# ---- block 1 ----
<file path="config.mk">
export PLATFORM = sky130hd
export DESIGN_NAME = ws2812_serializer
export DESIGN_NICKNAME = d
export VERILOG_FILES = /design/src/rtl/ws2812_serializer.sv
export SDC_FILE = /design/constraint.sdc
export NUM_CORES = 1
export LEC_CHECK = 0
export CAP_MARGIN = 15
export CORE_UTILIZATION = 50
export DETAILED_ROUTE_END_ITERATION = 7
export GPL_ROUTABILITY_DRIVEN = 1
export PLACE_DENSITY = 0.68
export SLEW_MARGIN = 20
export SYNTH_ARGS = -nofsm -noshare
export SYNTH_HDL_FRONTEND = slang
export SYNTH_SLANG_ARGS = --single-unit
export TNS_END_PERCENT = 20
</file>
<file path="constraint.sdc">
create_clock -name clk -period 3.55 [get_ports clk]
set_input_delay 0.355 -clock clk [delete_from_list [all_inputs] [get_ports clk]]
set_output_delay 0.355 -clock clk [all_outputs]
set_load 0.02 [all_outputs]
</file>
<file path="src/rtl/ws2812_serializer.sv">
// WS2812B single-wire serializer: takes 24-bit GRB pixels over valid/ready and
// emits MSB-first bit waveforms, with a low latch gap after each full frame.
module ws2812_serializer #(
  parameter int unsigned NUM_PIXELS   = 64,
  parameter int unsigned BIT_CYCLES   = 15,
  parameter int unsigned T0H_CYCLES   = 4,
  parameter int unsigned T1H_CYCLES   = 8,
  parameter int unsigned LATCH_CYCLES = 720
) (
  input  logic        clk,
  input  logic        rst,
  input  logic [23:0] pixel_data,
  input  logic        pixel_valid,
  output logic        pixel_ready,
  output logic        data_out,
  output logic        busy,
  output logic        frame_done
);

  localparam int unsigned CYC_MAX = (LATCH_CYCLES > BIT_CYCLES) ? LATCH_CYCLES : BIT_CYCLES;
  localparam int unsigned CYC_W   = $clog2(CYC_MAX + 1);
  localparam int unsigned PIX_W   = $clog2(NUM_PIXELS + 1);

  localparam logic [CYC_W-1:0] BIT_LAST   = CYC_W'(BIT_CYCLES - 1);
  localparam logic [CYC_W-1:0] LATCH_LAST = CYC_W'(LATCH_CYCLES - 1);
  localparam logic [CYC_W-1:0] T0H        = CYC_W'(T0H_CYCLES);
  localparam logic [CYC_W-1:0] T1H        = CYC_W'(T1H_CYCLES);
  localparam logic [PIX_W-1:0] PIX_FULL   = PIX_W'(NUM_PIXELS);

  typedef enum logic [1:0] {
    ST_LATCH,
    ST_IDLE,
    ST_SEND
  } state_e;

  state_e             state_q, state_d;
  logic [23:0]        shift_q, shift_d;
  logic [4:0]         bit_idx_q, bit_idx_d;
  logic [CYC_W-1:0]   cyc_q, cyc_d;
  logic [PIX_W-1:0]   pix_cnt_q, pix_cnt_d;
  logic               from_rst_q, from_rst_d;
  logic               data_out_q, data_out_d;
  logic               frame_done_q, frame_done_d;

  logic bit_end;
  logic pixel_end;
  logic xfer;

  assign bit_end     = (state_q == ST_SEND) && (cyc_q == BIT_LAST);
  assign pixel_end   = bit_end && (bit_idx_q == '0);
  assign pixel_ready = (state_q == ST_IDLE) || (pixel_end && (pix_cnt_q < PIX_FULL));
  assign xfer        = pixel_valid && pixel_ready;
  assign busy        = (state_q != ST_IDLE);
  assign data_out    = data_out_q;
  assign frame_done  = frame_done_q;

  always_comb begin
    state_d      = state_q;
    shift_d      = shift_q;
    bit_idx_d    = bit_idx_q;
    cyc_d        = cyc_q;
    pix_cnt_d    = pix_cnt_q;
    from_rst_d   = from_rst_q;
    frame_done_d = 1'b0;

    case (state_q)
      ST_LATCH: begin
        if (cyc_q == LATCH_LAST) begin
          state_d      = ST_IDLE;
          cyc_d        = '0;
          pix_cnt_d    = '0;
          frame_done_d = !from_rst_q;
        end else begin
          cyc_d = cyc_q + 1'b1;
        end
      end
      ST_IDLE: begin
        if (xfer) begin
          state_d   = ST_SEND;
          shift_d   = pixel_data;
          bit_idx_d = 5'd23;
          cyc_d     = '0;
          pix_cnt_d = pix_cnt_q + 1'b1;
        end
      end
      ST_SEND: begin
        if (!bit_end) begin
          cyc_d = cyc_q + 1'b1;
        end else begin
          cyc_d = '0;
          if (bit_idx_q != '0) begin
            shift_d   = {shift_q[22:0], 1'b0};
            bit_idx_d = bit_idx_q - 1'b1;
          end else if (xfer) begin
            shift_d   = pixel_data;
            bit_idx_d = 5'd23;
            pix_cnt_d = pix_cnt_q + 1'b1;
          end else if (pix_cnt_q == PIX_FULL) begin
            state_d    = ST_LATCH;
            from_rst_d = 1'b0;
          end else begin
            state_d = ST_IDLE;
          end
        end
      end
      default: begin
        state_d = ST_LATCH;
        cyc_d   = '0;
      end
    endcase

    // Decoded from next-state so the first high cycle lands right after the transfer edge.
    data_out_d = (state_d == ST_SEND) && (cyc_d < (shift_d[23] ? T1H : T0H));
  end

  always_ff @(posedge clk) begin
    if (rst) begin
      state_q      <= ST_LATCH;
      shift_q      <= '0;
      bit_idx_q    <= '0;
      cyc_q        <= '0;
      pix_cnt_q    <= '0;
      from_rst_q   <= 1'b1;
      data_out_q   <= 1'b0;
      frame_done_q <= 1'b0;
    end else begin
      state_q      <= state_d;
      shift_q      <= shift_d;
      bit_idx_q    <= bit_idx_d;
      cyc_q        <= cyc_d;
      pix_cnt_q    <= pix_cnt_d;
      from_rst_q   <= from_rst_d;
      data_out_q   <= data_out_d;
      frame_done_q <= frame_done_d;
    end
  end

endmodule

</file>
Fig. 1: block 1, congestion heat map
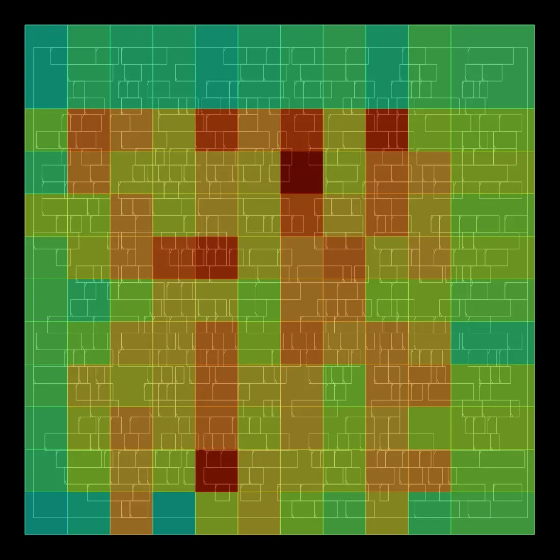
global route hottest layer: met2
routing usage on met3: 0.03956
Core Util, Final: 0.6039
GR Util met2: 0.4322
met1 Use GR: 0.3665

Fig. 2: block 1, clock distribution
Scale: 6 px per µm.
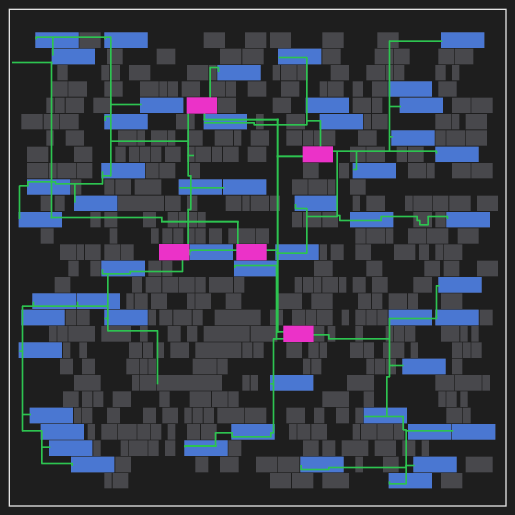
[blue] flip-flops | count: 51
[magenta] clock drivers | count: 5
[green] clock wires | length: 684 µm
flops lie	spread over the die
Post-Route Skew: 0.01625 ns
Latency at later pin: 0.31 ns
Clk power: 0.405 mW

==> impl_metrics.json <==
{
  "status": "finished, final reports clean",
  "holdWs_ns": 0.4758,
  "dp_slack_ns": 0.5276,
  "hold_class": "flop to flop",
  "wl_met2_mm": 3.961,
  "tightestPinTransition_ns": 0.8413,
  "synth_dominant_cell_count": "dfxtp_1",
  "path_delay_family": "simple AND/OR/NAND/NOR gates",
  "clockNetworkAreaShare": 0.02787,
  "chipArea_mm2": 0.006812,
  "io_pins": 31,
  "top_cells_by_area": "dfxtp_1 31%, a21oi_1 6.6%, a32oi_1 6.2%",
  "routabilityCongestion": 0.8823,
  "grt_use_total": 0.2640,
  "yosysWarnings": 0
}
==> where the power goes <==
group / total, mW / switching, mW / internal (mW)
sequential: 0.578 / 0.00358 / 0.575
combinational: 0.0746 / 0.0359 / 0.0387
clock: 0.405 / 0.198 / 0.207
==> state kept, by name, summed over array words and instances (netlist names) <==
name,count
shift_q,24
data_out,1
cyc_q,10
from_rst_q,1
state_q,2
bit_idx_q,5
pix_cnt_q,7
frame_done,1

# ---- block 2 ----
`config.mk`:
```
export PLATFORM = sky130hd
export DESIGN_NAME = arbitro_mult_flat
export DESIGN_NICKNAME = d
export VERILOG_FILES = /design/src/rtl/arbitro_mult_if.sv /design/src/rtl/arbitro_mult.sv /design/src/flat_wrapper.sv
export SDC_FILE = /design/constraint.sdc
export NUM_CORES = 1
export LEC_CHECK = 0
export ABC_AREA = 1
export CAP_MARGIN = 5
export CELL_PAD_IN_SITES_DETAIL_PLACEMENT = 0
export CELL_PAD_IN_SITES_GLOBAL_PLACEMENT = 1
export CORE_MARGIN = 5
export CORE_UTILIZATION = 27
export DETAILED_ROUTE_END_ITERATION = 16
export MAX_ROUTING_LAYER = met4
export PLACE_DENSITY = 0.86
export SYNTH_ARGS = -nofsm -noshare
export SYNTH_HDL_FRONTEND = slang
export SYNTH_SLANG_ARGS = --single-unit
```
`constraint.sdc`:
```
create_clock -name clk -period 1.4 [get_ports clk]
set_clock_uncertainty 0.1 [all_clocks]
set_input_delay 0.21 -clock clk [delete_from_list [all_inputs] [get_ports clk]]
set_output_delay 0.21 -clock clk [all_outputs]
set_load 0.03 [all_outputs]
```
`src/rtl/arbitro_mult_if.sv`:
```
// Bundle of requester, response and multiplier-side signals for arbitro_mult.
// The slave view is the arbiter itself; the master view is its surroundings
// (requesters, response consumer and the ss_mult instance).
interface arbitro_mult_if #(
  parameter int N_REQ = 2,
  parameter int WIDTH = 4
);
  localparam int IDW = (N_REQ > 1) ? $clog2(N_REQ) : 1;

  logic [N_REQ-1:0]       req_valid;
  logic [N_REQ*WIDTH-1:0] req_A;
  logic [N_REQ*WIDTH-1:0] req_B;
  logic [N_REQ-1:0]       req_ready;

  logic                   resp_valid;
  logic                   resp_ready;
  logic [IDW-1:0]         resp_id;
  logic [2*WIDTH-1:0]     resp_result;
  logic                   resp_error;

  logic                   mult_valid;
  logic [WIDTH-1:0]       mult_A;
  logic [WIDTH-1:0]       mult_B;
  logic                   mult_done;
  logic [2*WIDTH-1:0]     mult_result;

  modport slave (
    input  req_valid, req_A, req_B, resp_ready, mult_done, mult_result,
    output req_ready, resp_valid, resp_id, resp_result, resp_error,
           mult_valid, mult_A, mult_B
  );

  modport master (
    output req_valid, req_A, req_B, resp_ready, mult_done, mult_result,
    input  req_ready, resp_valid, resp_id, resp_result, resp_error,
           mult_valid, mult_A, mult_B
  );
endinterface

```
`src/rtl/arbitro_mult.sv`:
```
// Round-robin arbiter that shares one ss_mult between N_REQ requesters.
// One transaction is in flight at a time: accept, pulse start, wait for done
// (or give up after TIMEOUT cycles), then hold the tagged response until taken.
module arbitro_mult #(
  parameter int N_REQ   = 2,
  parameter int WIDTH   = 4,
  parameter int TIMEOUT = 31
) (
  input  logic          clk,
  input  logic          rst,
  arbitro_mult_if.slave bus,
  output logic          busy
);
  localparam int IDW = (N_REQ > 1) ? $clog2(N_REQ) : 1;
  localparam int TW  = $clog2(TIMEOUT + 1);

  typedef enum logic [1:0] {IDLE, ISSUE, WAIT, RESP} state_t;

  state_t             state;
  state_t             state_nxt;
  logic [IDW-1:0]     last_grant;
  logic [TW-1:0]      timer;
  logic [WIDTH-1:0]   op_a;
  logic [WIDTH-1:0]   op_b;
  logic [IDW-1:0]     id_q;
  logic [2*WIDTH-1:0] result_q;
  logic               error_q;

  logic               grant_found;
  logic [IDW-1:0]     grant_idx;
  logic               timeout_hit;

  assign timeout_hit     = (timer == TW'(TIMEOUT - 1));
  assign bus.mult_A      = op_a;
  assign bus.mult_B      = op_b;
  assign bus.resp_id     = id_q;
  assign bus.resp_result = result_q;
  assign bus.resp_error  = error_q;

  // Pick the first requesting index after the last one served, wrapping round.
  always_comb begin
    int cand;
    cand        = 0;
    grant_found = 1'b0;
    grant_idx   = '0;
    for (int k = 1; k <= N_REQ; k++) begin
      cand = (int'(last_grant) + k) % N_REQ;
      if (!grant_found && bus.req_valid[cand[IDW-1:0]]) begin
        grant_found = 1'b1;
        grant_idx   = cand[IDW-1:0];
      end
    end
  end

  // State register; reset drops any transaction in flight without a response.
  always_ff @(posedge clk or posedge rst) begin
    if (rst) state <= IDLE;
    else     state <= state_nxt;
  end

  // Next-state decision and the state-decoded handshake outputs.
  always_comb begin
    state_nxt      = state;
    bus.req_ready  = '0;
    bus.mult_valid = 1'b0;
    bus.resp_valid = 1'b0;
    busy           = (state != IDLE);
    case (state)
      IDLE: begin
        if (grant_found) begin
          bus.req_ready[grant_idx] = 1'b1;
          state_nxt = ISSUE;
        end
      end
      ISSUE: begin
        bus.mult_valid = 1'b1;
        state_nxt = WAIT;
      end
      WAIT: begin
        if (bus.mult_done || timeout_hit) state_nxt = RESP;
      end
      RESP: begin
        bus.resp_valid = 1'b1;
        if (bus.resp_ready) state_nxt = IDLE;
      end
      default: state_nxt = IDLE;
    endcase
  end

  // Operand/ID capture, wait timer, response payload and round-robin pointer.
  always_ff @(posedge clk or posedge rst) begin
    if (rst) begin
      last_grant <= IDW'(N_REQ - 1);
      timer      <= '0;
      op_a       <= '0;
      op_b       <= '0;
      id_q       <= '0;
      result_q   <= '0;
      error_q    <= 1'b0;
    end else begin
      case (state)
        IDLE: begin
          if (grant_found) begin
            op_a <= bus.req_A[grant_idx*WIDTH +: WIDTH];
            op_b <= bus.req_B[grant_idx*WIDTH +: WIDTH];
            id_q <= grant_idx;
          end
        end
        ISSUE: begin
          timer <= '0;
        end
        WAIT: begin
          timer <= timer + 1'b1;
          if (bus.mult_done) begin
            result_q <= bus.mult_result;
            error_q  <= 1'b0;
          end else if (timeout_hit) begin
            result_q <= '0;
            error_q  <= 1'b1;
          end
        end
        RESP: begin
          if (bus.resp_ready) last_grant <= id_q;
        end
        default: ;
      endcase
    end
  end
endmodule

```
`src/flat_wrapper.sv`:
```
// flat-port wrapper written by rule: the top's interface ports become plain ports
module arbitro_mult_flat 
#(
  parameter int N_REQ   = 2,
  parameter int WIDTH   = 4,
  parameter int TIMEOUT = 31
)
  (clk, rst, busy, bus_req_valid, bus_req_A, bus_req_B, bus_resp_ready, bus_mult_done, bus_mult_result, bus_req_ready, bus_resp_valid, bus_resp_id, bus_resp_result, bus_resp_error, bus_mult_valid, bus_mult_A, bus_mult_B);
  arbitro_mult_if #(.N_REQ(N_REQ), .WIDTH(WIDTH)) bus_i ();
  input  logic clk;
  input  logic rst;
  output logic busy;
  input wire logic [$bits(bus_i.req_valid)-1:0] bus_req_valid;
  input wire logic [$bits(bus_i.req_A)-1:0] bus_req_A;
  input wire logic [$bits(bus_i.req_B)-1:0] bus_req_B;
  input wire logic [$bits(bus_i.resp_ready)-1:0] bus_resp_ready;
  input wire logic [$bits(bus_i.mult_done)-1:0] bus_mult_done;
  input wire logic [$bits(bus_i.mult_result)-1:0] bus_mult_result;
  output wire logic [$bits(bus_i.req_ready)-1:0] bus_req_ready;
  output wire logic [$bits(bus_i.resp_valid)-1:0] bus_resp_valid;
  output wire logic [$bits(bus_i.resp_id)-1:0] bus_resp_id;
  output wire logic [$bits(bus_i.resp_result)-1:0] bus_resp_result;
  output wire logic [$bits(bus_i.resp_error)-1:0] bus_resp_error;
  output wire logic [$bits(bus_i.mult_valid)-1:0] bus_mult_valid;
  output wire logic [$bits(bus_i.mult_A)-1:0] bus_mult_A;
  output wire logic [$bits(bus_i.mult_B)-1:0] bus_mult_B;
  assign bus_i.req_valid = bus_req_valid;
  assign bus_i.req_A = bus_req_A;
  assign bus_i.req_B = bus_req_B;
  assign bus_i.resp_ready = bus_resp_ready;
  assign bus_i.mult_done = bus_mult_done;
  assign bus_i.mult_result = bus_mult_result;
  assign bus_req_ready = bus_i.req_ready;
  assign bus_resp_valid = bus_i.resp_valid;
  assign bus_resp_id = bus_i.resp_id;
  assign bus_resp_result = bus_i.resp_result;
  assign bus_resp_error = bus_i.resp_error;
  assign bus_mult_valid = bus_i.mult_valid;
  assign bus_mult_A = bus_i.mult_A;
  assign bus_mult_B = bus_i.mult_B;
  arbitro_mult #(.N_REQ(N_REQ), .WIDTH(WIDTH), .TIMEOUT(TIMEOUT)) u_core (.clk(clk), .rst(rst), .bus(bus_i), .busy(busy));
endmodule
```
Fig. 3: block 2, congestion heat map
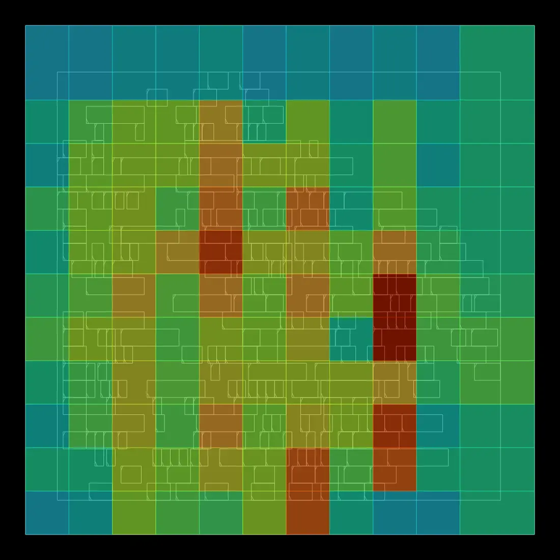
Core Util, Final: 0.4878
met1 Use GR: 0.1464
global route hottest layer: met2
GR Util All Layers: 0.1217

Fig. 4: block 2, wire density map
Scale: 4 px per µm. 16 x 16 tiles, from white (low) to dark blue (high), scaled to the fullest tile. Values are wire area over tile area, all layers added.
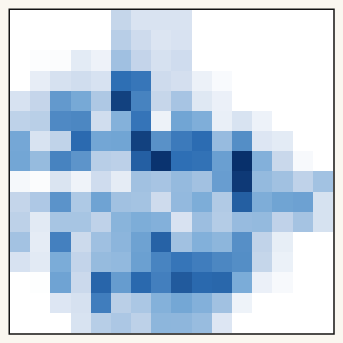
mean over tiles	0.087
fullest tile	0.31
emptiest ninth of the die	top right
tiles over half the peak	22%
nearly empty tiles	29%
wire per inst: 11.82 µm
Vias: 1,322
Total Wirelength: 3.687 mm

Fig. 5: block 2, logic cells by family
Scale: 4 px per µm.
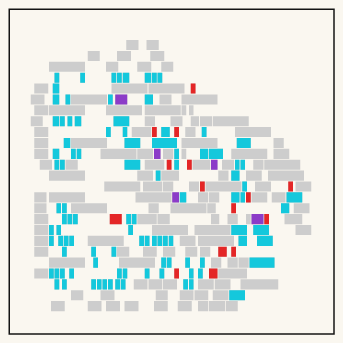
colour	family	cells
purple	inverting AOI/OAI gates	5
cyan	NAND gates	100
red	inverters	15

[synth_stat cells]
master,number,area (µm²)
nor2_1,5,18.77
inv_1,13,48.80
nand3_2,2,20.02
or2_2,1,6.260
ha_1,6,75.07
o21ai_2,1,8.760
nand2_1,76,285.3
xnor2_1,1,8.760
nand4_1,4,25.02
nor3b_1,1,7.510
o21ai_1,1,5.000
nor2_2,4,25.02
buf_4,3,22.52
inv_4,1,6.260
o21ai_0,1,5.000
xor2_1,1,8.760
a21oi_1,2,10.01
nand2_4,3,33.78
nand3_1,11,55.05
dfstp_2,1,26.28
nand2_2,3,18.77
dfrtp_1,25,625.6
inv_6,1,8.760
==> impl_metrics.json <==
{
  "p_total_mw": 4.842,
  "cts_made_buffers": 3,
  "setup_viol": 15,
  "switching_share": 0.4505,
  "cp_max_fo": 3,
  "hold_class": "input pin to async pin",
  "synth_cells": 167,
  "powerDensity_mw_per_mm2": 2074,
  "clock_net_power_mw": 0.493,
  "ctsHoldBuffers": 0,
  "fp-row-count": 25,
  "layout-drive-gt1-share": 0.2776,
  "layout_setup_ws_ns": -0.2126,
  "io_pins": 53,
  "p_comb_frac": 0.637,
  "grt_pass1_vias": 1356,
  "largest_reg_flops": 8,
  "status": "finished, violations left",
  "violations": "setup timing",
  "num_antenna_cells": 0,
  "largest_cell_class": "multi-input combinational cells"
}

# ---- block 3 ----
Fig. 6: block 3, wire density map
Scale: 2 px per µm. 20 x 20 tiles, from white (low) to dark blue (high), scaled to the fullest tile. Values are wire area over tile area, all layers added.
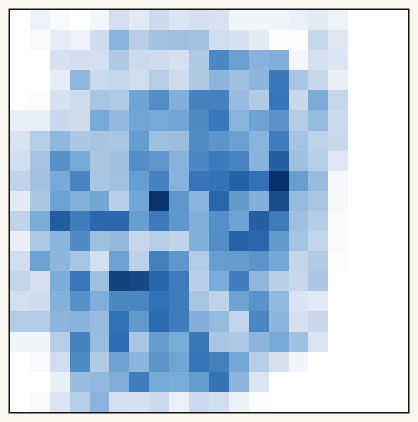
Fig. 7: block 3, port wiring
Scale: 2 px per µm.
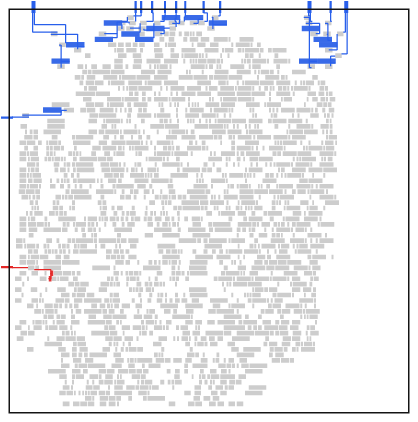
$ cat config.mk
export PLATFORM = sky130hd
export DESIGN_NAME = noise_gate
export DESIGN_NICKNAME = d
export VERILOG_FILES = /design/src/rtl/fx_pkg.sv /design/src/rtl/envelope_follower.sv /design/src/rtl/noise_gate.sv
export SDC_FILE = /design/constraint.sdc
export NUM_CORES = 1
export LEC_CHECK = 0
export CORE_AREA = 2 2 197 199
export DETAILED_ROUTE_END_ITERATION = 12
export DIE_AREA = 0 0 199 201
export HOLD_SLACK_MARGIN = 0.05
export PLACE_DENSITY = 0.63
export SYNTH_ARGS = -nofsm -noshare
export SYNTH_HDL_FRONTEND = slang
export SYNTH_HIERARCHICAL = 1
export SYNTH_SLANG_ARGS = --single-unit
$ cat constraint.sdc
create_clock -name clk -period 10.9 [get_ports clk]
set_input_delay 2.18 -clock clk [delete_from_list [all_inputs] [get_ports clk]]
set_output_delay 2.18 -clock clk [all_outputs]
set_load 0.02 [all_outputs]
$ cat src/rtl/fx_pkg.sv
// Shared definitions for the effects chain: gate states and the Q1.15 gain format.
package fx_pkg;

  typedef enum logic [2:0] {
    CLOSED,
    ATTACK,
    OPEN,
    HOLD,
    RELEASE
  } gate_state_t;

  localparam int unsigned GAIN_UNITY = 32768;
  localparam int unsigned GAIN_FRAC  = 15;

endpackage

$ cat src/rtl/envelope_follower.sv
// Peak envelope follower: saturating magnitude, exponential decay, updated on in_valid only.
module envelope_follower #(
  parameter int unsigned width       = 16,
  parameter int unsigned DECAY_SHIFT = 8
) (
  input  logic                    clk,
  input  logic                    rst,
  input  logic                    in_valid,
  input  logic signed [width-1:0] in_signal,
  output logic        [width-1:0] env_n,
  output logic        [width-1:0] env
);

  logic [width-1:0] mag;
  logic [width-1:0] decayed;

  // The most negative code has no positive twin, so it saturates to full scale.
  always_comb begin
    mag = unsigned'(in_signal);
    if (in_signal == {1'b1, {(width-1){1'b0}}})
      mag = {1'b0, {(width-1){1'b1}}};
    else if (in_signal[width-1])
      mag = unsigned'(-in_signal);
  end

  always_comb begin
    decayed = env - (env >> DECAY_SHIFT);
    env_n   = (mag > decayed) ? mag : decayed;
  end

  always_ff @(posedge clk or posedge rst) begin
    if (rst)
      env <= '0;
    else if (in_valid)
      env <= env_n;
  end

endmodule

$ cat src/rtl/noise_gate.sv
// Noise gate ahead of the clipper: envelope-driven 5-state gate FSM with gain ramps,
// followed by a rounding Q1.15 multiply. Two-cycle latency from in_valid to out_valid.
module noise_gate
  import fx_pkg::*;
#(
  parameter int unsigned width        = 16,
  parameter int unsigned DECAY_SHIFT  = 8,
  parameter int unsigned ATTACK_STEP  = 2048,
  parameter int unsigned RELEASE_STEP = 64
) (
  input  logic                    clk,
  input  logic                    rst,
  input  logic                    enable,
  input  logic                    in_valid,
  input  logic signed [width-1:0] in_signal,
  input  logic        [width-1:0] open_thresh,
  input  logic        [width-1:0] close_thresh,
  input  logic        [15:0]      hold_samples,
  output logic                    out_valid,
  output logic signed [width-1:0] out_signal,
  output logic                    gate_open
);

  localparam logic [16:0] UNITY = 17'(GAIN_UNITY);
  localparam logic signed [width+16:0] ROUND = (width+17)'(1) <<< (GAIN_FRAC - 1);

  gate_state_t state, state_n;
  logic [15:0] gain, gain_n;
  logic [15:0] hold_cnt, hold_n;
  logic        gate_open_n;

  logic [width-1:0] env_n;
  logic [width-1:0] env;
  logic             above_open, below_close;

  logic [16:0] gain_up_raw, hold_inc;
  logic [15:0] gain_up, gain_dn;
  logic        up_full, dn_empty;

  logic signed [width-1:0]  s1;
  logic                     v1;
  logic signed [width+16:0] prod;

  envelope_follower #(
    .width      (width),
    .DECAY_SHIFT(DECAY_SHIFT)
  ) u_env (
    .clk      (clk),
    .rst      (rst),
    .in_valid (in_valid),
    .in_signal(in_signal),
    .env_n    (env_n),
    .env      (env)
  );

  always_comb begin
    above_open  = env_n >= open_thresh;
    below_close = env_n < close_thresh;
    gain_up_raw = {1'b0, gain} + 17'(ATTACK_STEP);
    up_full     = gain_up_raw >= UNITY;
    gain_up     = up_full ? UNITY[15:0] : gain_up_raw[15:0];
    dn_empty    = {1'b0, gain} <= 17'(RELEASE_STEP);
    gain_dn     = dn_empty ? '0 : gain - 16'(RELEASE_STEP);
    hold_inc    = {1'b0, hold_cnt} + 17'd1;
  end

  always_ff @(posedge clk or posedge rst) begin
    if (rst) begin
      state     <= CLOSED;
      gain      <= '0;
      hold_cnt  <= '0;
      gate_open <= 1'b0;
    end else if (in_valid) begin
      state     <= state_n;
      gain      <= gain_n;
      hold_cnt  <= hold_n;
      gate_open <= gate_open_n;
    end
  end

  // Gain follows the post-transition state, so the entering sample already ramps.
  always_comb begin
    state_n = state;
    gain_n  = gain;
    hold_n  = hold_cnt;
    if (!enable) begin
      state_n = OPEN;
      gain_n  = UNITY[15:0];
    end else begin
      unique case (state)
        CLOSED: begin
          gain_n = '0;
          if (above_open) begin
            state_n = up_full ? OPEN : ATTACK;
            gain_n  = gain_up;
          end
        end
        ATTACK, RELEASE: begin
          if (above_open || (state == ATTACK && !below_close)) begin
            state_n = up_full ? OPEN : ATTACK;
            gain_n  = gain_up;
          end else begin
            state_n = dn_empty ? CLOSED : RELEASE;
            gain_n  = gain_dn;
          end
        end
        OPEN: begin
          gain_n = UNITY[15:0];
          if (!above_open && below_close) begin
            state_n = HOLD;
            hold_n  = '0;
          end
        end
        HOLD: begin
          gain_n = UNITY[15:0];
          if (above_open) begin
            state_n = OPEN;
          end else begin
            hold_n = hold_inc[15:0];
            if (hold_inc >= {1'b0, hold_samples}) begin
              state_n = RELEASE;
              gain_n  = gain_dn;
            end
          end
        end
        default: begin
          state_n = CLOSED;
          gain_n  = '0;
        end
      endcase
    end
  end

  always_comb begin
    gate_open_n = state_n inside {ATTACK, OPEN, HOLD};
  end

  always_ff @(posedge clk or posedge rst) begin
    if (rst) begin
      s1 <= '0;
      v1 <= 1'b0;
    end else begin
      v1 <= in_valid;
      if (in_valid)
        s1 <= in_signal;
    end
  end

  assign prod = (width+17)'(s1) * (width+17)'($signed({1'b0, gain}));

  always_ff @(posedge clk or posedge rst) begin
    if (rst) begin
      out_valid  <= 1'b0;
      out_signal <= '0;
    end else begin
      out_valid <= v1;
      if (v1)
        out_signal <= width'((prod + ROUND) >>> GAIN_FRAC);
    end
  end

endmodule
==> impl_metrics.json <==
{
  "tool_warnings": 30,
  "p_comb_frac": 0.668,
  "dp.cells": 2220,
  "clock_skew_ns": 0.006610,
  "status": "finished, final reports clean",
  "synth_dominant_cell_count": "inv_1",
  "antenna_found_initial": 0,
  "yosysUniqueCellTypes": 83,
  "core_area_mm2": 0.03811,
  "highest_layer": "met4",
  "yosysTopAreaCell": "fa_1",
  "netlist_area_mm2": 0.01495,
  "worst_hold_startpoint": "out_signal[7]",
  "area_growth_pct": 10.68,
  "post-route-period-util": 0.8382,
  "finalNonFillerCells": 2236,
  "wl_met3_mm": 1.166
}
## Picture notes: Fig. 6
emptiest ninth of the die	bottom right
densest ninth of the die	middle
mean over tiles	0.14

## Picture notes: Fig. 7
colour	port	bits	direction	edge	end cells	buffers	wire
blue	out_signal	16	output	15 top, 1 left	16	16	403 µm
red	rst	1	input	left	2	1	23.2 µm
I/O Pins: 86
I/O Buffers: 85

==> cell families after synthesis <==
logic type | share of synthesized area
buffers and inverters | 0.09607
and+or+nand+nor | 0.1784
AOI/OAI and AO/OA | 0.09573
xor gates and xnor gates | 0.02987
muxes | 0.04092
adders and majority gates | 0.4151
DFF | 0.1439
==> final cells by class <==
| class | instances | share of cell area |
|---|---|---|
| flip-flops and latches | 86 | 0.1300 |
| clock buffers | 9 | 0.01361 |
| inverters | 312 | 0.07077 |
| multi-input cells | 1212 | 0.6867 |
| well taps | 518 | 0.03917 |
| clock inverters | 7 | 0.005444 |
| repair buffers | 92 | 0.05429 |

# ---- block 4 ----
===== src/rtl/sdrc_app_monitor.sv =====
// Passive checker for the SDRAM controller application interface: counts traffic, flags protocol errors.
// Optional SDRC_MON_LATENCY_EN adds rd_lat_max (read accept to first read beat, in clocks).
module sdrc_app_monitor #(
  parameter int APP_AW    = 26,
  parameter int APP_DW    = 32,
  parameter int BL_W      = 9,
  parameter int RDQ_DEPTH = 4,
  parameter int CNT_W     = 16
) (
  input  logic                         clk,
  input  logic                         reset_n,
  input  logic                         app_req,
  input  logic [APP_AW-1:0]            app_req_addr,
  input  logic [BL_W-1:0]              app_req_len,
  input  logic                         app_req_wr_n,
  input  logic                         app_req_ack,
  input  logic                         app_wr_next_req,
  input  logic                         app_last_wr,
  input  logic                         app_rd_valid,
  input  logic                         app_last_rd,
  input  logic                         mon_clr,
  output logic [CNT_W-1:0]             wr_txn_cnt,
  output logic [CNT_W-1:0]             rd_txn_cnt,
  output logic [CNT_W-1:0]             wr_beat_cnt,
  output logic [CNT_W-1:0]             rd_beat_cnt,
  output logic [$clog2(RDQ_DEPTH):0]   rd_outstanding,
  output logic                         wr_busy,
  output logic [7:0]                   err_vec,
`ifdef SDRC_MON_LATENCY_EN
  output logic [CNT_W-1:0]             rd_lat_max,
`endif
  output logic                         err_any
);
  localparam int QAW = $clog2(RDQ_DEPTH);

  typedef enum logic {W_IDLE, W_DATA} w_state_t;

  w_state_t          w_state, w_nxt;
  logic [BL_W-1:0]   wr_cnt, wr_cnt_nxt;
  logic              wr_final;
  logic              e2, e3, e5;

  logic              acc, wr_acc, rd_acc, len_nz;
  assign acc    = app_req & app_req_ack;
  assign wr_acc = acc & ~app_req_wr_n;
  assign rd_acc = acc & app_req_wr_n;
  assign len_nz = |app_req_len;

  always_comb begin
    w_nxt      = w_state;
    wr_cnt_nxt = wr_cnt;
    wr_final   = 1'b0;
    e2         = 1'b0;
    e3         = 1'b0;
    e5         = 1'b0;
    case (w_state)
      W_IDLE: begin
        e2 = app_wr_next_req;
        if (wr_acc && len_nz) begin
          w_nxt      = W_DATA;
          wr_cnt_nxt = app_req_len;
        end
      end
      W_DATA: begin
        if (app_wr_next_req) begin
          wr_final   = (wr_cnt == BL_W'(1));
          e3         = app_last_wr != wr_final;
          wr_cnt_nxt = wr_cnt - BL_W'(1);
          if (wr_final) w_nxt = W_IDLE;
        end
        // Only a write accept coinciding with the final beat may start the next burst.
        if (wr_acc) begin
          if (!wr_final) e5 = 1'b1;
          else if (len_nz) begin
            w_nxt      = W_DATA;
            wr_cnt_nxt = app_req_len;
          end
        end
      end
      default: w_nxt = W_IDLE;
    endcase
  end

  // Read-length FIFO; rd_done counts beats already returned for the head burst.
  logic [BL_W-1:0] mem_len [RDQ_DEPTH];
  logic [QAW:0]    wptr, rptr, q_cnt;
  logic [BL_W-1:0] rd_done, head_len;
  logic            q_empty, q_full, head_last, pop, push_req, push;
  logic            e0, e1, e4, e6, e7;

  assign q_cnt     = wptr - rptr;
  assign q_empty   = (q_cnt == '0);
  assign q_full    = (q_cnt == (QAW+1)'(RDQ_DEPTH));
  assign head_len  = mem_len[rptr[QAW-1:0]];
  assign head_last = (rd_done == head_len - BL_W'(1));
  assign pop       = app_rd_valid & ~q_empty & head_last;
  assign push_req  = rd_acc & len_nz;
  assign e0        = app_rd_valid & q_empty;
  assign e1        = app_rd_valid & ~q_empty & (app_last_rd != head_last);
  assign e4        = push_req & q_full & ~pop;
  assign push      = push_req & ~e4;
  assign e6        = acc & ~len_nz;

  // A pending (unacked) request must hold its command stable until accepted.
  logic              req_pend, p_wr_n;
  logic [APP_AW-1:0] p_addr;
  logic [BL_W-1:0]   p_len;
  assign e7 = req_pend & (~app_req | (app_req_addr != p_addr) |
                          (app_req_len != p_len) | (app_req_wr_n != p_wr_n));

  logic [7:0] err_nxt;
  assign err_nxt = (mon_clr ? 8'h00 : err_vec) | {e7, e6, e5, e4, e3, e2, e1, e0};

  function automatic logic [CNT_W-1:0] bump(input logic [CNT_W-1:0] c, input logic inc,
                                            input logic clr);
    if (clr)            return '0;
    else if (inc && ~&c) return c + CNT_W'(1);
    else                return c;
  endfunction

  always_ff @(posedge clk or negedge reset_n) begin
    if (!reset_n) begin
      w_state     <= W_IDLE;
      wr_cnt      <= '0;
      wptr        <= '0;
      rptr        <= '0;
      rd_done     <= '0;
      req_pend    <= 1'b0;
      p_addr      <= '0;
      p_len       <= '0;
      p_wr_n      <= 1'b0;
      wr_txn_cnt  <= '0;
      rd_txn_cnt  <= '0;
      wr_beat_cnt <= '0;
      rd_beat_cnt <= '0;
      err_vec     <= '0;
      err_any     <= 1'b0;
    end else begin
      w_state     <= w_nxt;
      wr_cnt      <= wr_cnt_nxt;
      if (push) wptr <= wptr + 1'b1;
      if (pop) begin
        rptr    <= rptr + 1'b1;
        rd_done <= '0;
      end else if (app_rd_valid && !q_empty) begin
        rd_done <= rd_done + BL_W'(1);
      end
      req_pend    <= app_req & ~app_req_ack;
      p_addr      <= app_req_addr;
      p_len       <= app_req_len;
      p_wr_n      <= app_req_wr_n;
      wr_txn_cnt  <= bump(wr_txn_cnt, wr_acc, mon_clr);
      rd_txn_cnt  <= bump(rd_txn_cnt, rd_acc, mon_clr);
      wr_beat_cnt <= bump(wr_beat_cnt, app_wr_next_req, mon_clr);
      rd_beat_cnt <= bump(rd_beat_cnt, app_rd_valid, mon_clr);
      err_vec     <= err_nxt;
      err_any     <= |err_nxt;
    end
  end

  always_ff @(posedge clk) begin
    if (push) mem_len[wptr[QAW-1:0]] <= app_req_len;
  end

  assign rd_outstanding = q_cnt;
  assign wr_busy        = (w_state == W_DATA);

`ifdef SDRC_MON_LATENCY_EN
  // Per-entry saturating age; an entry's age reads N-1 on the Nth edge after its accept.
  logic [CNT_W-1:0] age [RDQ_DEPTH];
  logic [CNT_W-1:0] head_lat;
  assign head_lat = (&age[rptr[QAW-1:0]]) ? age[rptr[QAW-1:0]] : age[rptr[QAW-1:0]] + CNT_W'(1);

  always_ff @(posedge clk) begin
    for (int i = 0; i < RDQ_DEPTH; i++) begin
      if (push && wptr[QAW-1:0] == QAW'(i)) age[i] <= '0;
      else if (~&age[i])                    age[i] <= age[i] + CNT_W'(1);
    end
  end

  always_ff @(posedge clk or negedge reset_n) begin
    if (!reset_n)                                               rd_lat_max <= '0;
    else if (mon_clr)                                           rd_lat_max <= '0;
    else if (app_rd_valid && !q_empty && rd_done == '0 && head_lat > rd_lat_max) rd_lat_max <= head_lat;
  end
`endif
endmodule


===== config.mk =====
export PLATFORM = sky130hd
export DESIGN_NAME = sdrc_app_monitor
export DESIGN_NICKNAME = d
export VERILOG_FILES = /design/src/rtl/sdrc_app_monitor.sv
export SDC_FILE = /design/constraint.sdc
export NUM_CORES = 1
export LEC_CHECK = 0
export CAP_MARGIN = 40
export CORE_MARGIN = 2
export CORE_UTILIZATION = 30
export CTS_CLUSTER_SIZE = 14
export DETAILED_ROUTE_END_ITERATION = 6
export SYNTH_ARGS = -nofsm -noshare
export SYNTH_HDL_FRONTEND = slang
export SYNTH_SLANG_ARGS = --single-unit
export TNS_END_PERCENT = 100

===== constraint.sdc =====
create_clock -name clk -period 4.3 [get_ports clk]
set_clock_uncertainty 0.15 [all_clocks]
set_input_delay 0.645 -clock clk [delete_from_list [all_inputs] [get_ports clk]]
set_output_delay 0.645 -clock clk [all_outputs]
set_load 0.01 [all_outputs]

Fig. 8: block 4, logic cells by family
Scale: 2 px per µm.
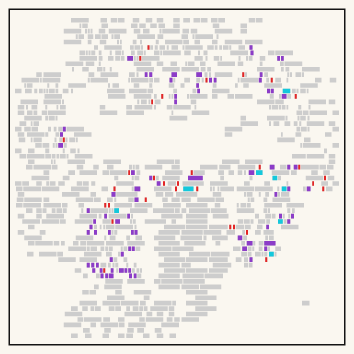
colour	family	cells
red	inverters	31
purple	inverting AOI/OAI gates	77
cyan	AND-OR and OR-AND gates	8

==> impl_metrics.json <==
{
  "drt_iter0_markers": 341,
  "synth-seq-cells": 171,
  "status": "finished, final reports clean",
  "fp-row-count": 59,
  "gr-usage-met3": 0.03850,
  "grt_max_degree": 85,
  "critPathSlowestCell": "mux4_1",
  "post_drt_wl_per_cell_um": 15.14,
  "post-dp-hpwl_mm": 12.73,
  "overflow": 0,
  "setup.worst_path.end_class": "flop",
  "finalNonFillerCells": 1188,
  "p_switching_mw": 1.240,
  "cp-endpoint": "mem_len[0][7]",
  "cts.htree.levels": 4,
  "p_comb_frac": 0.190,
  "cp_num_buf_inv": 2,
  "final_core_util": 0.3903
}
Fig. 9: block 4, port wiring
Scale: 3 px per µm.
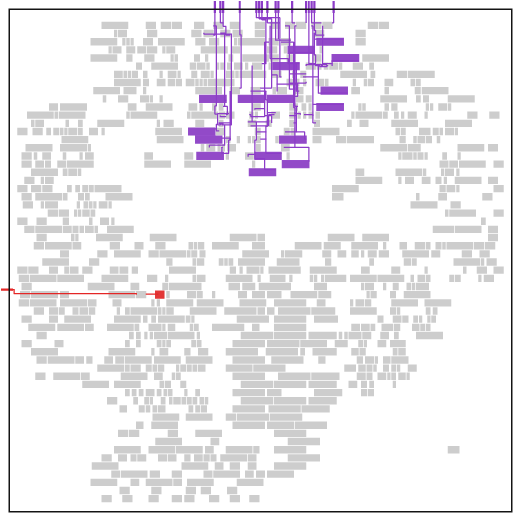
colour	port	bits	direction	edge	end cells	buffers	wire
purple	wr_txn_cnt	16	output	top	16	16	863 µm
red	app_last_wr	1	input	left	1	1	47.3 µm
I/O Pins: 122
I/O Buffers: 121

-- layout make-up --
type	count	area, µm²	share of cell area
multi-input combinational	488	3313	0.3258
timing repair buffer	131	1292	0.1271
clock inverter	12	112.6	0.01107
clock buffer	20	456.7	0.04491
inverter	31	116.4	0.01144
tap	335	419.2	0.04122
sequential	171	4459	0.4385
-- sequential cells by signal, indices dropped and copies added (netlist names), 3 cells and up --
register and count:
rptr 3, mem_len 36, rd_done 9, rd_txn_cnt 16, wr_txn_cnt 16, wptr 3, err_vec 8, wr_beat_cnt 16
wr_cnt 9, rd_beat_cnt 16, p_addr 26, p_len 9

# ---- block 5 ----
**src/rtl/map_port_arbiter_if.sv**
```systemverilog
// rtl/map_port_arbiter_if.sv - map port B requester/BRAM signal bundle
interface map_port_arbiter_if #(
  parameter int N_REQ  = 5,
  parameter int ADDR_W = 11,
  parameter int DATA_W = 4
);
  // read requesters
  logic [N_REQ-1:0]        rd_req;
  logic [N_REQ*ADDR_W-1:0] rd_addr;
  logic [N_REQ-1:0]        rd_gnt;
  logic [N_REQ-1:0]        rd_valid;
  logic [DATA_W-1:0]       rd_data;
  // clear (write) requester
  logic                    wr_req;
  logic [ADDR_W-1:0]       wr_addr;
  logic                    wr_gnt;
  // BRAM port B
  logic [ADDR_W-1:0]       mem_addr;
  logic                    mem_we;
  logic [DATA_W-1:0]       mem_din;
  logic [DATA_W-1:0]       mem_dout;

  // requesters plus the BRAM, seen from outside the arbiter
  modport master (
    output rd_req, rd_addr, wr_req, wr_addr, mem_dout,
    input  rd_gnt, rd_valid, rd_data, wr_gnt, mem_addr, mem_we, mem_din
  );

  // the arbiter itself
  modport slave (
    input  rd_req, rd_addr, wr_req, wr_addr, mem_dout,
    output rd_gnt, rd_valid, rd_data, wr_gnt, mem_addr, mem_we, mem_din
  );
endinterface

```
**src/rtl/map_port_arbiter.sv**
```systemverilog
// rtl/map_port_arbiter.sv - round-robin read / priority clear arbiter for tile map port B
module map_port_arbiter #(
  parameter int               N_REQ      = 5,
  parameter int               ADDR_W     = 11,
  parameter int               DATA_W     = 4,
  parameter logic [DATA_W-1:0] CLEAR_CODE = 4'b1000
) (
  input  logic             vga_pix_clk,
  input  logic             rst,
  map_port_arbiter_if.slave bus
);

  localparam int PTR_W = (N_REQ > 1) ? $clog2(N_REQ) : 1;
  localparam logic [PTR_W:0]   N_REQ_W  = (PTR_W+1)'(N_REQ);
  localparam logic [PTR_W-1:0] LAST_REQ = PTR_W'(N_REQ - 1);

  // registered state
  logic [PTR_W-1:0]  ptr;
  logic [N_REQ-1:0]  rd_gnt_q;
  logic [N_REQ-1:0]  rd_valid_q;
  logic              wr_gnt_q;
  logic              mem_we_q;
  logic [ADDR_W-1:0] mem_addr_q;

  // arbitration results for this edge
  logic [N_REQ-1:0]  rd_elig;
  logic              wr_elig;
  logic              found;
  logic [PTR_W-1:0]  winner;
  logic [PTR_W-1:0]  ptr_next;
  logic [N_REQ-1:0]  gnt_next;
  logic [ADDR_W-1:0] win_addr;
  logic [PTR_W:0]    sum;
  logic [PTR_W-1:0]  cand;
  logic [ADDR_W-1:0] addr_arr [N_REQ];

  // unpack the per-requester address bus
  always_comb begin
    for (int i = 0; i < N_REQ; i++) begin
      addr_arr[i] = bus.rd_addr[i*ADDR_W +: ADDR_W];
    end
  end

  // mask in-progress grants, then scan from the pointer upward for the first eligible reader
  always_comb begin
    rd_elig = bus.rd_req & ~rd_gnt_q;
    wr_elig = bus.wr_req & ~wr_gnt_q;
    found   = 1'b0;
    winner  = '0;
    sum     = '0;
    cand    = '0;
    for (int k = 0; k < N_REQ; k++) begin
      sum = {1'b0, ptr} + (PTR_W+1)'(k);
      if (sum >= N_REQ_W) begin
        sum = sum - N_REQ_W;
      end
      cand = sum[PTR_W-1:0];
      if (!found && rd_elig[cand]) begin
        found  = 1'b1;
        winner = cand;
      end
    end
  end

  // grant vector, address and pointer advance for the selected reader
  always_comb begin
    gnt_next = {{(N_REQ-1){1'b0}}, 1'b1} << winner;
    win_addr = addr_arr[winner];
    ptr_next = (winner == LAST_REQ) ? '0 : winner + 1'b1;
  end

  // port B sequencer: clears first, then reads; rd_valid trails the grant by one cycle
  always_ff @(posedge vga_pix_clk) begin
    if (rst) begin
      ptr        <= '0;
      rd_gnt_q   <= '0;
      rd_valid_q <= '0;
      wr_gnt_q   <= 1'b0;
      mem_we_q   <= 1'b0;
      mem_addr_q <= '0;
    end else begin
      rd_valid_q <= rd_gnt_q;
      if (wr_elig) begin
        wr_gnt_q   <= 1'b1;
        mem_we_q   <= 1'b1;
        mem_addr_q <= bus.wr_addr;
        rd_gnt_q   <= '0;
      end else if (found) begin
        wr_gnt_q   <= 1'b0;
        mem_we_q   <= 1'b0;
        mem_addr_q <= win_addr;
        rd_gnt_q   <= gnt_next;
        ptr        <= ptr_next;
      end else begin
        wr_gnt_q   <= 1'b0;
        mem_we_q   <= 1'b0;
        rd_gnt_q   <= '0;
      end
    end
  end

  assign bus.rd_gnt   = rd_gnt_q;
  assign bus.rd_valid = rd_valid_q;
  assign bus.rd_data  = bus.mem_dout;
  assign bus.wr_gnt   = wr_gnt_q;
  assign bus.mem_we   = mem_we_q;
  assign bus.mem_addr = mem_addr_q;
  assign bus.mem_din  = CLEAR_CODE;

endmodule

```
**src/flat_wrapper.sv**
```systemverilog
// flat-port wrapper written by rule: the top's interface ports become plain ports
module map_port_arbiter_flat 
#(
  parameter int               N_REQ      = 5,
  parameter int               ADDR_W     = 11,
  parameter int               DATA_W     = 4,
  parameter logic [DATA_W-1:0] CLEAR_CODE = 4'b1000
)
  (vga_pix_clk, rst, bus_rd_req, bus_rd_addr, bus_wr_req, bus_wr_addr, bus_mem_dout, bus_rd_gnt, bus_rd_valid, bus_rd_data, bus_wr_gnt, bus_mem_addr, bus_mem_we, bus_mem_din);
  map_port_arbiter_if #(.N_REQ(N_REQ), .ADDR_W(ADDR_W), .DATA_W(DATA_W)) bus_i ();
  input  logic vga_pix_clk;
  input  logic rst;
  input wire logic [$bits(bus_i.rd_req)-1:0] bus_rd_req;
  input wire logic [$bits(bus_i.rd_addr)-1:0] bus_rd_addr;
  input wire logic [$bits(bus_i.wr_req)-1:0] bus_wr_req;
  input wire logic [$bits(bus_i.wr_addr)-1:0] bus_wr_addr;
  input wire logic [$bits(bus_i.mem_dout)-1:0] bus_mem_dout;
  output wire logic [$bits(bus_i.rd_gnt)-1:0] bus_rd_gnt;
  output wire logic [$bits(bus_i.rd_valid)-1:0] bus_rd_valid;
  output wire logic [$bits(bus_i.rd_data)-1:0] bus_rd_data;
  output wire logic [$bits(bus_i.wr_gnt)-1:0] bus_wr_gnt;
  output wire logic [$bits(bus_i.mem_addr)-1:0] bus_mem_addr;
  output wire logic [$bits(bus_i.mem_we)-1:0] bus_mem_we;
  output wire logic [$bits(bus_i.mem_din)-1:0] bus_mem_din;
  assign bus_i.rd_req = bus_rd_req;
  assign bus_i.rd_addr = bus_rd_addr;
  assign bus_i.wr_req = bus_wr_req;
  assign bus_i.wr_addr = bus_wr_addr;
  assign bus_i.mem_dout = bus_mem_dout;
  assign bus_rd_gnt = bus_i.rd_gnt;
  assign bus_rd_valid = bus_i.rd_valid;
  assign bus_rd_data = bus_i.rd_data;
  assign bus_wr_gnt = bus_i.wr_gnt;
  assign bus_mem_addr = bus_i.mem_addr;
  assign bus_mem_we = bus_i.mem_we;
  assign bus_mem_din = bus_i.mem_din;
  map_port_arbiter #(.N_REQ(N_REQ), .ADDR_W(ADDR_W), .DATA_W(DATA_W), .CLEAR_CODE(CLEAR_CODE)) u_core (.vga_pix_clk(vga_pix_clk), .rst(rst), .bus(bus_i));
endmodule
```
**config.mk**
```make
export PLATFORM = sky130hd
export DESIGN_NAME = map_port_arbiter_flat
export DESIGN_NICKNAME = d
export VERILOG_FILES = /design/src/rtl/map_port_arbiter_if.sv /design/src/rtl/map_port_arbiter.sv /design/src/flat_wrapper.sv
export SDC_FILE = /design/constraint.sdc
export NUM_CORES = 1
export LEC_CHECK = 0
export ABC_AREA = 1
export CAP_MARGIN = 20
export CORE_UTILIZATION = 40
export CTS_BUF_LIST = sky130_fd_sc_hd__clkbuf_8
export DETAILED_ROUTE_END_ITERATION = 12
export PLACE_DENSITY = 0.73
export SYNTH_ARGS = -nofsm -noshare
export SYNTH_HDL_FRONTEND = slang
export SYNTH_SLANG_ARGS = --single-unit
```
**constraint.sdc**
```tcl
create_clock -name vga_pix_clk -period 4.3 [get_ports vga_pix_clk]
set_input_delay 0.86 -clock vga_pix_clk [delete_from_list [all_inputs] [get_ports vga_pix_clk]]
set_output_delay 0.86 -clock vga_pix_clk [all_outputs]
set_load 0.02 [all_outputs]
```
Fig. 10: block 5, wire density map
Scale: 4 px per µm. 18 x 18 tiles, from white (low) to dark blue (high), scaled to the fullest tile. Values are wire area over tile area, all layers added.
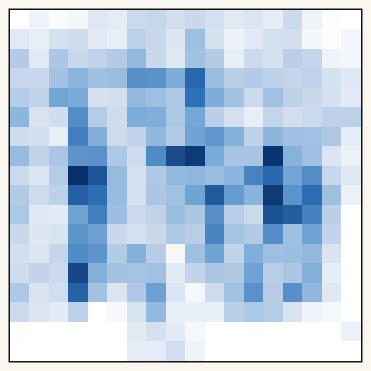
tiles over half the peak	15%
nearly empty tiles	12%
mean over tiles	0.18
fullest tile	0.61
Total Wirelength: 8.400 mm
wire per inst: 12.16 µm
GR Util All Layers: 0.2221

Fig. 11: block 5, congestion heat map
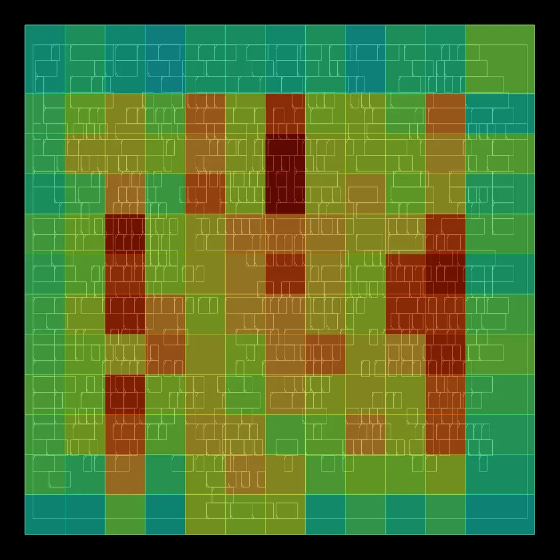
global route hottest layer: met2
Core Util, Final: 0.5650
met1 Use GR: 0.2822
routing usage on met3: 0.03110
GR Util met2: 0.3946

Fig. 12: block 5, port wiring
Scale: 6 px per µm.
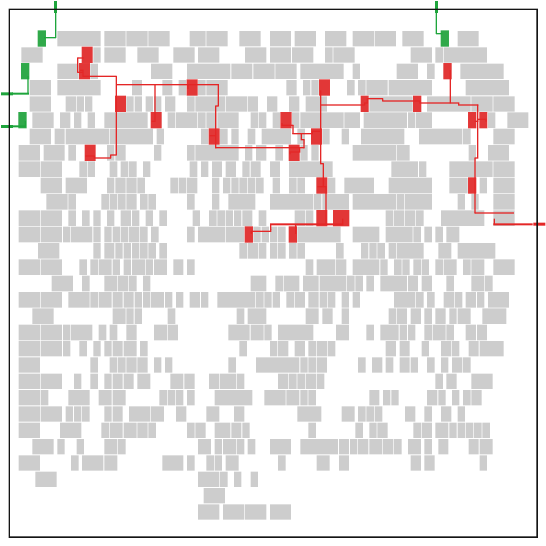
colour	port	bits	direction	edge	end cells	buffers	wire
green	bus_mem_din	4	output	2 left, 2 top	4	0	18.9 µm
red	rst	1	input	right	22	1	207 µm
I/O Buffers: 96
I/O Pins: 109

==> impl_metrics.json <==
{
  "status": "finished, final reports clean",
  "num_antenna_cells": 0,
  "ctsHoldBuffers": 0,
  "overflow": 0,
  "yosysTopAreaCell": "nand2_1",
  "synth-edff-count": 0,
  "tool_warnings": 32,
  "nets": 685,
  "reg2reg_to": "u_core.ptr[2]",
  "setup.worst_path.start_class": "flop",
  "wl_met2_mm": 4.044,
  "ys_cells": 518,
  "final_area_mm2": 0.003924,
  "cp_cell_sequence": "ha_1 > inv_1 > fa_1 > inv_1 > nand2_1 > o21ai_1 > nand3_1 > nand2_1 > nand2_1 > nand2_1 > nand3_4 > nor2_8 > nand3_4 > nand3_4 > inv_1 > ha_1 > nand3_1 > nand2_1 > nor2_1 > nor2_1 > nor2_1",
  "finalHoldViolCount": 0,
  "adder_share": 0.04936
}
-- how the worst max path moves through the flow --
stage	startpoint	to	slack, ns	cells after the start
after detailed placement	u_core.ptr[1]	u_core.ptr[2]	0.55	21
final	u_core.ptr[1]	u_core.ptr[2]	0.50	21
after global placement	u_core.ptr[1]	u_core.ptr[2]	0.66	21
after floorplan	u_core.ptr[0]	u_core.ptr[2]	1.13	26
after CTS	u_core.ptr[1]	u_core.ptr[2]	0.52	21
after global routing	u_core.ptr[1]	u_core.ptr[2]	0.09	21

# ---- block 6 ----
--- src/rtl/uart_tx_arbiter.sv ---
// uart_tx_arbiter
//   Shares one UART character transmitter among N_REQ requesters. Requesters
//   are served round-robin. A requester whose char is not flagged as the last
//   of its packet keeps the grant (packet lock) until it sends its last char,
//   or until it leaves its request low for HOLD_MAX cycles.
//
// Ports
//   i_clk        system clock
//   i_rst        asynchronous reset, active-low
//   i_req        per-requester "char ready"
//   i_char       8-bit char of requester k in bits [8k+7:8k]
//   i_last       per-requester "this char ends the packet"
//   o_ack        one-cycle pulse, char of the granted requester was taken
//   o_grant_idx  index of the current / last granted requester
//   o_tx_char    char to the transmitter, stable from o_tx_start to i_tx_done
//   o_tx_start   one-cycle transmit command
//   i_tx_done    one-cycle pulse from the transmitter after the stop bit
//   o_busy       high whenever the arbiter is not idle
module uart_tx_arbiter #(
    parameter int N_REQ    = 4,
    parameter int HOLD_MAX = 2400
) (
    input  logic               i_clk,
    input  logic               i_rst,
    input  logic [N_REQ-1:0]   i_req,
    input  logic [8*N_REQ-1:0] i_char,
    input  logic [N_REQ-1:0]   i_last,
    output logic [N_REQ-1:0]   o_ack,
    output logic [2:0]         o_grant_idx,
    output logic [7:0]         o_tx_char,
    output logic               o_tx_start,
    input  logic               i_tx_done,
    output logic               o_busy
);

    localparam int HW = $clog2(HOLD_MAX + 1);

    typedef enum logic [1:0] {IDLE, SEND, WAIT, HOLD} state_t;

    state_t state, state_nxt;

    logic [2:0]            rr_ptr, rr_d;
    logic                  last_flag, last_d;
    logic [HW-1:0]         hold_cnt, hold_d;
    logic [2:0]            idx_d;
    logic [7:0]            char_d;
    logic [N_REQ-1:0]      ack_d;
    logic                  start_d, busy_d;

    logic [N_REQ-1:0][7:0] char_arr;
    logic                  pick_found;
    logic [2:0]            pick_idx;
    logic [2:0]            tgt;
    logic                  sel_req, sel_last;
    logic [7:0]            sel_char;
    logic                  latch, release_lock;

    assign char_arr = i_char;

    // Round-robin search: distance of requester j from rr_ptr (mod N_REQ).
    // Walking distances from largest to smallest leaves the nearest hit.
    always_comb begin
        pick_found = 1'b0;
        pick_idx   = '0;
        for (int i = N_REQ - 1; i >= 0; i--) begin
            for (int j = 0; j < N_REQ; j++) begin
                if (i_req[j] &&
                    (((j >= int'(rr_ptr)) ? (j - int'(rr_ptr))
                                          : (j + N_REQ - int'(rr_ptr))) == i)) begin
                    pick_found = 1'b1;
                    pick_idx   = 3'(j);
                end
            end
        end
    end

    // In IDLE the candidate is the round-robin pick; otherwise the lock owner.
    assign tgt = (state == IDLE) ? pick_idx : o_grant_idx;

    always_comb begin
        sel_req  = 1'b0;
        sel_last = 1'b0;
        sel_char = '0;
        for (int j = 0; j < N_REQ; j++) begin
            if (3'(j) == tgt) begin
                sel_req  = i_req[j];
                sel_last = i_last[j];
                sel_char = char_arr[j];
            end
        end
    end

    // State register
    always_ff @(posedge i_clk or negedge i_rst) begin
        if (!i_rst) state <= IDLE;
        else        state <= state_nxt;
    end

    // Next-state logic
    always_comb begin
        state_nxt = state;
        case (state)
            IDLE: if (pick_found) state_nxt = SEND;
            SEND: state_nxt = WAIT;
            WAIT: begin
                if (i_tx_done) begin
                    if (last_flag)    state_nxt = IDLE;
                    else if (sel_req) state_nxt = SEND;
                    else              state_nxt = HOLD;
                end
            end
            HOLD: begin
                if (sel_req)                             state_nxt = SEND;
                else if (hold_cnt == HW'(HOLD_MAX - 1))  state_nxt = IDLE;
            end
            default: state_nxt = IDLE;
        endcase
    end

    // Output / datapath next values. Every entry into SEND latches a char,
    // whether it comes from IDLE, WAIT or HOLD.
    always_comb begin
        latch        = (state_nxt == SEND);
        release_lock = ((state == WAIT) || (state == HOLD)) && (state_nxt == IDLE);

        idx_d   = latch ? tgt      : o_grant_idx;
        char_d  = latch ? sel_char : o_tx_char;
        last_d  = latch ? sel_last : last_flag;
        start_d = latch;
        busy_d  = (state_nxt != IDLE);
        hold_d  = (state == HOLD) ? hold_cnt + 1'b1 : '0;

        for (int j = 0; j < N_REQ; j++) ack_d[j] = latch && (3'(j) == tgt);

        rr_d = rr_ptr;
        if (release_lock)
            rr_d = (o_grant_idx == 3'(N_REQ - 1)) ? 3'd0 : o_grant_idx + 3'd1;
    end

    always_ff @(posedge i_clk or negedge i_rst) begin
        if (!i_rst) begin
            rr_ptr      <= '0;
            last_flag   <= 1'b0;
            hold_cnt    <= '0;
            o_grant_idx <= '0;
            o_tx_char   <= '0;
            o_ack       <= '0;
            o_tx_start  <= 1'b0;
            o_busy      <= 1'b0;
        end else begin
            rr_ptr      <= rr_d;
            last_flag   <= last_d;
            hold_cnt    <= hold_d;
            o_grant_idx <= idx_d;
            o_tx_char   <= char_d;
            o_ack       <= ack_d;
            o_tx_start  <= start_d;
            o_busy      <= busy_d;
        end
    end

endmodule

--- config.mk ---
export PLATFORM = sky130hd
export DESIGN_NAME = uart_tx_arbiter
export DESIGN_NICKNAME = d
export VERILOG_FILES = /design/src/rtl/uart_tx_arbiter.sv
export SDC_FILE = /design/constraint.sdc
export NUM_CORES = 1
export LEC_CHECK = 0
export ABC_AREA = 1
export ABC_CLOCK_PERIOD_IN_PS = 4050
export CAP_MARGIN = 15
export CORE_MARGIN = 2
export CORE_UTILIZATION = 30
export DETAILED_ROUTE_END_ITERATION = 7
export DONT_BUFFER_PORTS = 1
export PLACE_DENSITY = 0.43
export SYNTH_ARGS = -nofsm -noshare
export SYNTH_HDL_FRONTEND = slang
export SYNTH_SLANG_ARGS = --single-unit
--- constraint.sdc ---
create_clock -name i_clk -period 4.05 [get_ports i_clk]
set_clock_uncertainty 0.1 [all_clocks]
set_input_delay 0.405 -clock i_clk [delete_from_list [all_inputs] [get_ports i_clk]]
set_output_delay 0.405 -clock i_clk [all_outputs]
set_load 0.1 [all_outputs]
Fig. 13: block 6, congestion heat map
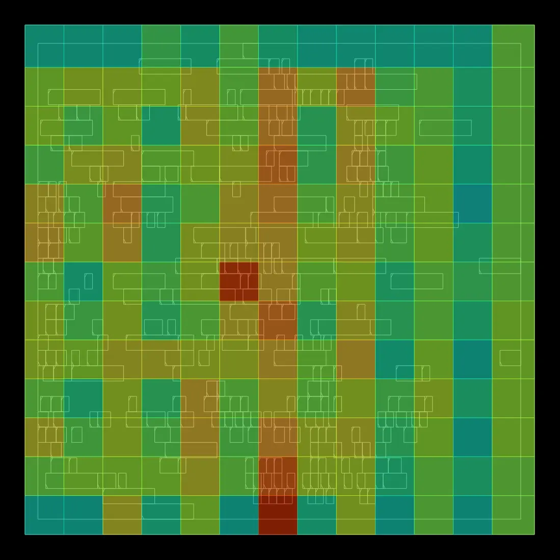
routing usage on met3: 0.02922
met1 Use GR: 0.1786
GR Util All Layers: 0.1363
GR Util met2: 0.2249

Fig. 14: block 6, port wiring
Scale: 4 px per µm.
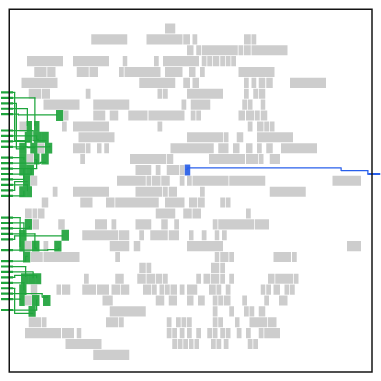
colour	port	bits	direction	edge	end cells	buffers	wire
green	i_char	32	input	left	32	0	266 µm
blue	i_tx_done	1	input	right	1	0	47.6 µm

Fig. 15: block 6, clock distribution
Scale: 4 px per µm.
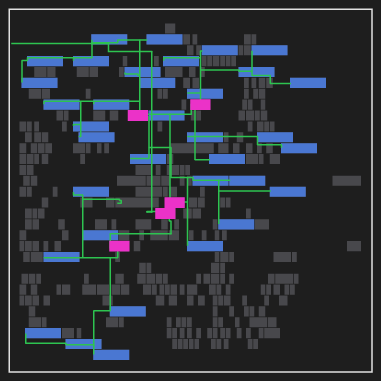
[blue] flip-flops | count: 35
[magenta] clock drivers | count: 5
[green] clock wires | length: 546 µm
routed clock nets	6

==> impl_metrics.json <==
{
  "synth-seq-cells": 35,
  "tightestPinTransition_ns": 0.9762,
  "post-route-period-util": 0.7758,
  "n_clock_buffer": 6,
  "setup_viol": 0,
  "lay_top_count": "nand2_1",
  "topCombFamilyByArea": "simple AND/OR/NAND/NOR gates",
  "wl_met2_mm": 2.328,
  "highest_layer": "met4",
  "cts_tree": "yes",
  "cts_resized": 0,
  "die_x_um": 90.31,
  "cts_made_buffers": 5,
  "ctsRootBufferMaster": "clkbuf_8",
  "top_cells_by_area": "dfrtp_1 39%, nand2_1 11%, nand3_1 9.4%",
  "cts.htree.levels": 2,
  "status": "finished, final reports clean"
}
## path summary, 6_finish.rpt
check                       startpoint            to  slack, ns  cells past startpoint
min reg2reg                hold_cnt[0]   hold_cnt[0]       0.38                      1
min                         i_char[25]  o_tx_char[1]       0.22                      2
max reg2reg                  rr_ptr[1]  o_tx_char[7]       0.91                     22
max                          rr_ptr[1]  o_tx_char[7]       0.91                     22
max in group asynchronous        i_rst   hold_cnt[0]       3.18                      2
min in group asynchronous        i_rst   hold_cnt[8]       0.48                      2
## metal layers
layer  vias up  track usage
li1        984            -
met1       849       0.1786
met2        58       0.2249
met3         4      0.02922
met4         0      0.04359
met5         -            0

# ---- block 7 ----
### config.mk
export PLATFORM = sky130hd
export DESIGN_NAME = axi_read_responder
export DESIGN_NICKNAME = d
export VERILOG_FILES = /design/src/rtl/axi_read_responder.sv
export SDC_FILE = /design/constraint.sdc
export NUM_CORES = 1
export LEC_CHECK = 0
export ABC_AREA = 1
export CAP_MARGIN = 20
export CORE_AREA = 2 2 131 133
export CTS_CLUSTER_DIAMETER = 40
export DETAILED_ROUTE_END_ITERATION = 10
export DIE_AREA = 0 0 133 135
export DONT_BUFFER_PORTS = 1
export PLACE_DENSITY_LB_ADDON = 0.12
export SLEW_MARGIN = 20
export SYNTH_ARGS = -nofsm -noshare
export SYNTH_HDL_FRONTEND = slang
export SYNTH_SLANG_ARGS = --single-unit
### constraint.sdc
create_clock -name clk -period 6.35 [get_ports clk]
set_clock_uncertainty 0.2 [all_clocks]
set_input_delay 0.635 -clock clk [delete_from_list [all_inputs] [get_ports clk]]
set_output_delay 0.635 -clock clk [all_outputs]
set_load 0.03 [all_outputs]
### src/rtl/axi_read_responder.sv
// AXI4 read subordinate, one burst outstanding, serving beats from a 1-cycle-latency RAM.
// First rvalid 2 cycles after AR, then one beat per 2 cycles; R outputs hold while rready is low.
module axi_read_responder #(
  parameter int AXI_DATA_W = 128,
  parameter int AXI_ADDR_W = 16,
  parameter int AXI_ID_W   = 8,
  parameter int RAM_ADDR_W = 8
) (
  input  logic                  clk,
  input  logic                  rst,
  input  logic                  axi_ar_arvalid,
  output logic                  axi_ar_arready,
  input  logic [AXI_ID_W-1:0]   axi_ar_arid,
  input  logic [AXI_ADDR_W-1:0] axi_ar_araddr,
  input  logic [3:0]            axi_ar_arregion,
  input  logic [3:0]            axi_ar_arcache,
  input  logic [3:0]            axi_ar_arqos,
  input  logic [2:0]            axi_ar_arprot,
  input  logic [7:0]            axi_ar_arlen,
  input  logic [2:0]            axi_ar_arsize,
  input  logic [1:0]            axi_ar_arburst,
  output logic                  axi_r_rvalid,
  input  logic                  axi_r_rready,
  output logic [AXI_ID_W-1:0]   axi_r_rid,
  output logic [AXI_DATA_W-1:0] axi_r_rdata,
  output logic [1:0]            axi_r_rresp,
  output logic                  axi_r_rlast,
  output logic                  ram_rd_en,
  output logic [RAM_ADDR_W-1:0] ram_rd_addr,
  input  logic [AXI_DATA_W-1:0] ram_rd_data
);

  localparam int         LG    = $clog2(AXI_DATA_W / 8);
  localparam logic [2:0] LG_SZ = 3'(LG);

  typedef enum logic [1:0] {S_IDLE, S_FETCH, S_SEND} state_t;

  state_t                r_state;
  state_t                w_next;
  logic [AXI_ID_W-1:0]   r_id;
  logic [AXI_ADDR_W-1:0] r_addr;
  logic [7:0]            r_len;
  logic [2:0]            r_size;
  logic [1:0]            r_burst;
  logic [8:0]            r_beat;
  logic                  r_slverr;

  logic                  w_ar_hs;
  logic                  w_r_hs;
  logic                  w_len_ok;
  logic                  w_ar_slverr;
  logic [AXI_ADDR_W-1:0] w_ar_mask;
  logic [AXI_ADDR_W-1:0] w_step;
  logic [AXI_ADDR_W-1:0] w_wrap_mask;
  logic [AXI_ADDR_W-1:0] w_addr_next;
  logic [AXI_ADDR_W-1:0] w_word;
  logic                  w_oor;
  logic                  w_err_beat;
  logic                  w_last;
  logic                  w_unused;

  assign w_unused = &{1'b0, axi_ar_arregion, axi_ar_arcache, axi_ar_arqos, axi_ar_arprot};

  assign w_ar_hs = axi_ar_arvalid & axi_ar_arready;
  assign w_r_hs  = axi_r_rvalid & axi_r_rready;

  // Protocol violations are decided once per burst and poison every beat.
  assign w_ar_mask   = (AXI_ADDR_W'(1) << axi_ar_arsize) - AXI_ADDR_W'(1);
  assign w_len_ok    = (axi_ar_arlen == 8'd1) || (axi_ar_arlen == 8'd3) ||
                       (axi_ar_arlen == 8'd7) || (axi_ar_arlen == 8'd15);
  assign w_ar_slverr = (axi_ar_arburst == 2'd3) || (axi_ar_arsize > LG_SZ) ||
                       ((axi_ar_arburst == 2'd2) && (!w_len_ok || (|(axi_ar_araddr & w_ar_mask))));

  assign w_step      = AXI_ADDR_W'(1) << r_size;
  assign w_wrap_mask = (AXI_ADDR_W'({1'b0, r_len} + 9'd1) << r_size) - AXI_ADDR_W'(1);

  always_comb begin
    w_addr_next = r_addr;
    case (r_burst)
      2'd1:    w_addr_next = r_addr + w_step;
      2'd2:    w_addr_next = (r_addr & ~w_wrap_mask) | ((r_addr + w_step) & w_wrap_mask);
      default: w_addr_next = r_addr;
    endcase
  end

  assign w_word      = r_addr >> LG;
  assign w_oor       = |(w_word >> RAM_ADDR_W);
  assign w_err_beat  = r_slverr | w_oor;
  assign w_last      = (r_beat == {1'b0, r_len});
  assign ram_rd_addr = RAM_ADDR_W'(w_word);

  always_ff @(posedge clk or negedge rst) begin
    if (!rst) r_state <= S_IDLE;
    else      r_state <= w_next;
  end

  always_comb begin
    w_next         = r_state;
    axi_ar_arready = 1'b0;
    axi_r_rvalid   = 1'b0;
    axi_r_rid      = '0;
    axi_r_rdata    = '0;
    axi_r_rresp    = 2'd0;
    axi_r_rlast    = 1'b0;
    ram_rd_en      = 1'b0;
    case (r_state)
      S_IDLE: begin
        axi_ar_arready = rst;
        if (axi_ar_arvalid && rst) w_next = S_FETCH;
      end
      S_FETCH: begin
        ram_rd_en = !w_err_beat;
        w_next    = S_SEND;
      end
      S_SEND: begin
        axi_r_rvalid = 1'b1;
        axi_r_rid    = r_id;
        axi_r_rdata  = w_err_beat ? '0 : ram_rd_data;
        axi_r_rresp  = r_slverr ? 2'd2 : (w_oor ? 2'd3 : 2'd0);
        axi_r_rlast  = w_last;
        if (axi_r_rready) w_next = w_last ? S_IDLE : S_FETCH;
      end
      default: w_next = S_IDLE;
    endcase
  end

  always_ff @(posedge clk or negedge rst) begin
    if (!rst) begin
      r_id     <= '0;
      r_addr   <= '0;
      r_len    <= '0;
      r_size   <= '0;
      r_burst  <= '0;
      r_beat   <= '0;
      r_slverr <= 1'b0;
    end else if (w_ar_hs) begin
      r_id     <= axi_ar_arid;
      r_addr   <= axi_ar_araddr;
      r_len    <= axi_ar_arlen;
      r_size   <= axi_ar_arsize;
      r_burst  <= axi_ar_arburst;
      r_beat   <= '0;
      r_slverr <= w_ar_slverr;
    end else if (w_r_hs && !w_last) begin
      r_addr   <= w_addr_next;
      r_beat   <= r_beat + 9'd1;
    end
  end

endmodule

Fig. 16: block 7, congestion heat map
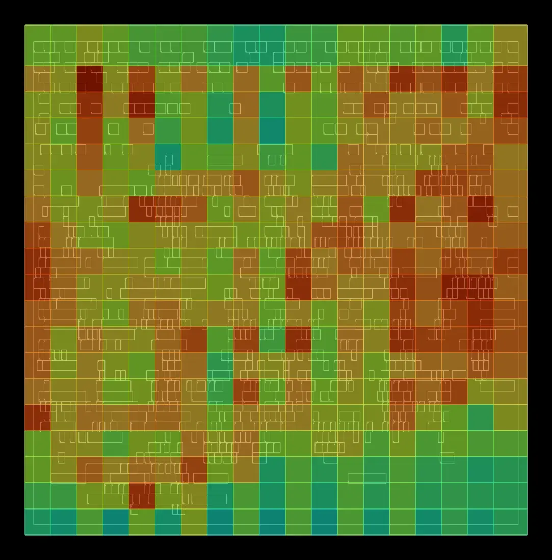
wire per inst: 24.16 µm
met1 Use GR: 0.3019
GR Util met2: 0.4770

==> impl_metrics.json <==
{
  "cp_max_fo": 129,
  "hold_class": "input pin to flop",
  "status": "finished, final reports clean",
  "yosysWarnings": 0,
  "wl_met2_mm": 12.28,
  "io_pins": 334,
  "antenna_left": 0,
  "overflow": 0,
  "layout-drive-gt1-share": 0.1261,
  "cts_resized": 0,
  "gr-usage-met3": 0.1273,
  "layout_min_cycle_time_ns": 4.265,
  "worst_hold_startpoint": "axi_r_rready",
  "post-route-period-util": 0.6716,
  "setup.worst_path.start_class": "flop",
  "setup-tns-final_ns": 0,
  "yosysUniqueCellTypes": 49,
  "most-common-layout-cells": "200 x nand2_1, 129 x nor3b_1, 73 x inv_1, 70 x nand3_1, 55 x nor2_1",
  "finalNonFillerCells": 1067,
  "cp-startpoint": "r_state[0]",
  "synthXorXnorAreaFrac": 0.01760,
  "drt_iter0_markers": 382,
  "synthArstFlopShare": 1.000,
  "reg2reg_depth": 11,
  "cts_tree": "yes",
  "ctsHoldBuffers": 1,
  "placed_area_mm2": 0.005774,
  "cap_viol_max_count": 0,
  "holdWs_ns": 0.2393
}
[layout make-up]
type                    count  area, µm²
fillers                  1780      10370
multi-input cells         645       3684
flip-flops and latches     49       1226
inverters                  84      322.8
repair buffers             39      315.3
well taps                 220      275.3
clock buffers               6      138.9
diodes                     22      55.05
clock inverters             2      16.27
[worst max-delay path, cell delays in order (launching register included)]
cell and delay (ns):
dfrtp_1 0.40, nor2_1 0.85, nand2_8 0.68, nor3b_1 1.12
[power by group]
part,internal [mW],switching (mW),leakage (nW)
clock network,0.159,0.135,0.0736
registers,0.432,0.221,0.629
logic,0.576,1.71,1.95
total,1.17,2.06,2.65

# ---- block 8 ----
### src/rtl/intr_ctrl.sv
// Interrupt controller that synchronises NUM_SRC async lines and presents one prioritised request to the control FSM.
// Latency: an IRQ_IN edge first sampled at edge k gives pending at edge k+SYNC_STAGES and INTR at edge k+SYNC_STAGES+1.
// Backpressure: a request is held with a stable index until INT_TAKEN, then INTR is forced low for HOLDOFF cycles.
//
// Ports:
//   i_clk, i_rst_n      clock, synchronous active-low reset
//   i_irq_in            asynchronous interrupt lines (active-high)
//   i_irq_en            per-source enable
//   i_csr_mie           global interrupt enable
//   i_int_taken         one-cycle acknowledge from the control FSM
//   o_intr              registered interrupt request
//   o_int_id            index of the requested source, valid while o_intr=1
//   o_int_pending       raw pending vector before enable masking
module intr_ctrl #(
    parameter int                 NUM_SRC     = 4,
    parameter int                 SYNC_STAGES = 2,
    parameter logic [NUM_SRC-1:0] EDGE_MASK   = '1,
    parameter int                 HOLDOFF     = 2
) (
    input  logic                       i_clk,
    input  logic                       i_rst_n,
    input  logic [NUM_SRC-1:0]         i_irq_in,
    input  logic [NUM_SRC-1:0]         i_irq_en,
    input  logic                       i_csr_mie,
    input  logic                       i_int_taken,
    output logic                       o_intr,
    output logic [$clog2(NUM_SRC)-1:0] o_int_id,
    output logic [NUM_SRC-1:0]         o_int_pending
);

    localparam int ID_W  = $clog2(NUM_SRC);
    localparam int CNT_W = (HOLDOFF > 1) ? $clog2(HOLDOFF) : 1;

    typedef enum logic [1:0] {
        ST_IDLE = 2'd0,
        ST_REQ  = 2'd1,
        ST_HOLD = 2'd2
    } state_t;

    // Synchroniser chains and edge detector
    logic [NUM_SRC-1:0] r_sync [SYNC_STAGES];
    logic [NUM_SRC-1:0] r_s_d;
    logic [NUM_SRC-1:0] w_s;

    // Pending, FSM and output registers
    logic [NUM_SRC-1:0] r_pend;
    state_t             r_state;
    state_t             w_state_nxt;
    logic               r_intr;
    logic [ID_W-1:0]    r_int_id;
    logic [CNT_W-1:0]   r_cnt;

    logic [NUM_SRC-1:0] w_set;
    logic [NUM_SRC-1:0] w_clr;
    logic [NUM_SRC-1:0] w_pend_nxt;
    logic [NUM_SRC-1:0] w_elig;
    logic               w_win_vld;
    logic [ID_W-1:0]    w_win_id;
    logic               w_take;
    logic               w_intr_d;
    logic [ID_W-1:0]    w_int_id_d;
    logic [CNT_W-1:0]   w_cnt_d;

    always_ff @(posedge i_clk) begin
        if (!i_rst_n) begin
            for (int s = 0; s < SYNC_STAGES; s++) begin
                r_sync[s] <= '0;
            end
        end else begin
            r_sync[0] <= i_irq_in;
            for (int s = 1; s < SYNC_STAGES; s++) begin
                r_sync[s] <= r_sync[s-1];
            end
        end
    end

    assign w_s = r_sync[SYNC_STAGES-1];

    // An acknowledge only counts while a request is outstanding.
    assign w_take = (r_state == ST_REQ) && i_int_taken;

    // Edge-type bits: a new rising edge beats a same-cycle acknowledge so the event is not lost.
    // Level-type bits simply mirror the synchronised line.
    assign w_set      = w_s & ~r_s_d & EDGE_MASK;
    assign w_clr      = w_take ? (EDGE_MASK & (NUM_SRC'(1) << r_int_id)) : '0;
    assign w_pend_nxt = (w_s & ~EDGE_MASK) | (EDGE_MASK & (w_set | (r_pend & ~w_clr)));

    assign w_elig    = r_pend & i_irq_en;
    assign w_win_vld = |w_elig;

    // Lowest index wins: scan downwards so the last hit is the lowest set bit.
    always_comb begin
        w_win_id = '0;
        for (int i = NUM_SRC - 1; i >= 0; i--) begin
            if (w_elig[i]) begin
                w_win_id = ID_W'(i);
            end
        end
    end

    // State register together with the registered outputs.
    always_ff @(posedge i_clk) begin
        if (!i_rst_n) begin
            r_state  <= ST_IDLE;
            r_intr   <= 1'b0;
            r_int_id <= '0;
            r_cnt    <= '0;
            r_pend   <= '0;
            r_s_d    <= '0;
        end else begin
            r_state  <= w_state_nxt;
            r_intr   <= w_intr_d;
            r_int_id <= w_int_id_d;
            r_cnt    <= w_cnt_d;
            r_pend   <= w_pend_nxt;
            r_s_d    <= w_s;
        end
    end

    // Next-state logic. Once in REQ nothing but the acknowledge moves us.
    always_comb begin
        w_state_nxt = r_state;
        case (r_state)
            ST_IDLE: if (i_csr_mie && w_win_vld) w_state_nxt = ST_REQ;
            ST_REQ:  if (i_int_taken)            w_state_nxt = ST_HOLD;
            ST_HOLD: if (r_cnt == '0)            w_state_nxt = ST_IDLE;
            default:                             w_state_nxt = ST_IDLE;
        endcase
    end

    // Output logic: values loaded into the output registers at the next edge.
    always_comb begin
        w_intr_d   = (w_state_nxt == ST_REQ);
        w_int_id_d = r_int_id;
        w_cnt_d    = r_cnt;
        if (r_state == ST_IDLE && w_state_nxt == ST_REQ) begin
            w_int_id_d = w_win_id;
        end
        if (w_take) begin
            w_cnt_d = CNT_W'(HOLDOFF - 1);
        end else if (r_state == ST_HOLD && r_cnt != '0) begin
            w_cnt_d = r_cnt - CNT_W'(1);
        end
    end

    assign o_intr        = r_intr;
    assign o_int_id      = r_int_id;
    assign o_int_pending = r_pend;

endmodule

### config.mk
export PLATFORM = sky130hd
export DESIGN_NAME = intr_ctrl
export DESIGN_NICKNAME = d
export VERILOG_FILES = /design/src/rtl/intr_ctrl.sv
export SDC_FILE = /design/constraint.sdc
export NUM_CORES = 1
export LEC_CHECK = 0
export CORE_MARGIN = 3
export CORE_UTILIZATION = 45
export DETAILED_ROUTE_END_ITERATION = 8
export GPL_ROUTABILITY_DRIVEN = 0
export PLACE_DENSITY = 0.74
export SYNTH_ARGS = -nofsm -noshare
export SYNTH_HDL_FRONTEND = slang
export SYNTH_SLANG_ARGS = --single-unit
### constraint.sdc
create_clock -name i_clk -period 2.6 [get_ports i_clk]
set_clock_uncertainty 0.15 [all_clocks]
set_input_delay 0.39 -clock i_clk [delete_from_list [all_inputs] [get_ports i_clk]]
set_output_delay 0.39 -clock i_clk [all_outputs]
set_load 0.02 [all_outputs]
==> impl_metrics.json <==
{
  "status": "finished, final reports clean",
  "rsz0062_at_grt": "no",
  "overflow": 0,
  "cts.sinks": 22,
  "largest_reg_flops": 8,
  "post-route-period-util": 0.7550,
  "netlist_area_um2": 778.2,
  "drtPass1Iterations": 4,
  "finalNonFillerCells": 112,
  "area_growth_pct": 31.51,
  "inv_count": 2,
  "die_x_um": 47.59,
  "tool_warnings": 26,
  "syn_area_per_cell_um2": 10.24,
  "clk_path_buf_depth": 2,
  "nets": 109,
  "dp_slack_ns": 0.7397,
  "io_pins": 19,
  "logic_area_um2": 322.8,
  "fp-row-count": 14,
  "synthXorXnorAreaFrac": 0
}
==> routing by layer <==
layer,global-route usage,vias up,part of all wire
li1,-,301,-
met1,0.1852,272,0.48
met2,0.1952,22,0.42
met3,0.03383,5,0.066
met4,0.1129,0,0.035
met5,0,-,0
==> cells in the mapped netlist <==
cell      number
o41ai_1        1
o31ai_1        1
nand3_1        2
dfxtp_1       22
nor2_1         2
a31oi_1        1
a32oi_1        1
and3_1         2
o22ai_1        1
nand2b_1       6
nand2_1        6
a22o_1         1
clkbuf_1       2
and2_1        12
inv_1          2
a22oi_1        1
o211ai_1       1
o21ai_0        5
a221oi_4       1
a21boi_0       6
Fig. 17: block 8, congestion heat map
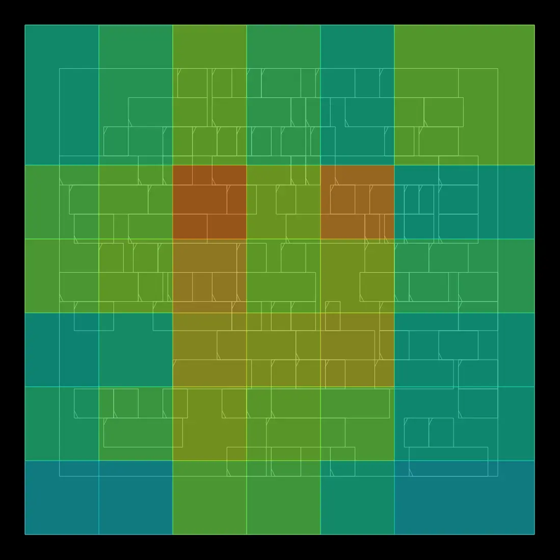
GR Util All Layers: 0.1410
wire per inst: 12.08 µm
routing usage on met3: 0.03383

Fig. 18: block 8, clock distribution
Scale: 10 px per µm.
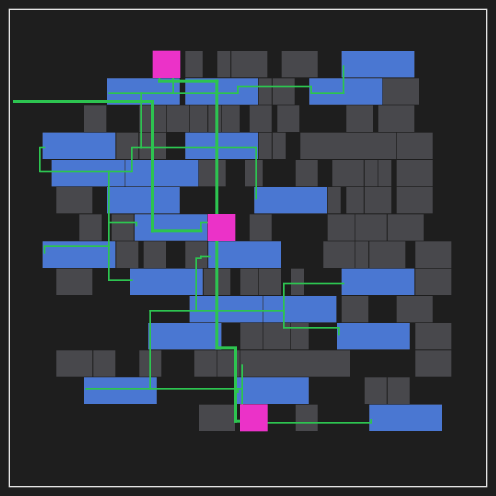
[magenta] clock drivers | count: 3
[blue] flip-flops | count: 22
[green] clock wires | length: 247 µm
routed clock nets	4
flops lie	spread over the die
Clk power: 0.259 mW
Clock power frac: 0.378


# ---- block 9 ----
Fig. 19: block 9, congestion heat map
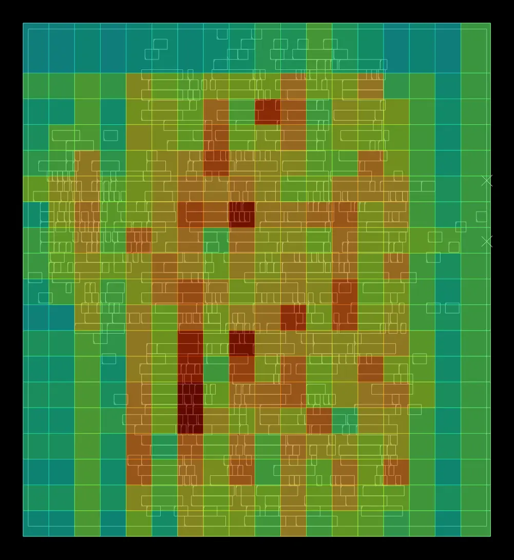
Fig. 20: block 9, wire density map
Scale: 3 px per µm. 25 x 28 tiles, from white (low) to dark blue (high), scaled to the fullest tile. Values are wire area over tile area, all layers added.
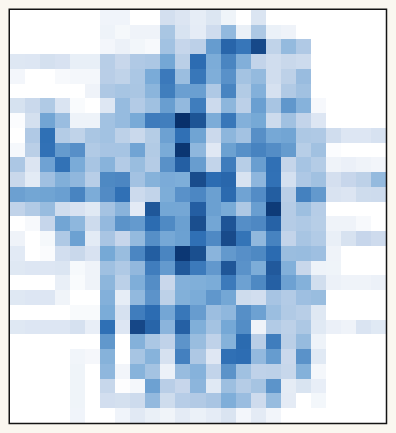
Fig. 21: block 9, clock distribution
Scale: 3 px per µm.
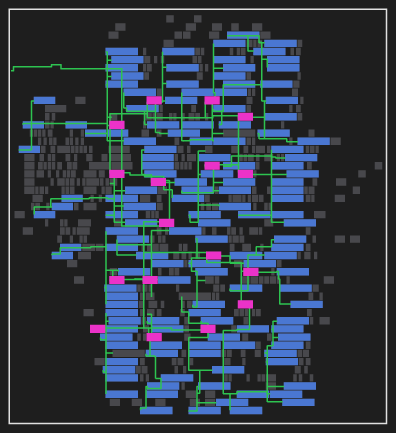
## src/rtl/sort_pkg.sv

```systemverilog
// Shared types and constants for the 4-element sort unit and its downstream blocks.
// Element 0 (smallest) lives in the MSBs of a vector.
package sort_pkg;

    localparam int unsigned SORT_NBITS  = 8;
    localparam int unsigned SORT_NELEMS = 4;

    typedef logic [SORT_NBITS-1:0]             elem_t;
    typedef logic [SORT_NELEMS*SORT_NBITS-1:0] vec_t;

    typedef enum logic [1:0] {
        ELEM0 = 2'd0,
        ELEM1 = 2'd1,
        ELEM2 = 2'd2,
        ELEM3 = 2'd3
    } elem_idx_e;

    function automatic elem_t get_elem(vec_t v, int unsigned i);
        return v[(SORT_NELEMS-1-i)*SORT_NBITS +: SORT_NBITS];
    endfunction

endpackage

```

## src/rtl/sort_out_serializer_if.sv

```systemverilog
// Vector input / element stream output bundle of sort_out_serializer.
// master = serializer side, slave = upstream producer plus downstream consumer.
interface sort_out_serializer_if #(
    parameter int unsigned nbits = sort_pkg::SORT_NBITS
);

    logic [sort_pkg::SORT_NELEMS*nbits-1:0] in_;
    logic                                   in_val;
    logic [nbits-1:0]                       out;
    logic                                   out_val;
    logic                                   out_rdy;
    logic                                   out_last;
    logic                                   overflow;

    modport master (
        input  in_, in_val, out_rdy,
        output out, out_val, out_last, overflow
    );

    modport slave (
        output in_, in_val, out_rdy,
        input  out, out_val, out_last, overflow
    );

endinterface

```

## src/rtl/sort_vec_fifo.sv

```systemverilog
// Whole-vector FIFO with registered head; a push while full is taken when the
// same cycle also pops, so a full FIFO keeps streaming without drops.
module sort_vec_fifo #(
    parameter int unsigned WIDTH = 32,
    parameter int unsigned DEPTH = 4
) (
    input  logic             clk,
    input  logic             reset,
    input  logic             push_i,
    input  logic [WIDTH-1:0] push_data_i,
    input  logic             pop_i,
    output logic             full_o,
    output logic             empty_o,
    output logic [WIDTH-1:0] head_data_o
);

    localparam int unsigned     PTR_W    = $clog2(DEPTH);
    localparam int unsigned     CNT_W    = PTR_W + 1;
    localparam logic [CNT_W-1:0] FULL_CNT = CNT_W'(DEPTH);

    logic [WIDTH-1:0] mem_q [DEPTH];
    logic [PTR_W-1:0] head_q, head_d;
    logic [PTR_W-1:0] tail_q, tail_d;
    logic [CNT_W-1:0] count_q, count_d;
    logic             do_push;
    logic             do_pop;

    assign full_o      = (count_q == FULL_CNT);
    assign empty_o     = (count_q == '0);
    assign do_pop      = pop_i & ~empty_o;
    assign do_push     = push_i & (~full_o | do_pop);
    assign head_data_o = mem_q[head_q];

    always_comb begin
        head_d  = head_q;
        tail_d  = tail_q;
        count_d = count_q;
        if (do_push) tail_d = tail_q + 1'b1;
        if (do_pop)  head_d = head_q + 1'b1;
        case ({do_push, do_pop})
            2'b10:   count_d = count_q + 1'b1;
            2'b01:   count_d = count_q - 1'b1;
            default: count_d = count_q;
        endcase
    end

    always_ff @(posedge clk) begin
        if (reset) begin
            head_q  <= '0;
            tail_q  <= '0;
            count_q <= '0;
        end else begin
            head_q  <= head_d;
            tail_q  <= tail_d;
            count_q <= count_d;
        end
    end

    // Storage needs no reset: count gates every read that matters.
    always_ff @(posedge clk) begin
        if (do_push) mem_q[tail_q] <= push_data_i;
    end

endmodule

```

## src/rtl/sort_out_serializer.sv

```systemverilog
// Buffers sorted vectors and streams their elements ascending over val/rdy.
// Optional SORT_SER_ORDER_CHECK_EN adds a sticky order_err output.
module sort_out_serializer
    import sort_pkg::*;
#(
    parameter int unsigned nbits = SORT_NBITS,
    parameter int unsigned DEPTH = 4
) (
    input  logic                  clk,
    input  logic                  reset,
    sort_out_serializer_if.master bus
`ifdef SORT_SER_ORDER_CHECK_EN
    ,
    output logic                  order_err
`endif
);

    localparam int unsigned VEC_W = SORT_NELEMS * nbits;

    logic [VEC_W-1:0] head_data;
    logic             fifo_full;
    logic             fifo_empty;
    logic             xfer;
    logic             pop_vec;
    logic             accept;
    logic             push;
    logic             drop;
    elem_idx_e        idx_q, idx_d;
    logic             overflow_q, overflow_d;

    sort_vec_fifo #(
        .WIDTH (VEC_W),
        .DEPTH (DEPTH)
    ) u_fifo (
        .clk         (clk),
        .reset       (reset),
        .push_i      (push),
        .push_data_i (bus.in_),
        .pop_i       (pop_vec),
        .full_o      (fifo_full),
        .empty_o     (fifo_empty),
        .head_data_o (head_data)
    );

    assign xfer    = ~fifo_empty & bus.out_rdy;
    assign pop_vec = xfer & (idx_q == ELEM3);
    assign accept  = ~fifo_full | pop_vec;
    assign push    = bus.in_val & accept;
    assign drop    = bus.in_val & ~accept;

    always_ff @(posedge clk) begin
        if (reset) begin
            idx_q      <= ELEM0;
            overflow_q <= 1'b0;
        end else begin
            idx_q      <= idx_d;
            overflow_q <= overflow_d;
        end
    end

    always_comb begin
        idx_d      = idx_q;
        overflow_d = overflow_q | drop;
        if (xfer) begin
            idx_d = (idx_q == ELEM3) ? ELEM0 : elem_idx_e'(idx_q + 2'd1);
        end
    end

    always_comb begin
        bus.out = '0;
        for (int unsigned i = 0; i < SORT_NELEMS; i++) begin
            if (32'(idx_q) == i) bus.out = head_data[(SORT_NELEMS-1-i)*nbits +: nbits];
        end
        bus.out_val  = ~fifo_empty;
        bus.out_last = ~fifo_empty & (idx_q == ELEM3);
        bus.overflow = overflow_q;
    end

`ifdef SORT_SER_ORDER_CHECK_EN
    logic in_ordered;
    logic order_err_q, order_err_d;

    // Only vectors that actually enter the FIFO are checked.
    always_comb begin
        in_ordered = 1'b1;
        for (int unsigned i = 0; i < SORT_NELEMS - 1; i++) begin
            if (bus.in_[(SORT_NELEMS-1-i)*nbits +: nbits] > bus.in_[(SORT_NELEMS-2-i)*nbits +: nbits])
                in_ordered = 1'b0;
        end
        order_err_d = order_err_q | (push & ~in_ordered);
    end

    always_ff @(posedge clk) begin
        if (reset) order_err_q <= 1'b0;
        else       order_err_q <= order_err_d;
    end

    assign order_err = order_err_q;
`endif

endmodule
```

## src/flat_wrapper.sv

```systemverilog
// flat-port wrapper written by rule: the top's interface ports become plain ports
module sort_out_serializer_flat import sort_pkg::*;
#(
    parameter int unsigned nbits = SORT_NBITS,
    parameter int unsigned DEPTH = 4
)
  (clk, reset, bus_in_, bus_in_val, bus_out_rdy, bus_out, bus_out_val, bus_out_last, bus_overflow);
  sort_out_serializer_if #(.nbits(nbits)) bus_i ();
  input  logic clk;
  input  logic reset;
  input wire logic [$bits(bus_i.in_)-1:0] bus_in_;
  input wire logic [$bits(bus_i.in_val)-1:0] bus_in_val;
  input wire logic [$bits(bus_i.out_rdy)-1:0] bus_out_rdy;
  output wire logic [$bits(bus_i.out)-1:0] bus_out;
  output wire logic [$bits(bus_i.out_val)-1:0] bus_out_val;
  output wire logic [$bits(bus_i.out_last)-1:0] bus_out_last;
  output wire logic [$bits(bus_i.overflow)-1:0] bus_overflow;
  assign bus_i.in_ = bus_in_;
  assign bus_i.in_val = bus_in_val;
  assign bus_i.out_rdy = bus_out_rdy;
  assign bus_out = bus_i.out;
  assign bus_out_val = bus_i.out_val;
  assign bus_out_last = bus_i.out_last;
  assign bus_overflow = bus_i.overflow;
  sort_out_serializer #(.nbits(nbits), .DEPTH(DEPTH)) u_core (.clk(clk), .reset(reset), .bus(bus_i));
endmodule
```

## config.mk

```make
export PLATFORM = sky130hd
export DESIGN_NAME = sort_out_serializer_flat
export DESIGN_NICKNAME = d
export VERILOG_FILES = /design/src/rtl/sort_pkg.sv /design/src/rtl/sort_out_serializer_if.sv /design/src/rtl/sort_vec_fifo.sv /design/src/rtl/sort_out_serializer.sv /design/src/flat_wrapper.sv
export SDC_FILE = /design/constraint.sdc
export NUM_CORES = 1
export LEC_CHECK = 0
export ABC_AREA = 1
export ABC_CLOCK_PERIOD_IN_PS = 3200
export CAP_MARGIN = 20
export CORE_ASPECT_RATIO = 1.1
export CORE_UTILIZATION = 35
export CTS_BUF_LIST = sky130_fd_sc_hd__clkbuf_4 sky130_fd_sc_hd__clkbuf_8
export CTS_CLUSTER_DIAMETER = 200
export DETAILED_ROUTE_END_ITERATION = 7
export PLACE_DENSITY = 0.6
export SYNTH_ARGS = -nofsm -noshare
export SYNTH_HDL_FRONTEND = slang
export SYNTH_HIERARCHICAL = 1
export SYNTH_SLANG_ARGS = --single-unit
```

## constraint.sdc

```tcl
create_clock -name clk -period 3.2 [get_ports clk]
set_input_delay 0.64 -clock clk [delete_from_list [all_inputs] [get_ports clk]]
set_output_delay 0.64 -clock clk [all_outputs]
set_load 0.05 [all_outputs]
```

==> impl_metrics.json <==
{
  "dp.cells": 715,
  "io_pins": 47,
  "synthXorXnorAreaFrac": 0,
  "antenna_left": 0,
  "tightestPinTransition_ns": 0.6162,
  "switching_share": 0.2419,
  "ff_type": "edfxtp_1",
  "status": "finished, violations left",
  "synth-seq-cells": 140,
  "p_comb_frac": 0.104,
  "timing.fmax_mhz": 334.5,
  "route.detailed.drc": 2,
  "floorplan.nets": 526,
  "chipArea_mm2": 0.01723,
  "post_drt_wl_per_cell_um": 16.37,
  "cts_tree": "yes",
  "synth-edff-count": 128,
  "post-dp-hpwl_mm": 7.322,
  "postCtsSetupRepairBufs": 0,
  "hold_class": "flop to flop",
  "ctsRootBufferMaster": "clkbuf_8",
  "comb_share": 0.2047,
  "drt_iter0_markers": 249,
  "fp-row-count": 49,
  "ys_sh_aoi": 0.1189,
  "synthArstFlopShare": 0,
  "reg2reg_slack_ns": 0.65,
  "dp_slack_ns": 0.3543,
  "yosysUniqueCellTypes": 22,
  "violations": "DRC"
}
## Picture notes: Fig. 19
global route hottest layer: met2
Core Util, Final: 0.4194
routing usage on met3: 0.04350

## Picture notes: Fig. 20
tiles over half the peak	22%
emptiest ninth of the die	bottom left
densest ninth of the die	middle
nearly empty tiles	24%
Vias: 3,695
GR Util All Layers: 0.1520

## Picture notes: Fig. 21
[magenta] clock drivers | count: 17
[green] clock wires | length: 1,470 µm
[blue] flip-flops | count: 140
routed clock nets	18

state kept, by name, summed over array words and instances (netlist names), named ones only:
register               count
u_core/u_fifo/mem_q      128
u_core/bus.overflow        1
u_core/u_fifo/count_q      3
u_core/idx_q               2
u_core/u_fifo/head_q       2
u_core/u_fifo/tail_q       2
metal layers:
layer	vias up	global-route usage	share of wire
li1	1802	-	-
met3	14	0.04350	0.052
met5	-	0	0
met1	1794	0.1738	0.42
met4	0	0.07046	0.020
met2	85	0.2654	0.50

# ---- block 10 ----
### config.mk
export PLATFORM = sky130hd
export DESIGN_NAME = uart_mmio_flat
export DESIGN_NICKNAME = d
export VERILOG_FILES = /design/src/rtl/uart_mmio_pkg.sv /design/src/rtl/uart_mmio_if.sv /design/src/rtl/uart_fifo.sv /design/src/rtl/uart_mmio.sv /design/src/flat_wrapper.sv
export SDC_FILE = /design/constraint.sdc
export NUM_CORES = 1
export LEC_CHECK = 0
export CORE_AREA = 2 2 126 128
export CTS_BUF_LIST = sky130_fd_sc_hd__clkbuf_4
export DETAILED_ROUTE_END_ITERATION = 12
export DIE_AREA = 0 0 128 130
export GPL_ROUTABILITY_DRIVEN = 0
export PLACE_DENSITY = 0.83
export SLEW_MARGIN = 40
export SYNTH_ARGS = -nofsm -noshare
export SYNTH_HDL_FRONTEND = slang
export SYNTH_SLANG_ARGS = --single-unit
### constraint.sdc
create_clock -name clk -period 4.45 [get_ports clk]
set_input_delay 0.6675 -clock clk [delete_from_list [all_inputs] [get_ports clk]]
set_output_delay 0.6675 -clock clk [all_outputs]
set_load 0.01 [all_outputs]
### src/rtl/uart_mmio_pkg.sv
// uart_mmio_pkg: shared definitions for the memory-mapped UART.
//   mem_access_t  - CPU data-bus access codes (idle, byte/half/word read/write)
//   UART_REG_*    - register offsets within the 16-byte window
//   ST_*          - STATUS register bit positions
//   tx_state_t / rx_state_t - shifter state machines
package uart_mmio_pkg;

  typedef enum logic [2:0] {
    MEM_NONE    = 3'd0,
    MEM_READ_B  = 3'd1,
    MEM_READ_H  = 3'd2,
    MEM_READ_W  = 3'd3,
    MEM_WRITE_B = 3'd4,
    MEM_WRITE_H = 3'd5,
    MEM_WRITE_W = 3'd6
  } mem_access_t;

  localparam logic [3:0] UART_REG_DATA   = 4'h0;
  localparam logic [3:0] UART_REG_STATUS = 4'h4;
  localparam logic [3:0] UART_REG_DIV    = 4'h8;

  localparam int unsigned ST_TX_FULL    = 0;
  localparam int unsigned ST_TX_IDLE    = 1;
  localparam int unsigned ST_RX_VALID   = 2;
  localparam int unsigned ST_RX_OVERRUN = 3;
  localparam int unsigned ST_FRAME_ERR  = 4;

  typedef enum logic [1:0] {
    TX_IDLE  = 2'd0,
    TX_START = 2'd1,
    TX_DATA  = 2'd2,
    TX_STOP  = 2'd3
  } tx_state_t;

  typedef enum logic [1:0] {
    RX_IDLE  = 2'd0,
    RX_START = 2'd1,
    RX_DATA  = 2'd2,
    RX_STOP  = 2'd3
  } rx_state_t;

  function automatic logic is_read(input mem_access_t a);
    return (a == MEM_READ_B) || (a == MEM_READ_H) || (a == MEM_READ_W);
  endfunction

  function automatic logic is_write(input mem_access_t a);
    return (a == MEM_WRITE_B) || (a == MEM_WRITE_H) || (a == MEM_WRITE_W);
  endfunction

endpackage

### src/rtl/uart_mmio_if.sv
// uart_mmio_if: CPU data-bus signals between the master and the UART slave.
//   db_addr, db_accessType, db_dataOut : master -> slave
//   db_dataIn, db_ready                : slave -> master (registered, 1-cycle ack)
interface uart_mmio_if;
  import uart_mmio_pkg::*;

  logic [31:0] db_addr;
  mem_access_t db_accessType;
  logic [31:0] db_dataOut;
  logic [31:0] db_dataIn;
  logic        db_ready;

  modport master (
    output db_addr, db_accessType, db_dataOut,
    input  db_dataIn, db_ready
  );

  modport slave (
    input  db_addr, db_accessType, db_dataOut,
    output db_dataIn, db_ready
  );
endinterface

### src/rtl/uart_fifo.sv
// uart_fifo: 8-bit synchronous show-ahead FIFO.
//   clk, res_n : clock, async active-low reset (empties the FIFO)
//   push/wdata : write when not full (ignored when full)
//   pop        : advance when not empty; rdata shows the head entry
//   full/empty : occupancy flags
module uart_fifo #(
  parameter int unsigned DEPTH = 4
) (
  input  logic       clk,
  input  logic       res_n,
  input  logic       push,
  input  logic [7:0] wdata,
  input  logic       pop,
  output logic [7:0] rdata,
  output logic       full,
  output logic       empty
);
  localparam int unsigned AW = $clog2(DEPTH);

  logic [7:0]  mem [DEPTH];
  logic [AW:0] wr_ptr;
  logic [AW:0] rd_ptr;
  logic        do_push;
  logic        do_pop;

  // Pointers carry one extra wrap bit to tell full from empty.
  assign empty   = (wr_ptr == rd_ptr);
  assign full    = (wr_ptr[AW] != rd_ptr[AW]) && (wr_ptr[AW-1:0] == rd_ptr[AW-1:0]);
  assign do_push = push && !full;
  assign do_pop  = pop && !empty;
  assign rdata   = mem[rd_ptr[AW-1:0]];

  always_ff @(posedge clk) begin
    if (do_push) mem[wr_ptr[AW-1:0]] <= wdata;
  end

  always_ff @(posedge clk or negedge res_n) begin
    if (!res_n) begin
      wr_ptr <= '0;
      rd_ptr <= '0;
    end else begin
      if (do_push) wr_ptr <= wr_ptr + 1'b1;
      if (do_pop)  rd_ptr <= rd_ptr + 1'b1;
    end
  end
endmodule

### src/rtl/uart_mmio.sv
// uart_mmio: memory-mapped 8N1 UART slave on the CPU data bus.
//   clk, res_n : clock, async active-low reset
//   db         : data-bus slave (DATA @0x0, STATUS @0x4, DIV @0x8, 0xC reads 0)
//   rx         : serial input (asynchronous, synchronised internally)
//   tx         : serial output, idles high
module uart_mmio
  import uart_mmio_pkg::*;
#(
  parameter logic [31:0] BASE_ADDR   = 32'hFFFF_0000,
  parameter logic [15:0] DEFAULT_DIV = 16'd434,
  parameter int unsigned FIFO_DEPTH  = 4
) (
  input  logic       clk,
  input  logic       res_n,
  uart_mmio_if.slave db,
  input  logic       rx,
  output logic       tx
);

  // ---------------- bus decode ----------------
  logic        ready_q;
  logic [31:0] data_q;
  logic        sel, access, rd, wr;
  logic [3:0]  offset;
  logic [15:0] div_wr;
  logic [15:0] div_reg;
  logic [31:0] rd_val;
  logic [31:0] status_word;
  logic        overrun_q, frame_q;
  logic        unused_hi;

  assign sel    = (db.db_addr[31:4] == BASE_ADDR[31:4]);
  // The ack cycle never starts a new access.
  assign access = sel && (db.db_accessType != MEM_NONE) && !ready_q;
  assign rd     = access && is_read(db.db_accessType);
  assign wr     = access && is_write(db.db_accessType);
  assign offset = db.db_addr[3:0];

  assign db.db_ready  = ready_q;
  assign db.db_dataIn = data_q;
  assign unused_hi    = ^db.db_dataOut[31:16];

  always_comb begin
    case (db.db_accessType)
      MEM_WRITE_B: div_wr = {8'h00, db.db_dataOut[7:0]};
      default:     div_wr = db.db_dataOut[15:0];
    endcase
  end

  // ---------------- FIFOs ----------------
  logic       tx_push, tx_pop, tx_full, tx_empty;
  logic [7:0] tx_rdata;
  logic       rx_push, rx_pop, rx_full, rx_empty;
  logic [7:0] rx_rdata;
  logic [7:0] rx_shreg;

  tx_state_t  tx_state;
  rx_state_t  rx_state;

  assign tx_push = wr && (offset == UART_REG_DATA) && !tx_full;
  assign tx_pop  = (tx_state == TX_IDLE) && !tx_empty;
  assign rx_pop  = rd && (offset == UART_REG_DATA) && !rx_empty;

  uart_fifo #(.DEPTH(FIFO_DEPTH)) u_tx_fifo (
    .clk   (clk),
    .res_n (res_n),
    .push  (tx_push),
    .wdata (db.db_dataOut[7:0]),
    .pop   (tx_pop),
    .rdata (tx_rdata),
    .full  (tx_full),
    .empty (tx_empty)
  );

  uart_fifo #(.DEPTH(FIFO_DEPTH)) u_rx_fifo (
    .clk   (clk),
    .res_n (res_n),
    .push  (rx_push),
    .wdata (rx_shreg),
    .pop   (rx_pop),
    .rdata (rx_rdata),
    .full  (rx_full),
    .empty (rx_empty)
  );

  // ---------------- register read mux ----------------
  always_comb begin
    status_word                = '0;
    status_word[ST_TX_FULL]    = tx_full;
    status_word[ST_TX_IDLE]    = tx_empty && (tx_state == TX_IDLE);
    status_word[ST_RX_VALID]   = !rx_empty;
    status_word[ST_RX_OVERRUN] = overrun_q;
    status_word[ST_FRAME_ERR]  = frame_q;
  end

  always_comb begin
    case (offset)
      UART_REG_DATA:   rd_val = rx_empty ? '0 : {24'h0, rx_rdata};
      UART_REG_STATUS: rd_val = status_word;
      UART_REG_DIV:    rd_val = {16'h0, div_reg};
      default:         rd_val = '0;
    endcase
  end

  // ---------------- RX event decode ----------------
  logic        rx_s1, rx_s2, rx_s3;
  logic [15:0] rx_cnt;
  logic [2:0]  rx_idx;
  logic        rx_stop_smp, overrun_set, frame_set, status_rd;

  assign rx_stop_smp = (rx_state == RX_STOP) && (rx_cnt == '0);
  assign rx_push     = rx_stop_smp && rx_s2 && !rx_full;
  assign overrun_set = rx_stop_smp && rx_s2 && rx_full;
  assign frame_set   = rx_stop_smp && !rx_s2;
  assign status_rd   = rd && (offset == UART_REG_STATUS);

  // ---------------- bus registers ----------------
  always_ff @(posedge clk or negedge res_n) begin
    if (!res_n) begin
      ready_q   <= 1'b0;
      data_q    <= '0;
      div_reg   <= DEFAULT_DIV;
      overrun_q <= 1'b0;
      frame_q   <= 1'b0;
    end else begin
      ready_q <= access;
      data_q  <= rd ? rd_val : '0;
      if (wr && (offset == UART_REG_DIV))
        div_reg <= (div_wr < 16'd2) ? 16'd2 : div_wr;
      // A new error wins over the clear of a coincident STATUS read.
      if (overrun_set)    overrun_q <= 1'b1;
      else if (status_rd) overrun_q <= 1'b0;
      if (frame_set)      frame_q   <= 1'b1;
      else if (status_rd) frame_q   <= 1'b0;
    end
  end

  // ---------------- TX shifter ----------------
  logic [15:0] tx_cnt;
  logic [2:0]  tx_idx;
  logic [7:0]  tx_shreg;

  always_ff @(posedge clk or negedge res_n) begin
    if (!res_n) begin
      tx_state <= TX_IDLE;
      tx_cnt   <= '0;
      tx_idx   <= '0;
      tx_shreg <= '0;
      tx       <= 1'b1;
    end else begin
      // tx is a registered copy of the current bit, one cycle behind the state.
      case (tx_state)
        TX_START: tx <= 1'b0;
        TX_DATA:  tx <= tx_shreg[0];
        default:  tx <= 1'b1;
      endcase
      if (tx_state == TX_IDLE) begin
        if (!tx_empty) begin
          tx_shreg <= tx_rdata;
          tx_cnt   <= div_reg - 16'd1;
          tx_state <= TX_START;
        end
      end else if (tx_cnt != '0) begin
        tx_cnt <= tx_cnt - 16'd1;
      end else begin
        // Bit boundary: the latest divider is picked up here.
        tx_cnt <= div_reg - 16'd1;
        case (tx_state)
          TX_START: begin
            tx_idx   <= '0;
            tx_state <= TX_DATA;
          end
          TX_DATA: begin
            tx_shreg <= {1'b0, tx_shreg[7:1]};
            tx_idx   <= tx_idx + 3'd1;
            if (tx_idx == 3'd7) tx_state <= TX_STOP;
          end
          default: tx_state <= TX_IDLE;
        endcase
      end
    end
  end

  // ---------------- RX shifter ----------------
  always_ff @(posedge clk or negedge res_n) begin
    if (!res_n) begin
      rx_s1    <= 1'b1;
      rx_s2    <= 1'b1;
      rx_s3    <= 1'b1;
      rx_state <= RX_IDLE;
      rx_cnt   <= '0;
      rx_idx   <= '0;
      rx_shreg <= '0;
    end else begin
      rx_s1 <= rx;
      rx_s2 <= rx_s1;
      rx_s3 <= rx_s2;
      if (rx_state == RX_IDLE) begin
        // Falling edge of the synchronised line; first sample half a bit later.
        if (rx_s3 && !rx_s2) begin
          rx_cnt   <= (div_reg >> 1) - 16'd1;
          rx_state <= RX_START;
        end
      end else if (rx_cnt != '0) begin
        rx_cnt <= rx_cnt - 16'd1;
      end else begin
        rx_cnt <= div_reg - 16'd1;
        case (rx_state)
          RX_START: begin
            rx_idx   <= '0;
            rx_state <= rx_s2 ? RX_IDLE : RX_DATA;
          end
          RX_DATA: begin
            rx_shreg <= {rx_s2, rx_shreg[7:1]};
            rx_idx   <= rx_idx + 3'd1;
            if (rx_idx == 3'd7) rx_state <= RX_STOP;
          end
          default: rx_state <= RX_IDLE;
        endcase
      end
    end
  end

endmodule

### src/flat_wrapper.sv
// flat-port wrapper written by rule: the top's interface ports become plain ports
module uart_mmio_flat import uart_mmio_pkg::*;
#(
  parameter logic [31:0] BASE_ADDR   = 32'hFFFF_0000,
  parameter logic [15:0] DEFAULT_DIV = 16'd434,
  parameter int unsigned FIFO_DEPTH  = 4
)
  (clk, res_n, rx, tx, db_db_addr, db_db_accessType, db_db_dataOut, db_db_dataIn, db_db_ready);
  uart_mmio_if db_i ();
  input  logic clk;
  input  logic res_n;
  input  logic rx;
  output logic tx;
  input wire logic [$bits(db_i.db_addr)-1:0] db_db_addr;
  input wire logic [$bits(db_i.db_accessType)-1:0] db_db_accessType;
  input wire logic [$bits(db_i.db_dataOut)-1:0] db_db_dataOut;
  output wire logic [$bits(db_i.db_dataIn)-1:0] db_db_dataIn;
  output wire logic [$bits(db_i.db_ready)-1:0] db_db_ready;
  assign db_i.db_addr = db_db_addr;
  assign db_i.db_accessType = db_db_accessType;
  assign db_i.db_dataOut = db_db_dataOut;
  assign db_db_dataIn = db_i.db_dataIn;
  assign db_db_ready = db_i.db_ready;
  uart_mmio #(.BASE_ADDR(BASE_ADDR), .DEFAULT_DIV(DEFAULT_DIV), .FIFO_DEPTH(FIFO_DEPTH)) u_core (.clk(clk), .res_n(res_n), .db(db_i), .rx(rx), .tx(tx));
endmodule
Fig. 22: block 10, congestion heat map
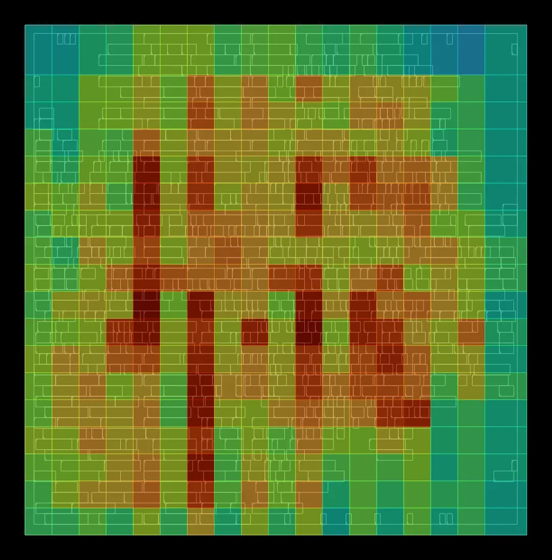
Core Util, Final: 0.6578
routing usage on met3: 0.05330
GR Util met2: 0.3853
global route hottest layer: met2

==> impl_metrics.json <==
{
  "setup-tns-final_ns": 0,
  "tool_warnings": 56,
  "ys_cells": 769,
  "reg2reg_depth": 4,
  "inv_count": 35,
  "chipArea_mm2": 0.01664,
  "met1Wirelength_mm": 8.206,
  "tightestPinTransition_ns": 0.8415,
  "final_area_mm2": 0.01015,
  "die_x_um": 128,
  "cts.sinks": 173,
  "post_drt_wl_per_cell_um": 18.45,
  "status": "finished, final reports clean",
  "powerDensity_mw_per_mm2": 329.7,
  "grt_pass1_vias": 6102,
  "core_area_mm2": 0.01542,
  "nNonClkBuffers": 77
}
Fig. 23: block 10, clock distribution
Scale: 4 px per µm.
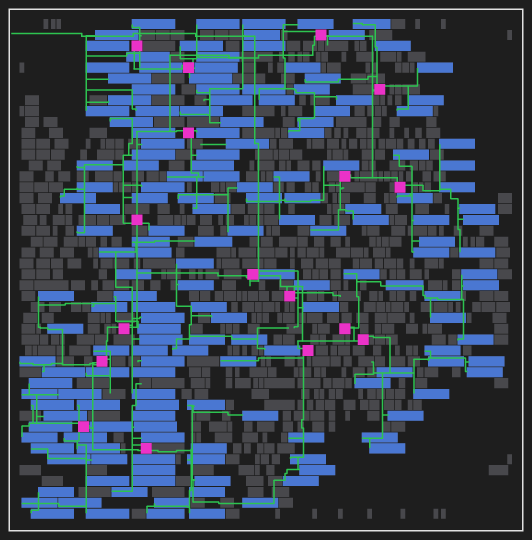
[blue] flip-flops | count: 173
[magenta] clock drivers | count: 17
[green] clock wires | length: 1,900 µm
routed clock nets	18
flops lie	spread over the die
Clock power frac: 0.282
Post-Route Skew: 0.02836 ns
Clk power: 0.942 mW
Latency at later pin: 0.62 ns

cell families (layout without fill, tap and decap cells):
logic type	after synthesis	after routing	synth area share
other	1	17	0.0004177
buffers and inverters	77	144	0.04125
AND-OR/OR-AND	122	122	0.09436
AND/OR/NAND/NOR	260	260	0.1635
adder cells (fa/ha/maj)	28	28	0.03902
flip-flops	173	173	0.5192
multiplexers	59	59	0.09450
XOR/XNOR	49	49	0.04781
worst register-to-register path, cell delays in order, from the launching register on:
cell     delay, ns
dfrtp_1       0.50
nor4_4        0.54
and4_2        0.51
and4b_1       0.43
and2_1        0.48

# ---- block 11 ----
<file path="src/rtl/ps2_scancode_rx.sv">
// PS/2 keyboard receiver: synchronises the pins, deframes 11-bit frames and folds E0/F0 prefixes
// into one 32-bit keyCode per key event; key_valid/frame_err are single-cycle pulses.
module ps2_scancode_rx #(
  parameter int SYNC_STAGES    = 2,
  parameter int TIMEOUT_CYCLES = 65000
) (
  input  logic        clk,
  input  logic        rst,
  input  logic        ps2_clk,
  input  logic        ps2_data,
  output logic [31:0] keyCode,
  output logic        key_valid,
  output logic        frame_err
);

  localparam int TW = $clog2(TIMEOUT_CYCLES + 1);

  typedef enum logic [1:0] {IDLE, DATA, PARITY, STOP} state_t;

  state_t                 state_q, state_d;
  logic [SYNC_STAGES-1:0] clk_sync_q, dat_sync_q;
  logic                   clk_prev_q;
  logic [2:0]             cnt_q, cnt_d;
  logic [7:0]             shift_q, shift_d;
  logic                   par_q, par_d;
  logic [TW-1:0]          tmo_q, tmo_d;
  logic                   ext_q, ext_d, rel_q, rel_d;
  logic [31:0]            key_q, key_d;
  logic                   kv_q, kv_d, ferr_q, ferr_d;

  logic ps2_clk_s, ps2_dat_s, fall, tmo_hit, byte_ok, bad_frame;

  assign ps2_clk_s = clk_sync_q[SYNC_STAGES-1];
  assign ps2_dat_s = dat_sync_q[SYNC_STAGES-1];
  assign fall      = clk_prev_q & ~ps2_clk_s;
  assign tmo_hit   = (state_q != IDLE) && (tmo_q == TW'(TIMEOUT_CYCLES - 1));

  assign keyCode   = key_q;
  assign key_valid = kv_q;
  assign frame_err = ferr_q;

  always_ff @(posedge clk) begin
    if (!rst) begin
      clk_sync_q <= '1;
      dat_sync_q <= '1;
      clk_prev_q <= 1'b1;
      state_q    <= IDLE;
      cnt_q      <= '0;
      shift_q    <= '0;
      par_q      <= 1'b0;
      tmo_q      <= '0;
      ext_q      <= 1'b0;
      rel_q      <= 1'b0;
      key_q      <= '0;
      kv_q       <= 1'b0;
      ferr_q     <= 1'b0;
    end else begin
      clk_sync_q <= {clk_sync_q[SYNC_STAGES-2:0], ps2_clk};
      dat_sync_q <= {dat_sync_q[SYNC_STAGES-2:0], ps2_data};
      clk_prev_q <= ps2_clk_s;
      state_q    <= state_d;
      cnt_q      <= cnt_d;
      shift_q    <= shift_d;
      par_q      <= par_d;
      tmo_q      <= tmo_d;
      ext_q      <= ext_d;
      rel_q      <= rel_d;
      key_q      <= key_d;
      kv_q       <= kv_d;
      ferr_q     <= ferr_d;
    end
  end

  // Frame FSM; an expiring timeout takes priority over an edge in the same cycle.
  always_comb begin
    state_d   = state_q;
    cnt_d     = cnt_q;
    shift_d   = shift_q;
    par_d     = par_q;
    tmo_d     = '0;
    byte_ok   = 1'b0;
    bad_frame = 1'b0;
    if (tmo_hit) begin
      state_d   = IDLE;
      bad_frame = 1'b1;
    end else begin
      if (state_q != IDLE && !fall) tmo_d = tmo_q + 1'b1;
      if (fall) begin
        case (state_q)
          IDLE: begin
            if (!ps2_dat_s) begin
              state_d = DATA;
              cnt_d   = '0;
            end
          end
          DATA: begin
            shift_d = {ps2_dat_s, shift_q[7:1]};
            if (cnt_q == 3'd7) state_d = PARITY;
            else               cnt_d   = cnt_q + 3'd1;
          end
          PARITY: begin
            par_d   = ps2_dat_s;
            state_d = STOP;
          end
          STOP: begin
            state_d = IDLE;
            if (ps2_dat_s && (^{shift_q, par_q})) byte_ok   = 1'b1;
            else                                  bad_frame = 1'b1;
          end
          default: state_d = IDLE;
        endcase
      end
    end
  end

  // Sequence assembler: prefixes set sticky flags consumed by the next real code.
  always_comb begin
    ext_d  = ext_q;
    rel_d  = rel_q;
    key_d  = key_q;
    kv_d   = 1'b0;
    ferr_d = bad_frame;
    if (bad_frame) begin
      ext_d = 1'b0;
      rel_d = 1'b0;
    end else if (byte_ok) begin
      case (shift_q)
        8'hE0: ext_d = 1'b1;
        8'hF0: rel_d = 1'b1;
        8'hE1: begin
        end
        8'hAA, 8'hFA, 8'hEE, 8'hFE, 8'hFC, 8'h00, 8'hFF: begin
          ext_d = 1'b0;
          rel_d = 1'b0;
        end
        default: begin
          key_d = {(rel_q ? 16'h00F0 : 16'h0000), (ext_q ? 8'hE0 : 8'h00), shift_q};
          kv_d  = 1'b1;
          ext_d = 1'b0;
          rel_d = 1'b0;
        end
      endcase
    end
  end

endmodule
</file>
<file path="config.mk">
export PLATFORM = sky130hd
export DESIGN_NAME = ps2_scancode_rx
export DESIGN_NICKNAME = d
export VERILOG_FILES = /design/src/rtl/ps2_scancode_rx.sv
export SDC_FILE = /design/constraint.sdc
export NUM_CORES = 1
export LEC_CHECK = 0
export CAP_MARGIN = 0
export CORE_MARGIN = 4
export CORE_UTILIZATION = 45
export CTS_BUF_LIST = sky130_fd_sc_hd__clkbuf_4 sky130_fd_sc_hd__clkbuf_8
export DETAILED_ROUTE_END_ITERATION = 6
export DONT_BUFFER_PORTS = 1
export PLACE_DENSITY_LB_ADDON = 0.08
export SLEW_MARGIN = 30
export SYNTH_ARGS = -nofsm -noshare
export SYNTH_HDL_FRONTEND = slang
export SYNTH_SLANG_ARGS = --single-unit
</file>
<file path="constraint.sdc">
create_clock -name clk -period 2.4 [get_ports clk]
set_input_delay 0.6 -clock clk [delete_from_list [all_inputs] [get_ports clk]]
set_output_delay 0.6 -clock clk [all_outputs]
set_load 0.005 [all_outputs]
</file>
Fig. 24: block 11, logic cells by family
Scale: 4 px per µm.
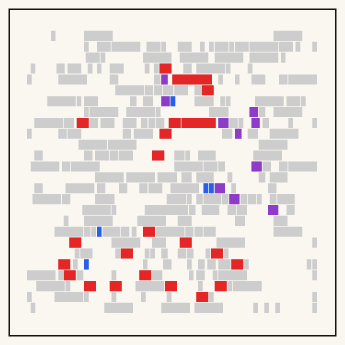
colour	family	cells
blue	inverters	5
red	XOR/XNOR gates	22
purple	inverting AOI/OAI gates	10

Fig. 25: block 11, port wiring
Scale: 6 px per µm.
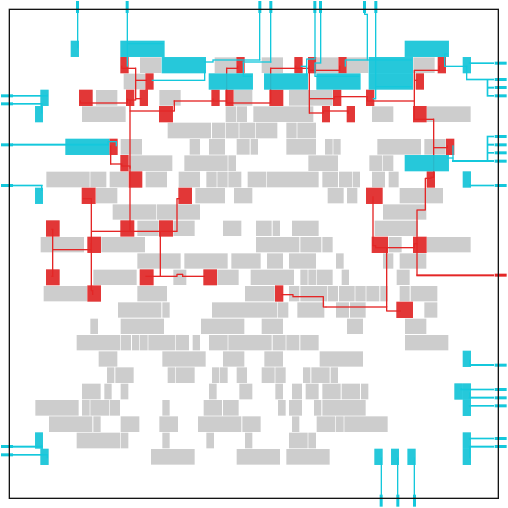
colour	port	bits	direction	edge	end cells	buffers	wire
red	rst	1	input	right	40	0	317 µm
cyan	keyCode	32	output	15 right, 8 top, 6 left, 3 bottom	27	0	278 µm
I/O Pins: 38
I/O Buffers: 0

Fig. 26: block 11, wire density map
Scale: 4 px per µm. 16 x 16 tiles, from white (low) to dark blue (high), scaled to the fullest tile. Values are wire area over tile area, all layers added.
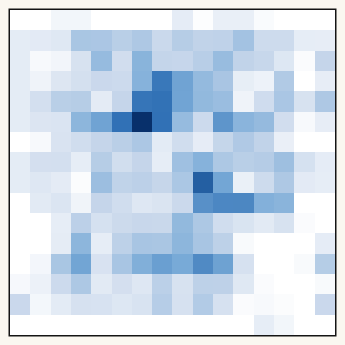
mean over tiles	0.097
emptiest ninth of the die	bottom right
fullest tile	0.46
nearly empty tiles	18%
tiles over half the peak	7.8%

==> impl_metrics.json <==
{
  "switching_share": 0.1966,
  "nets": 271,
  "status": "finished, final reports clean",
  "finalHoldViolCount": 0,
  "synthArstFlopShare": 0,
  "inv_count": 5,
  "reg2reg_to": "keyCode[3]",
  "chipArea_mm2": 0.006606,
  "ff_type": "dfxtp_1",
  "die_h_um": 81.28,
  "synth-seq-cells": 49,
  "post-route-period-util": 0.8708,
  "arrival_ns": 2.31,
  "viasPerCell": 4.827,
  "ys_cells": 266,
  "buffer_area_frac": 0.01814,
  "layout_setup_ws_ns": 0.3101,
  "setup.worst_path.start_class": "flop",
  "drtPass1Iterations": 4,
  "clock_net_power_mw": 0.563,
  "yosys_area_mm2": 0.002416,
  "syn_area_per_cell_um2": 9.083,
  "slew_violations": 0,
  "post_drt_wl_per_cell_um": 12.10,
  "seq_cell_power_mw": 0.818
}
==> metal layers <==
layer	track usage	up-vias	part of all wire
met5	0	-	0
met4	0.04561	0	0.012
met3	0.03659	4	0.064
met2	0.2036	37	0.42
met1	0.1875	727	0.51
li1	-	825	-
==> sequential cells by signal, indices dropped and copies added, names as in the netlist <==
register	flops
rel_q	1
clk_sync_q	2
dat_sync_q	2
par_q	1
frame_err	1
shift_q	8
ext_q	1
cnt_q	3
keyCode	10
tmo_q	16
state_q	2
key_valid	1
clk_prev_q	1


==> gallery <==
Clock distribution.
image #1
Scale: 6 px per µm.
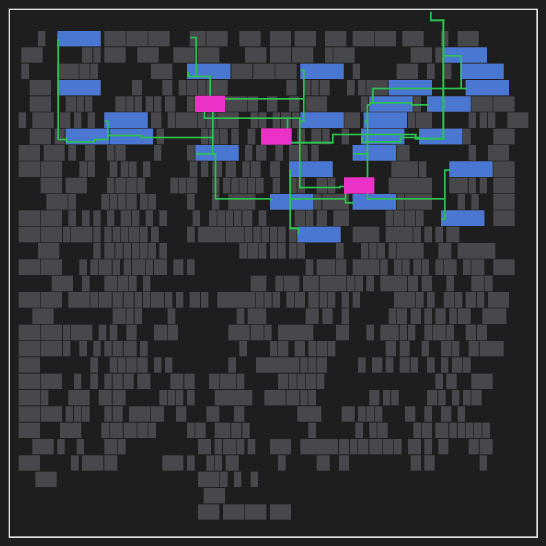
image #2
Scale: 3 px per µm.
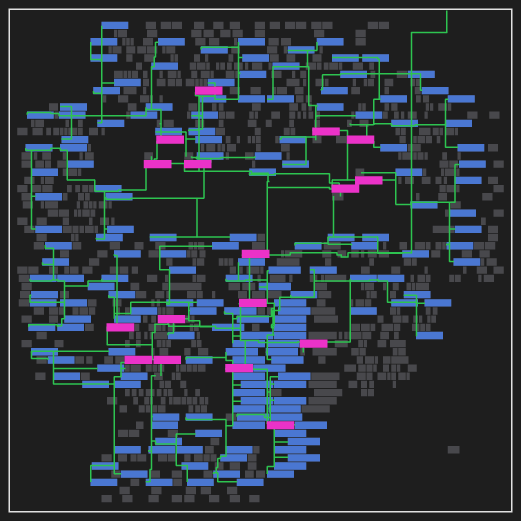
image #3
Scale: 2 px per µm.
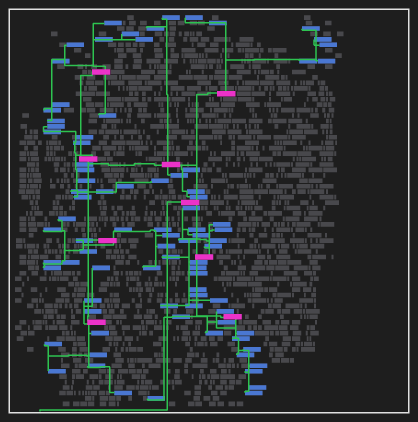
image #4
Scale: 6 px per µm.
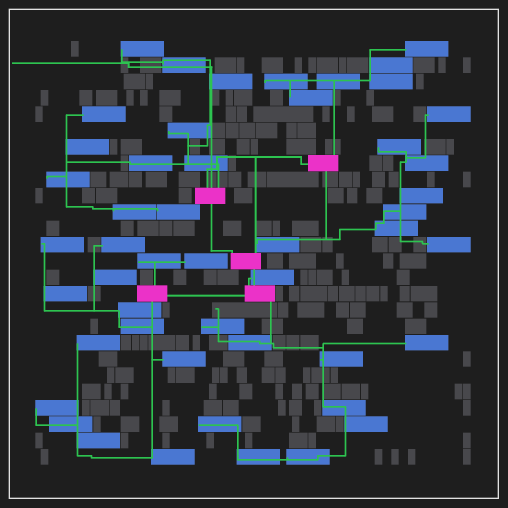
image #5
Scale: 4 px per µm.
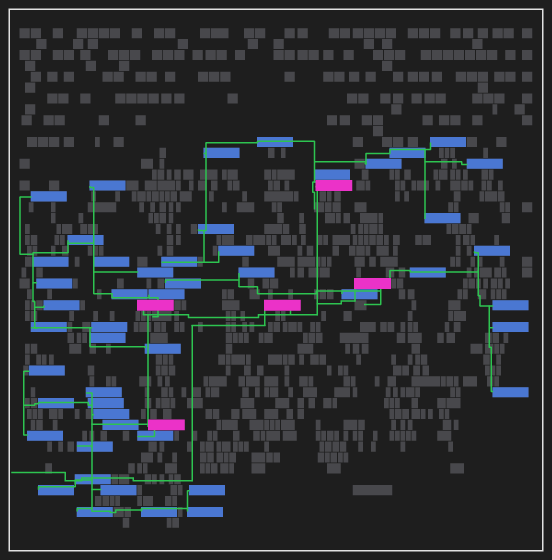
image #6
Scale: 6 px per µm.
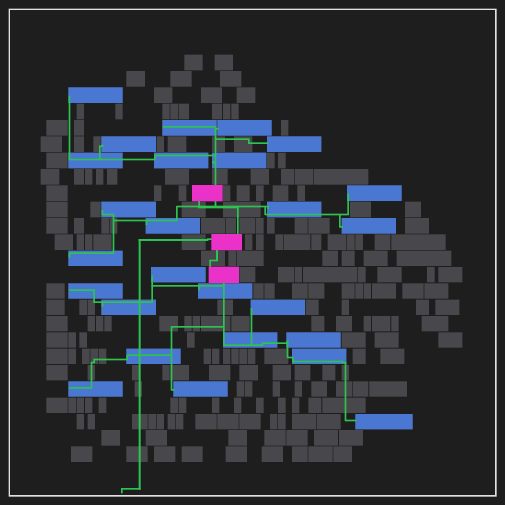
| picture | from |
|---|---|
| image #6 | block 2 |
| image #1 | block 5 |
| image #3 | block 3 |
| image #4 | block 11 |
| image #5 | block 7 |
| image #2 | block 4 |


## Gallery

Port wiring.
(a)
Scale: 6 px per µm.
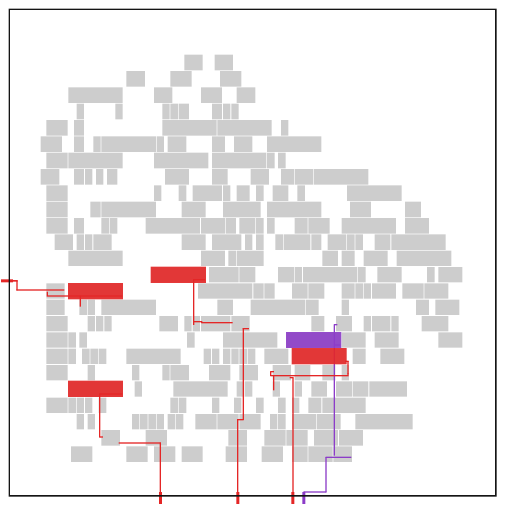
(b)
Scale: 6 px per µm.
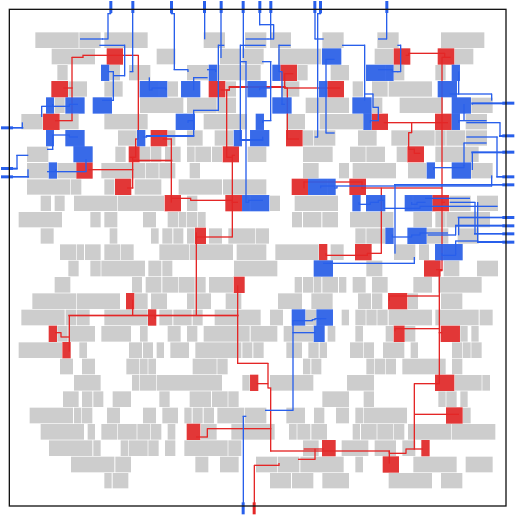
(c)
Scale: 3 px per µm.
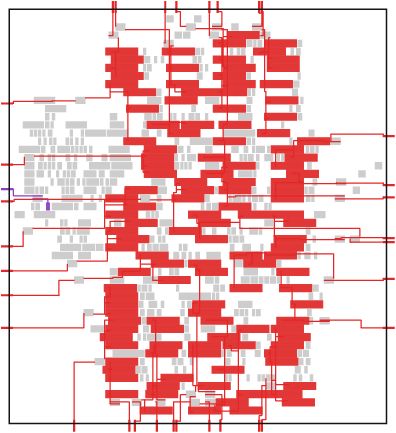
(d)
Scale: 10 px per µm.
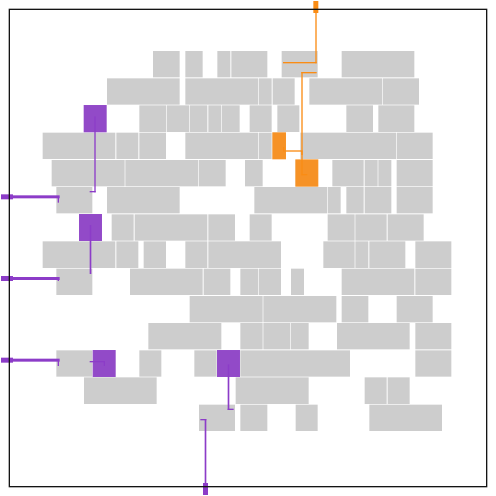
(e)
Scale: 4 px per µm.
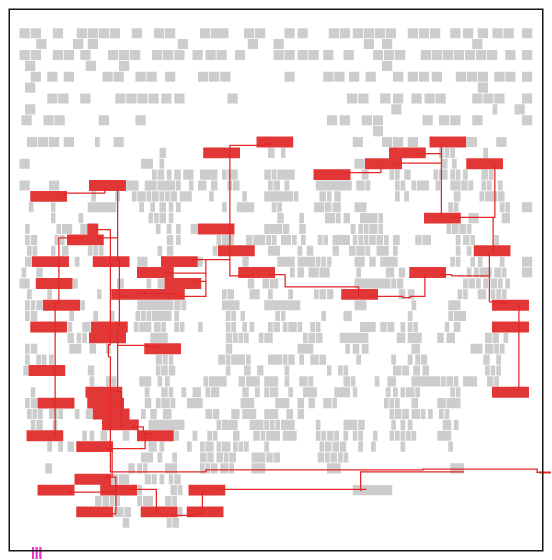
(f)
Scale: 4 px per µm.
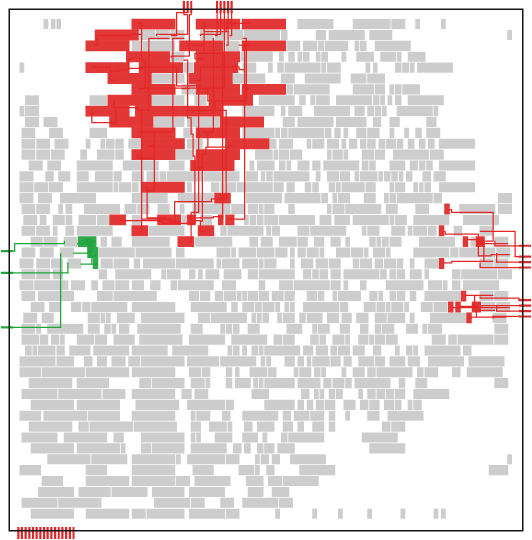
The one with the fewest cells is (d).
For block 2, see (a).
For block 8, see (d).
For block 10, see (f).
For block 9, see (c).
For block 1, see (b).
For block 7, see (e).

No activity file was given, so power comes from the tool's default toggle rates.
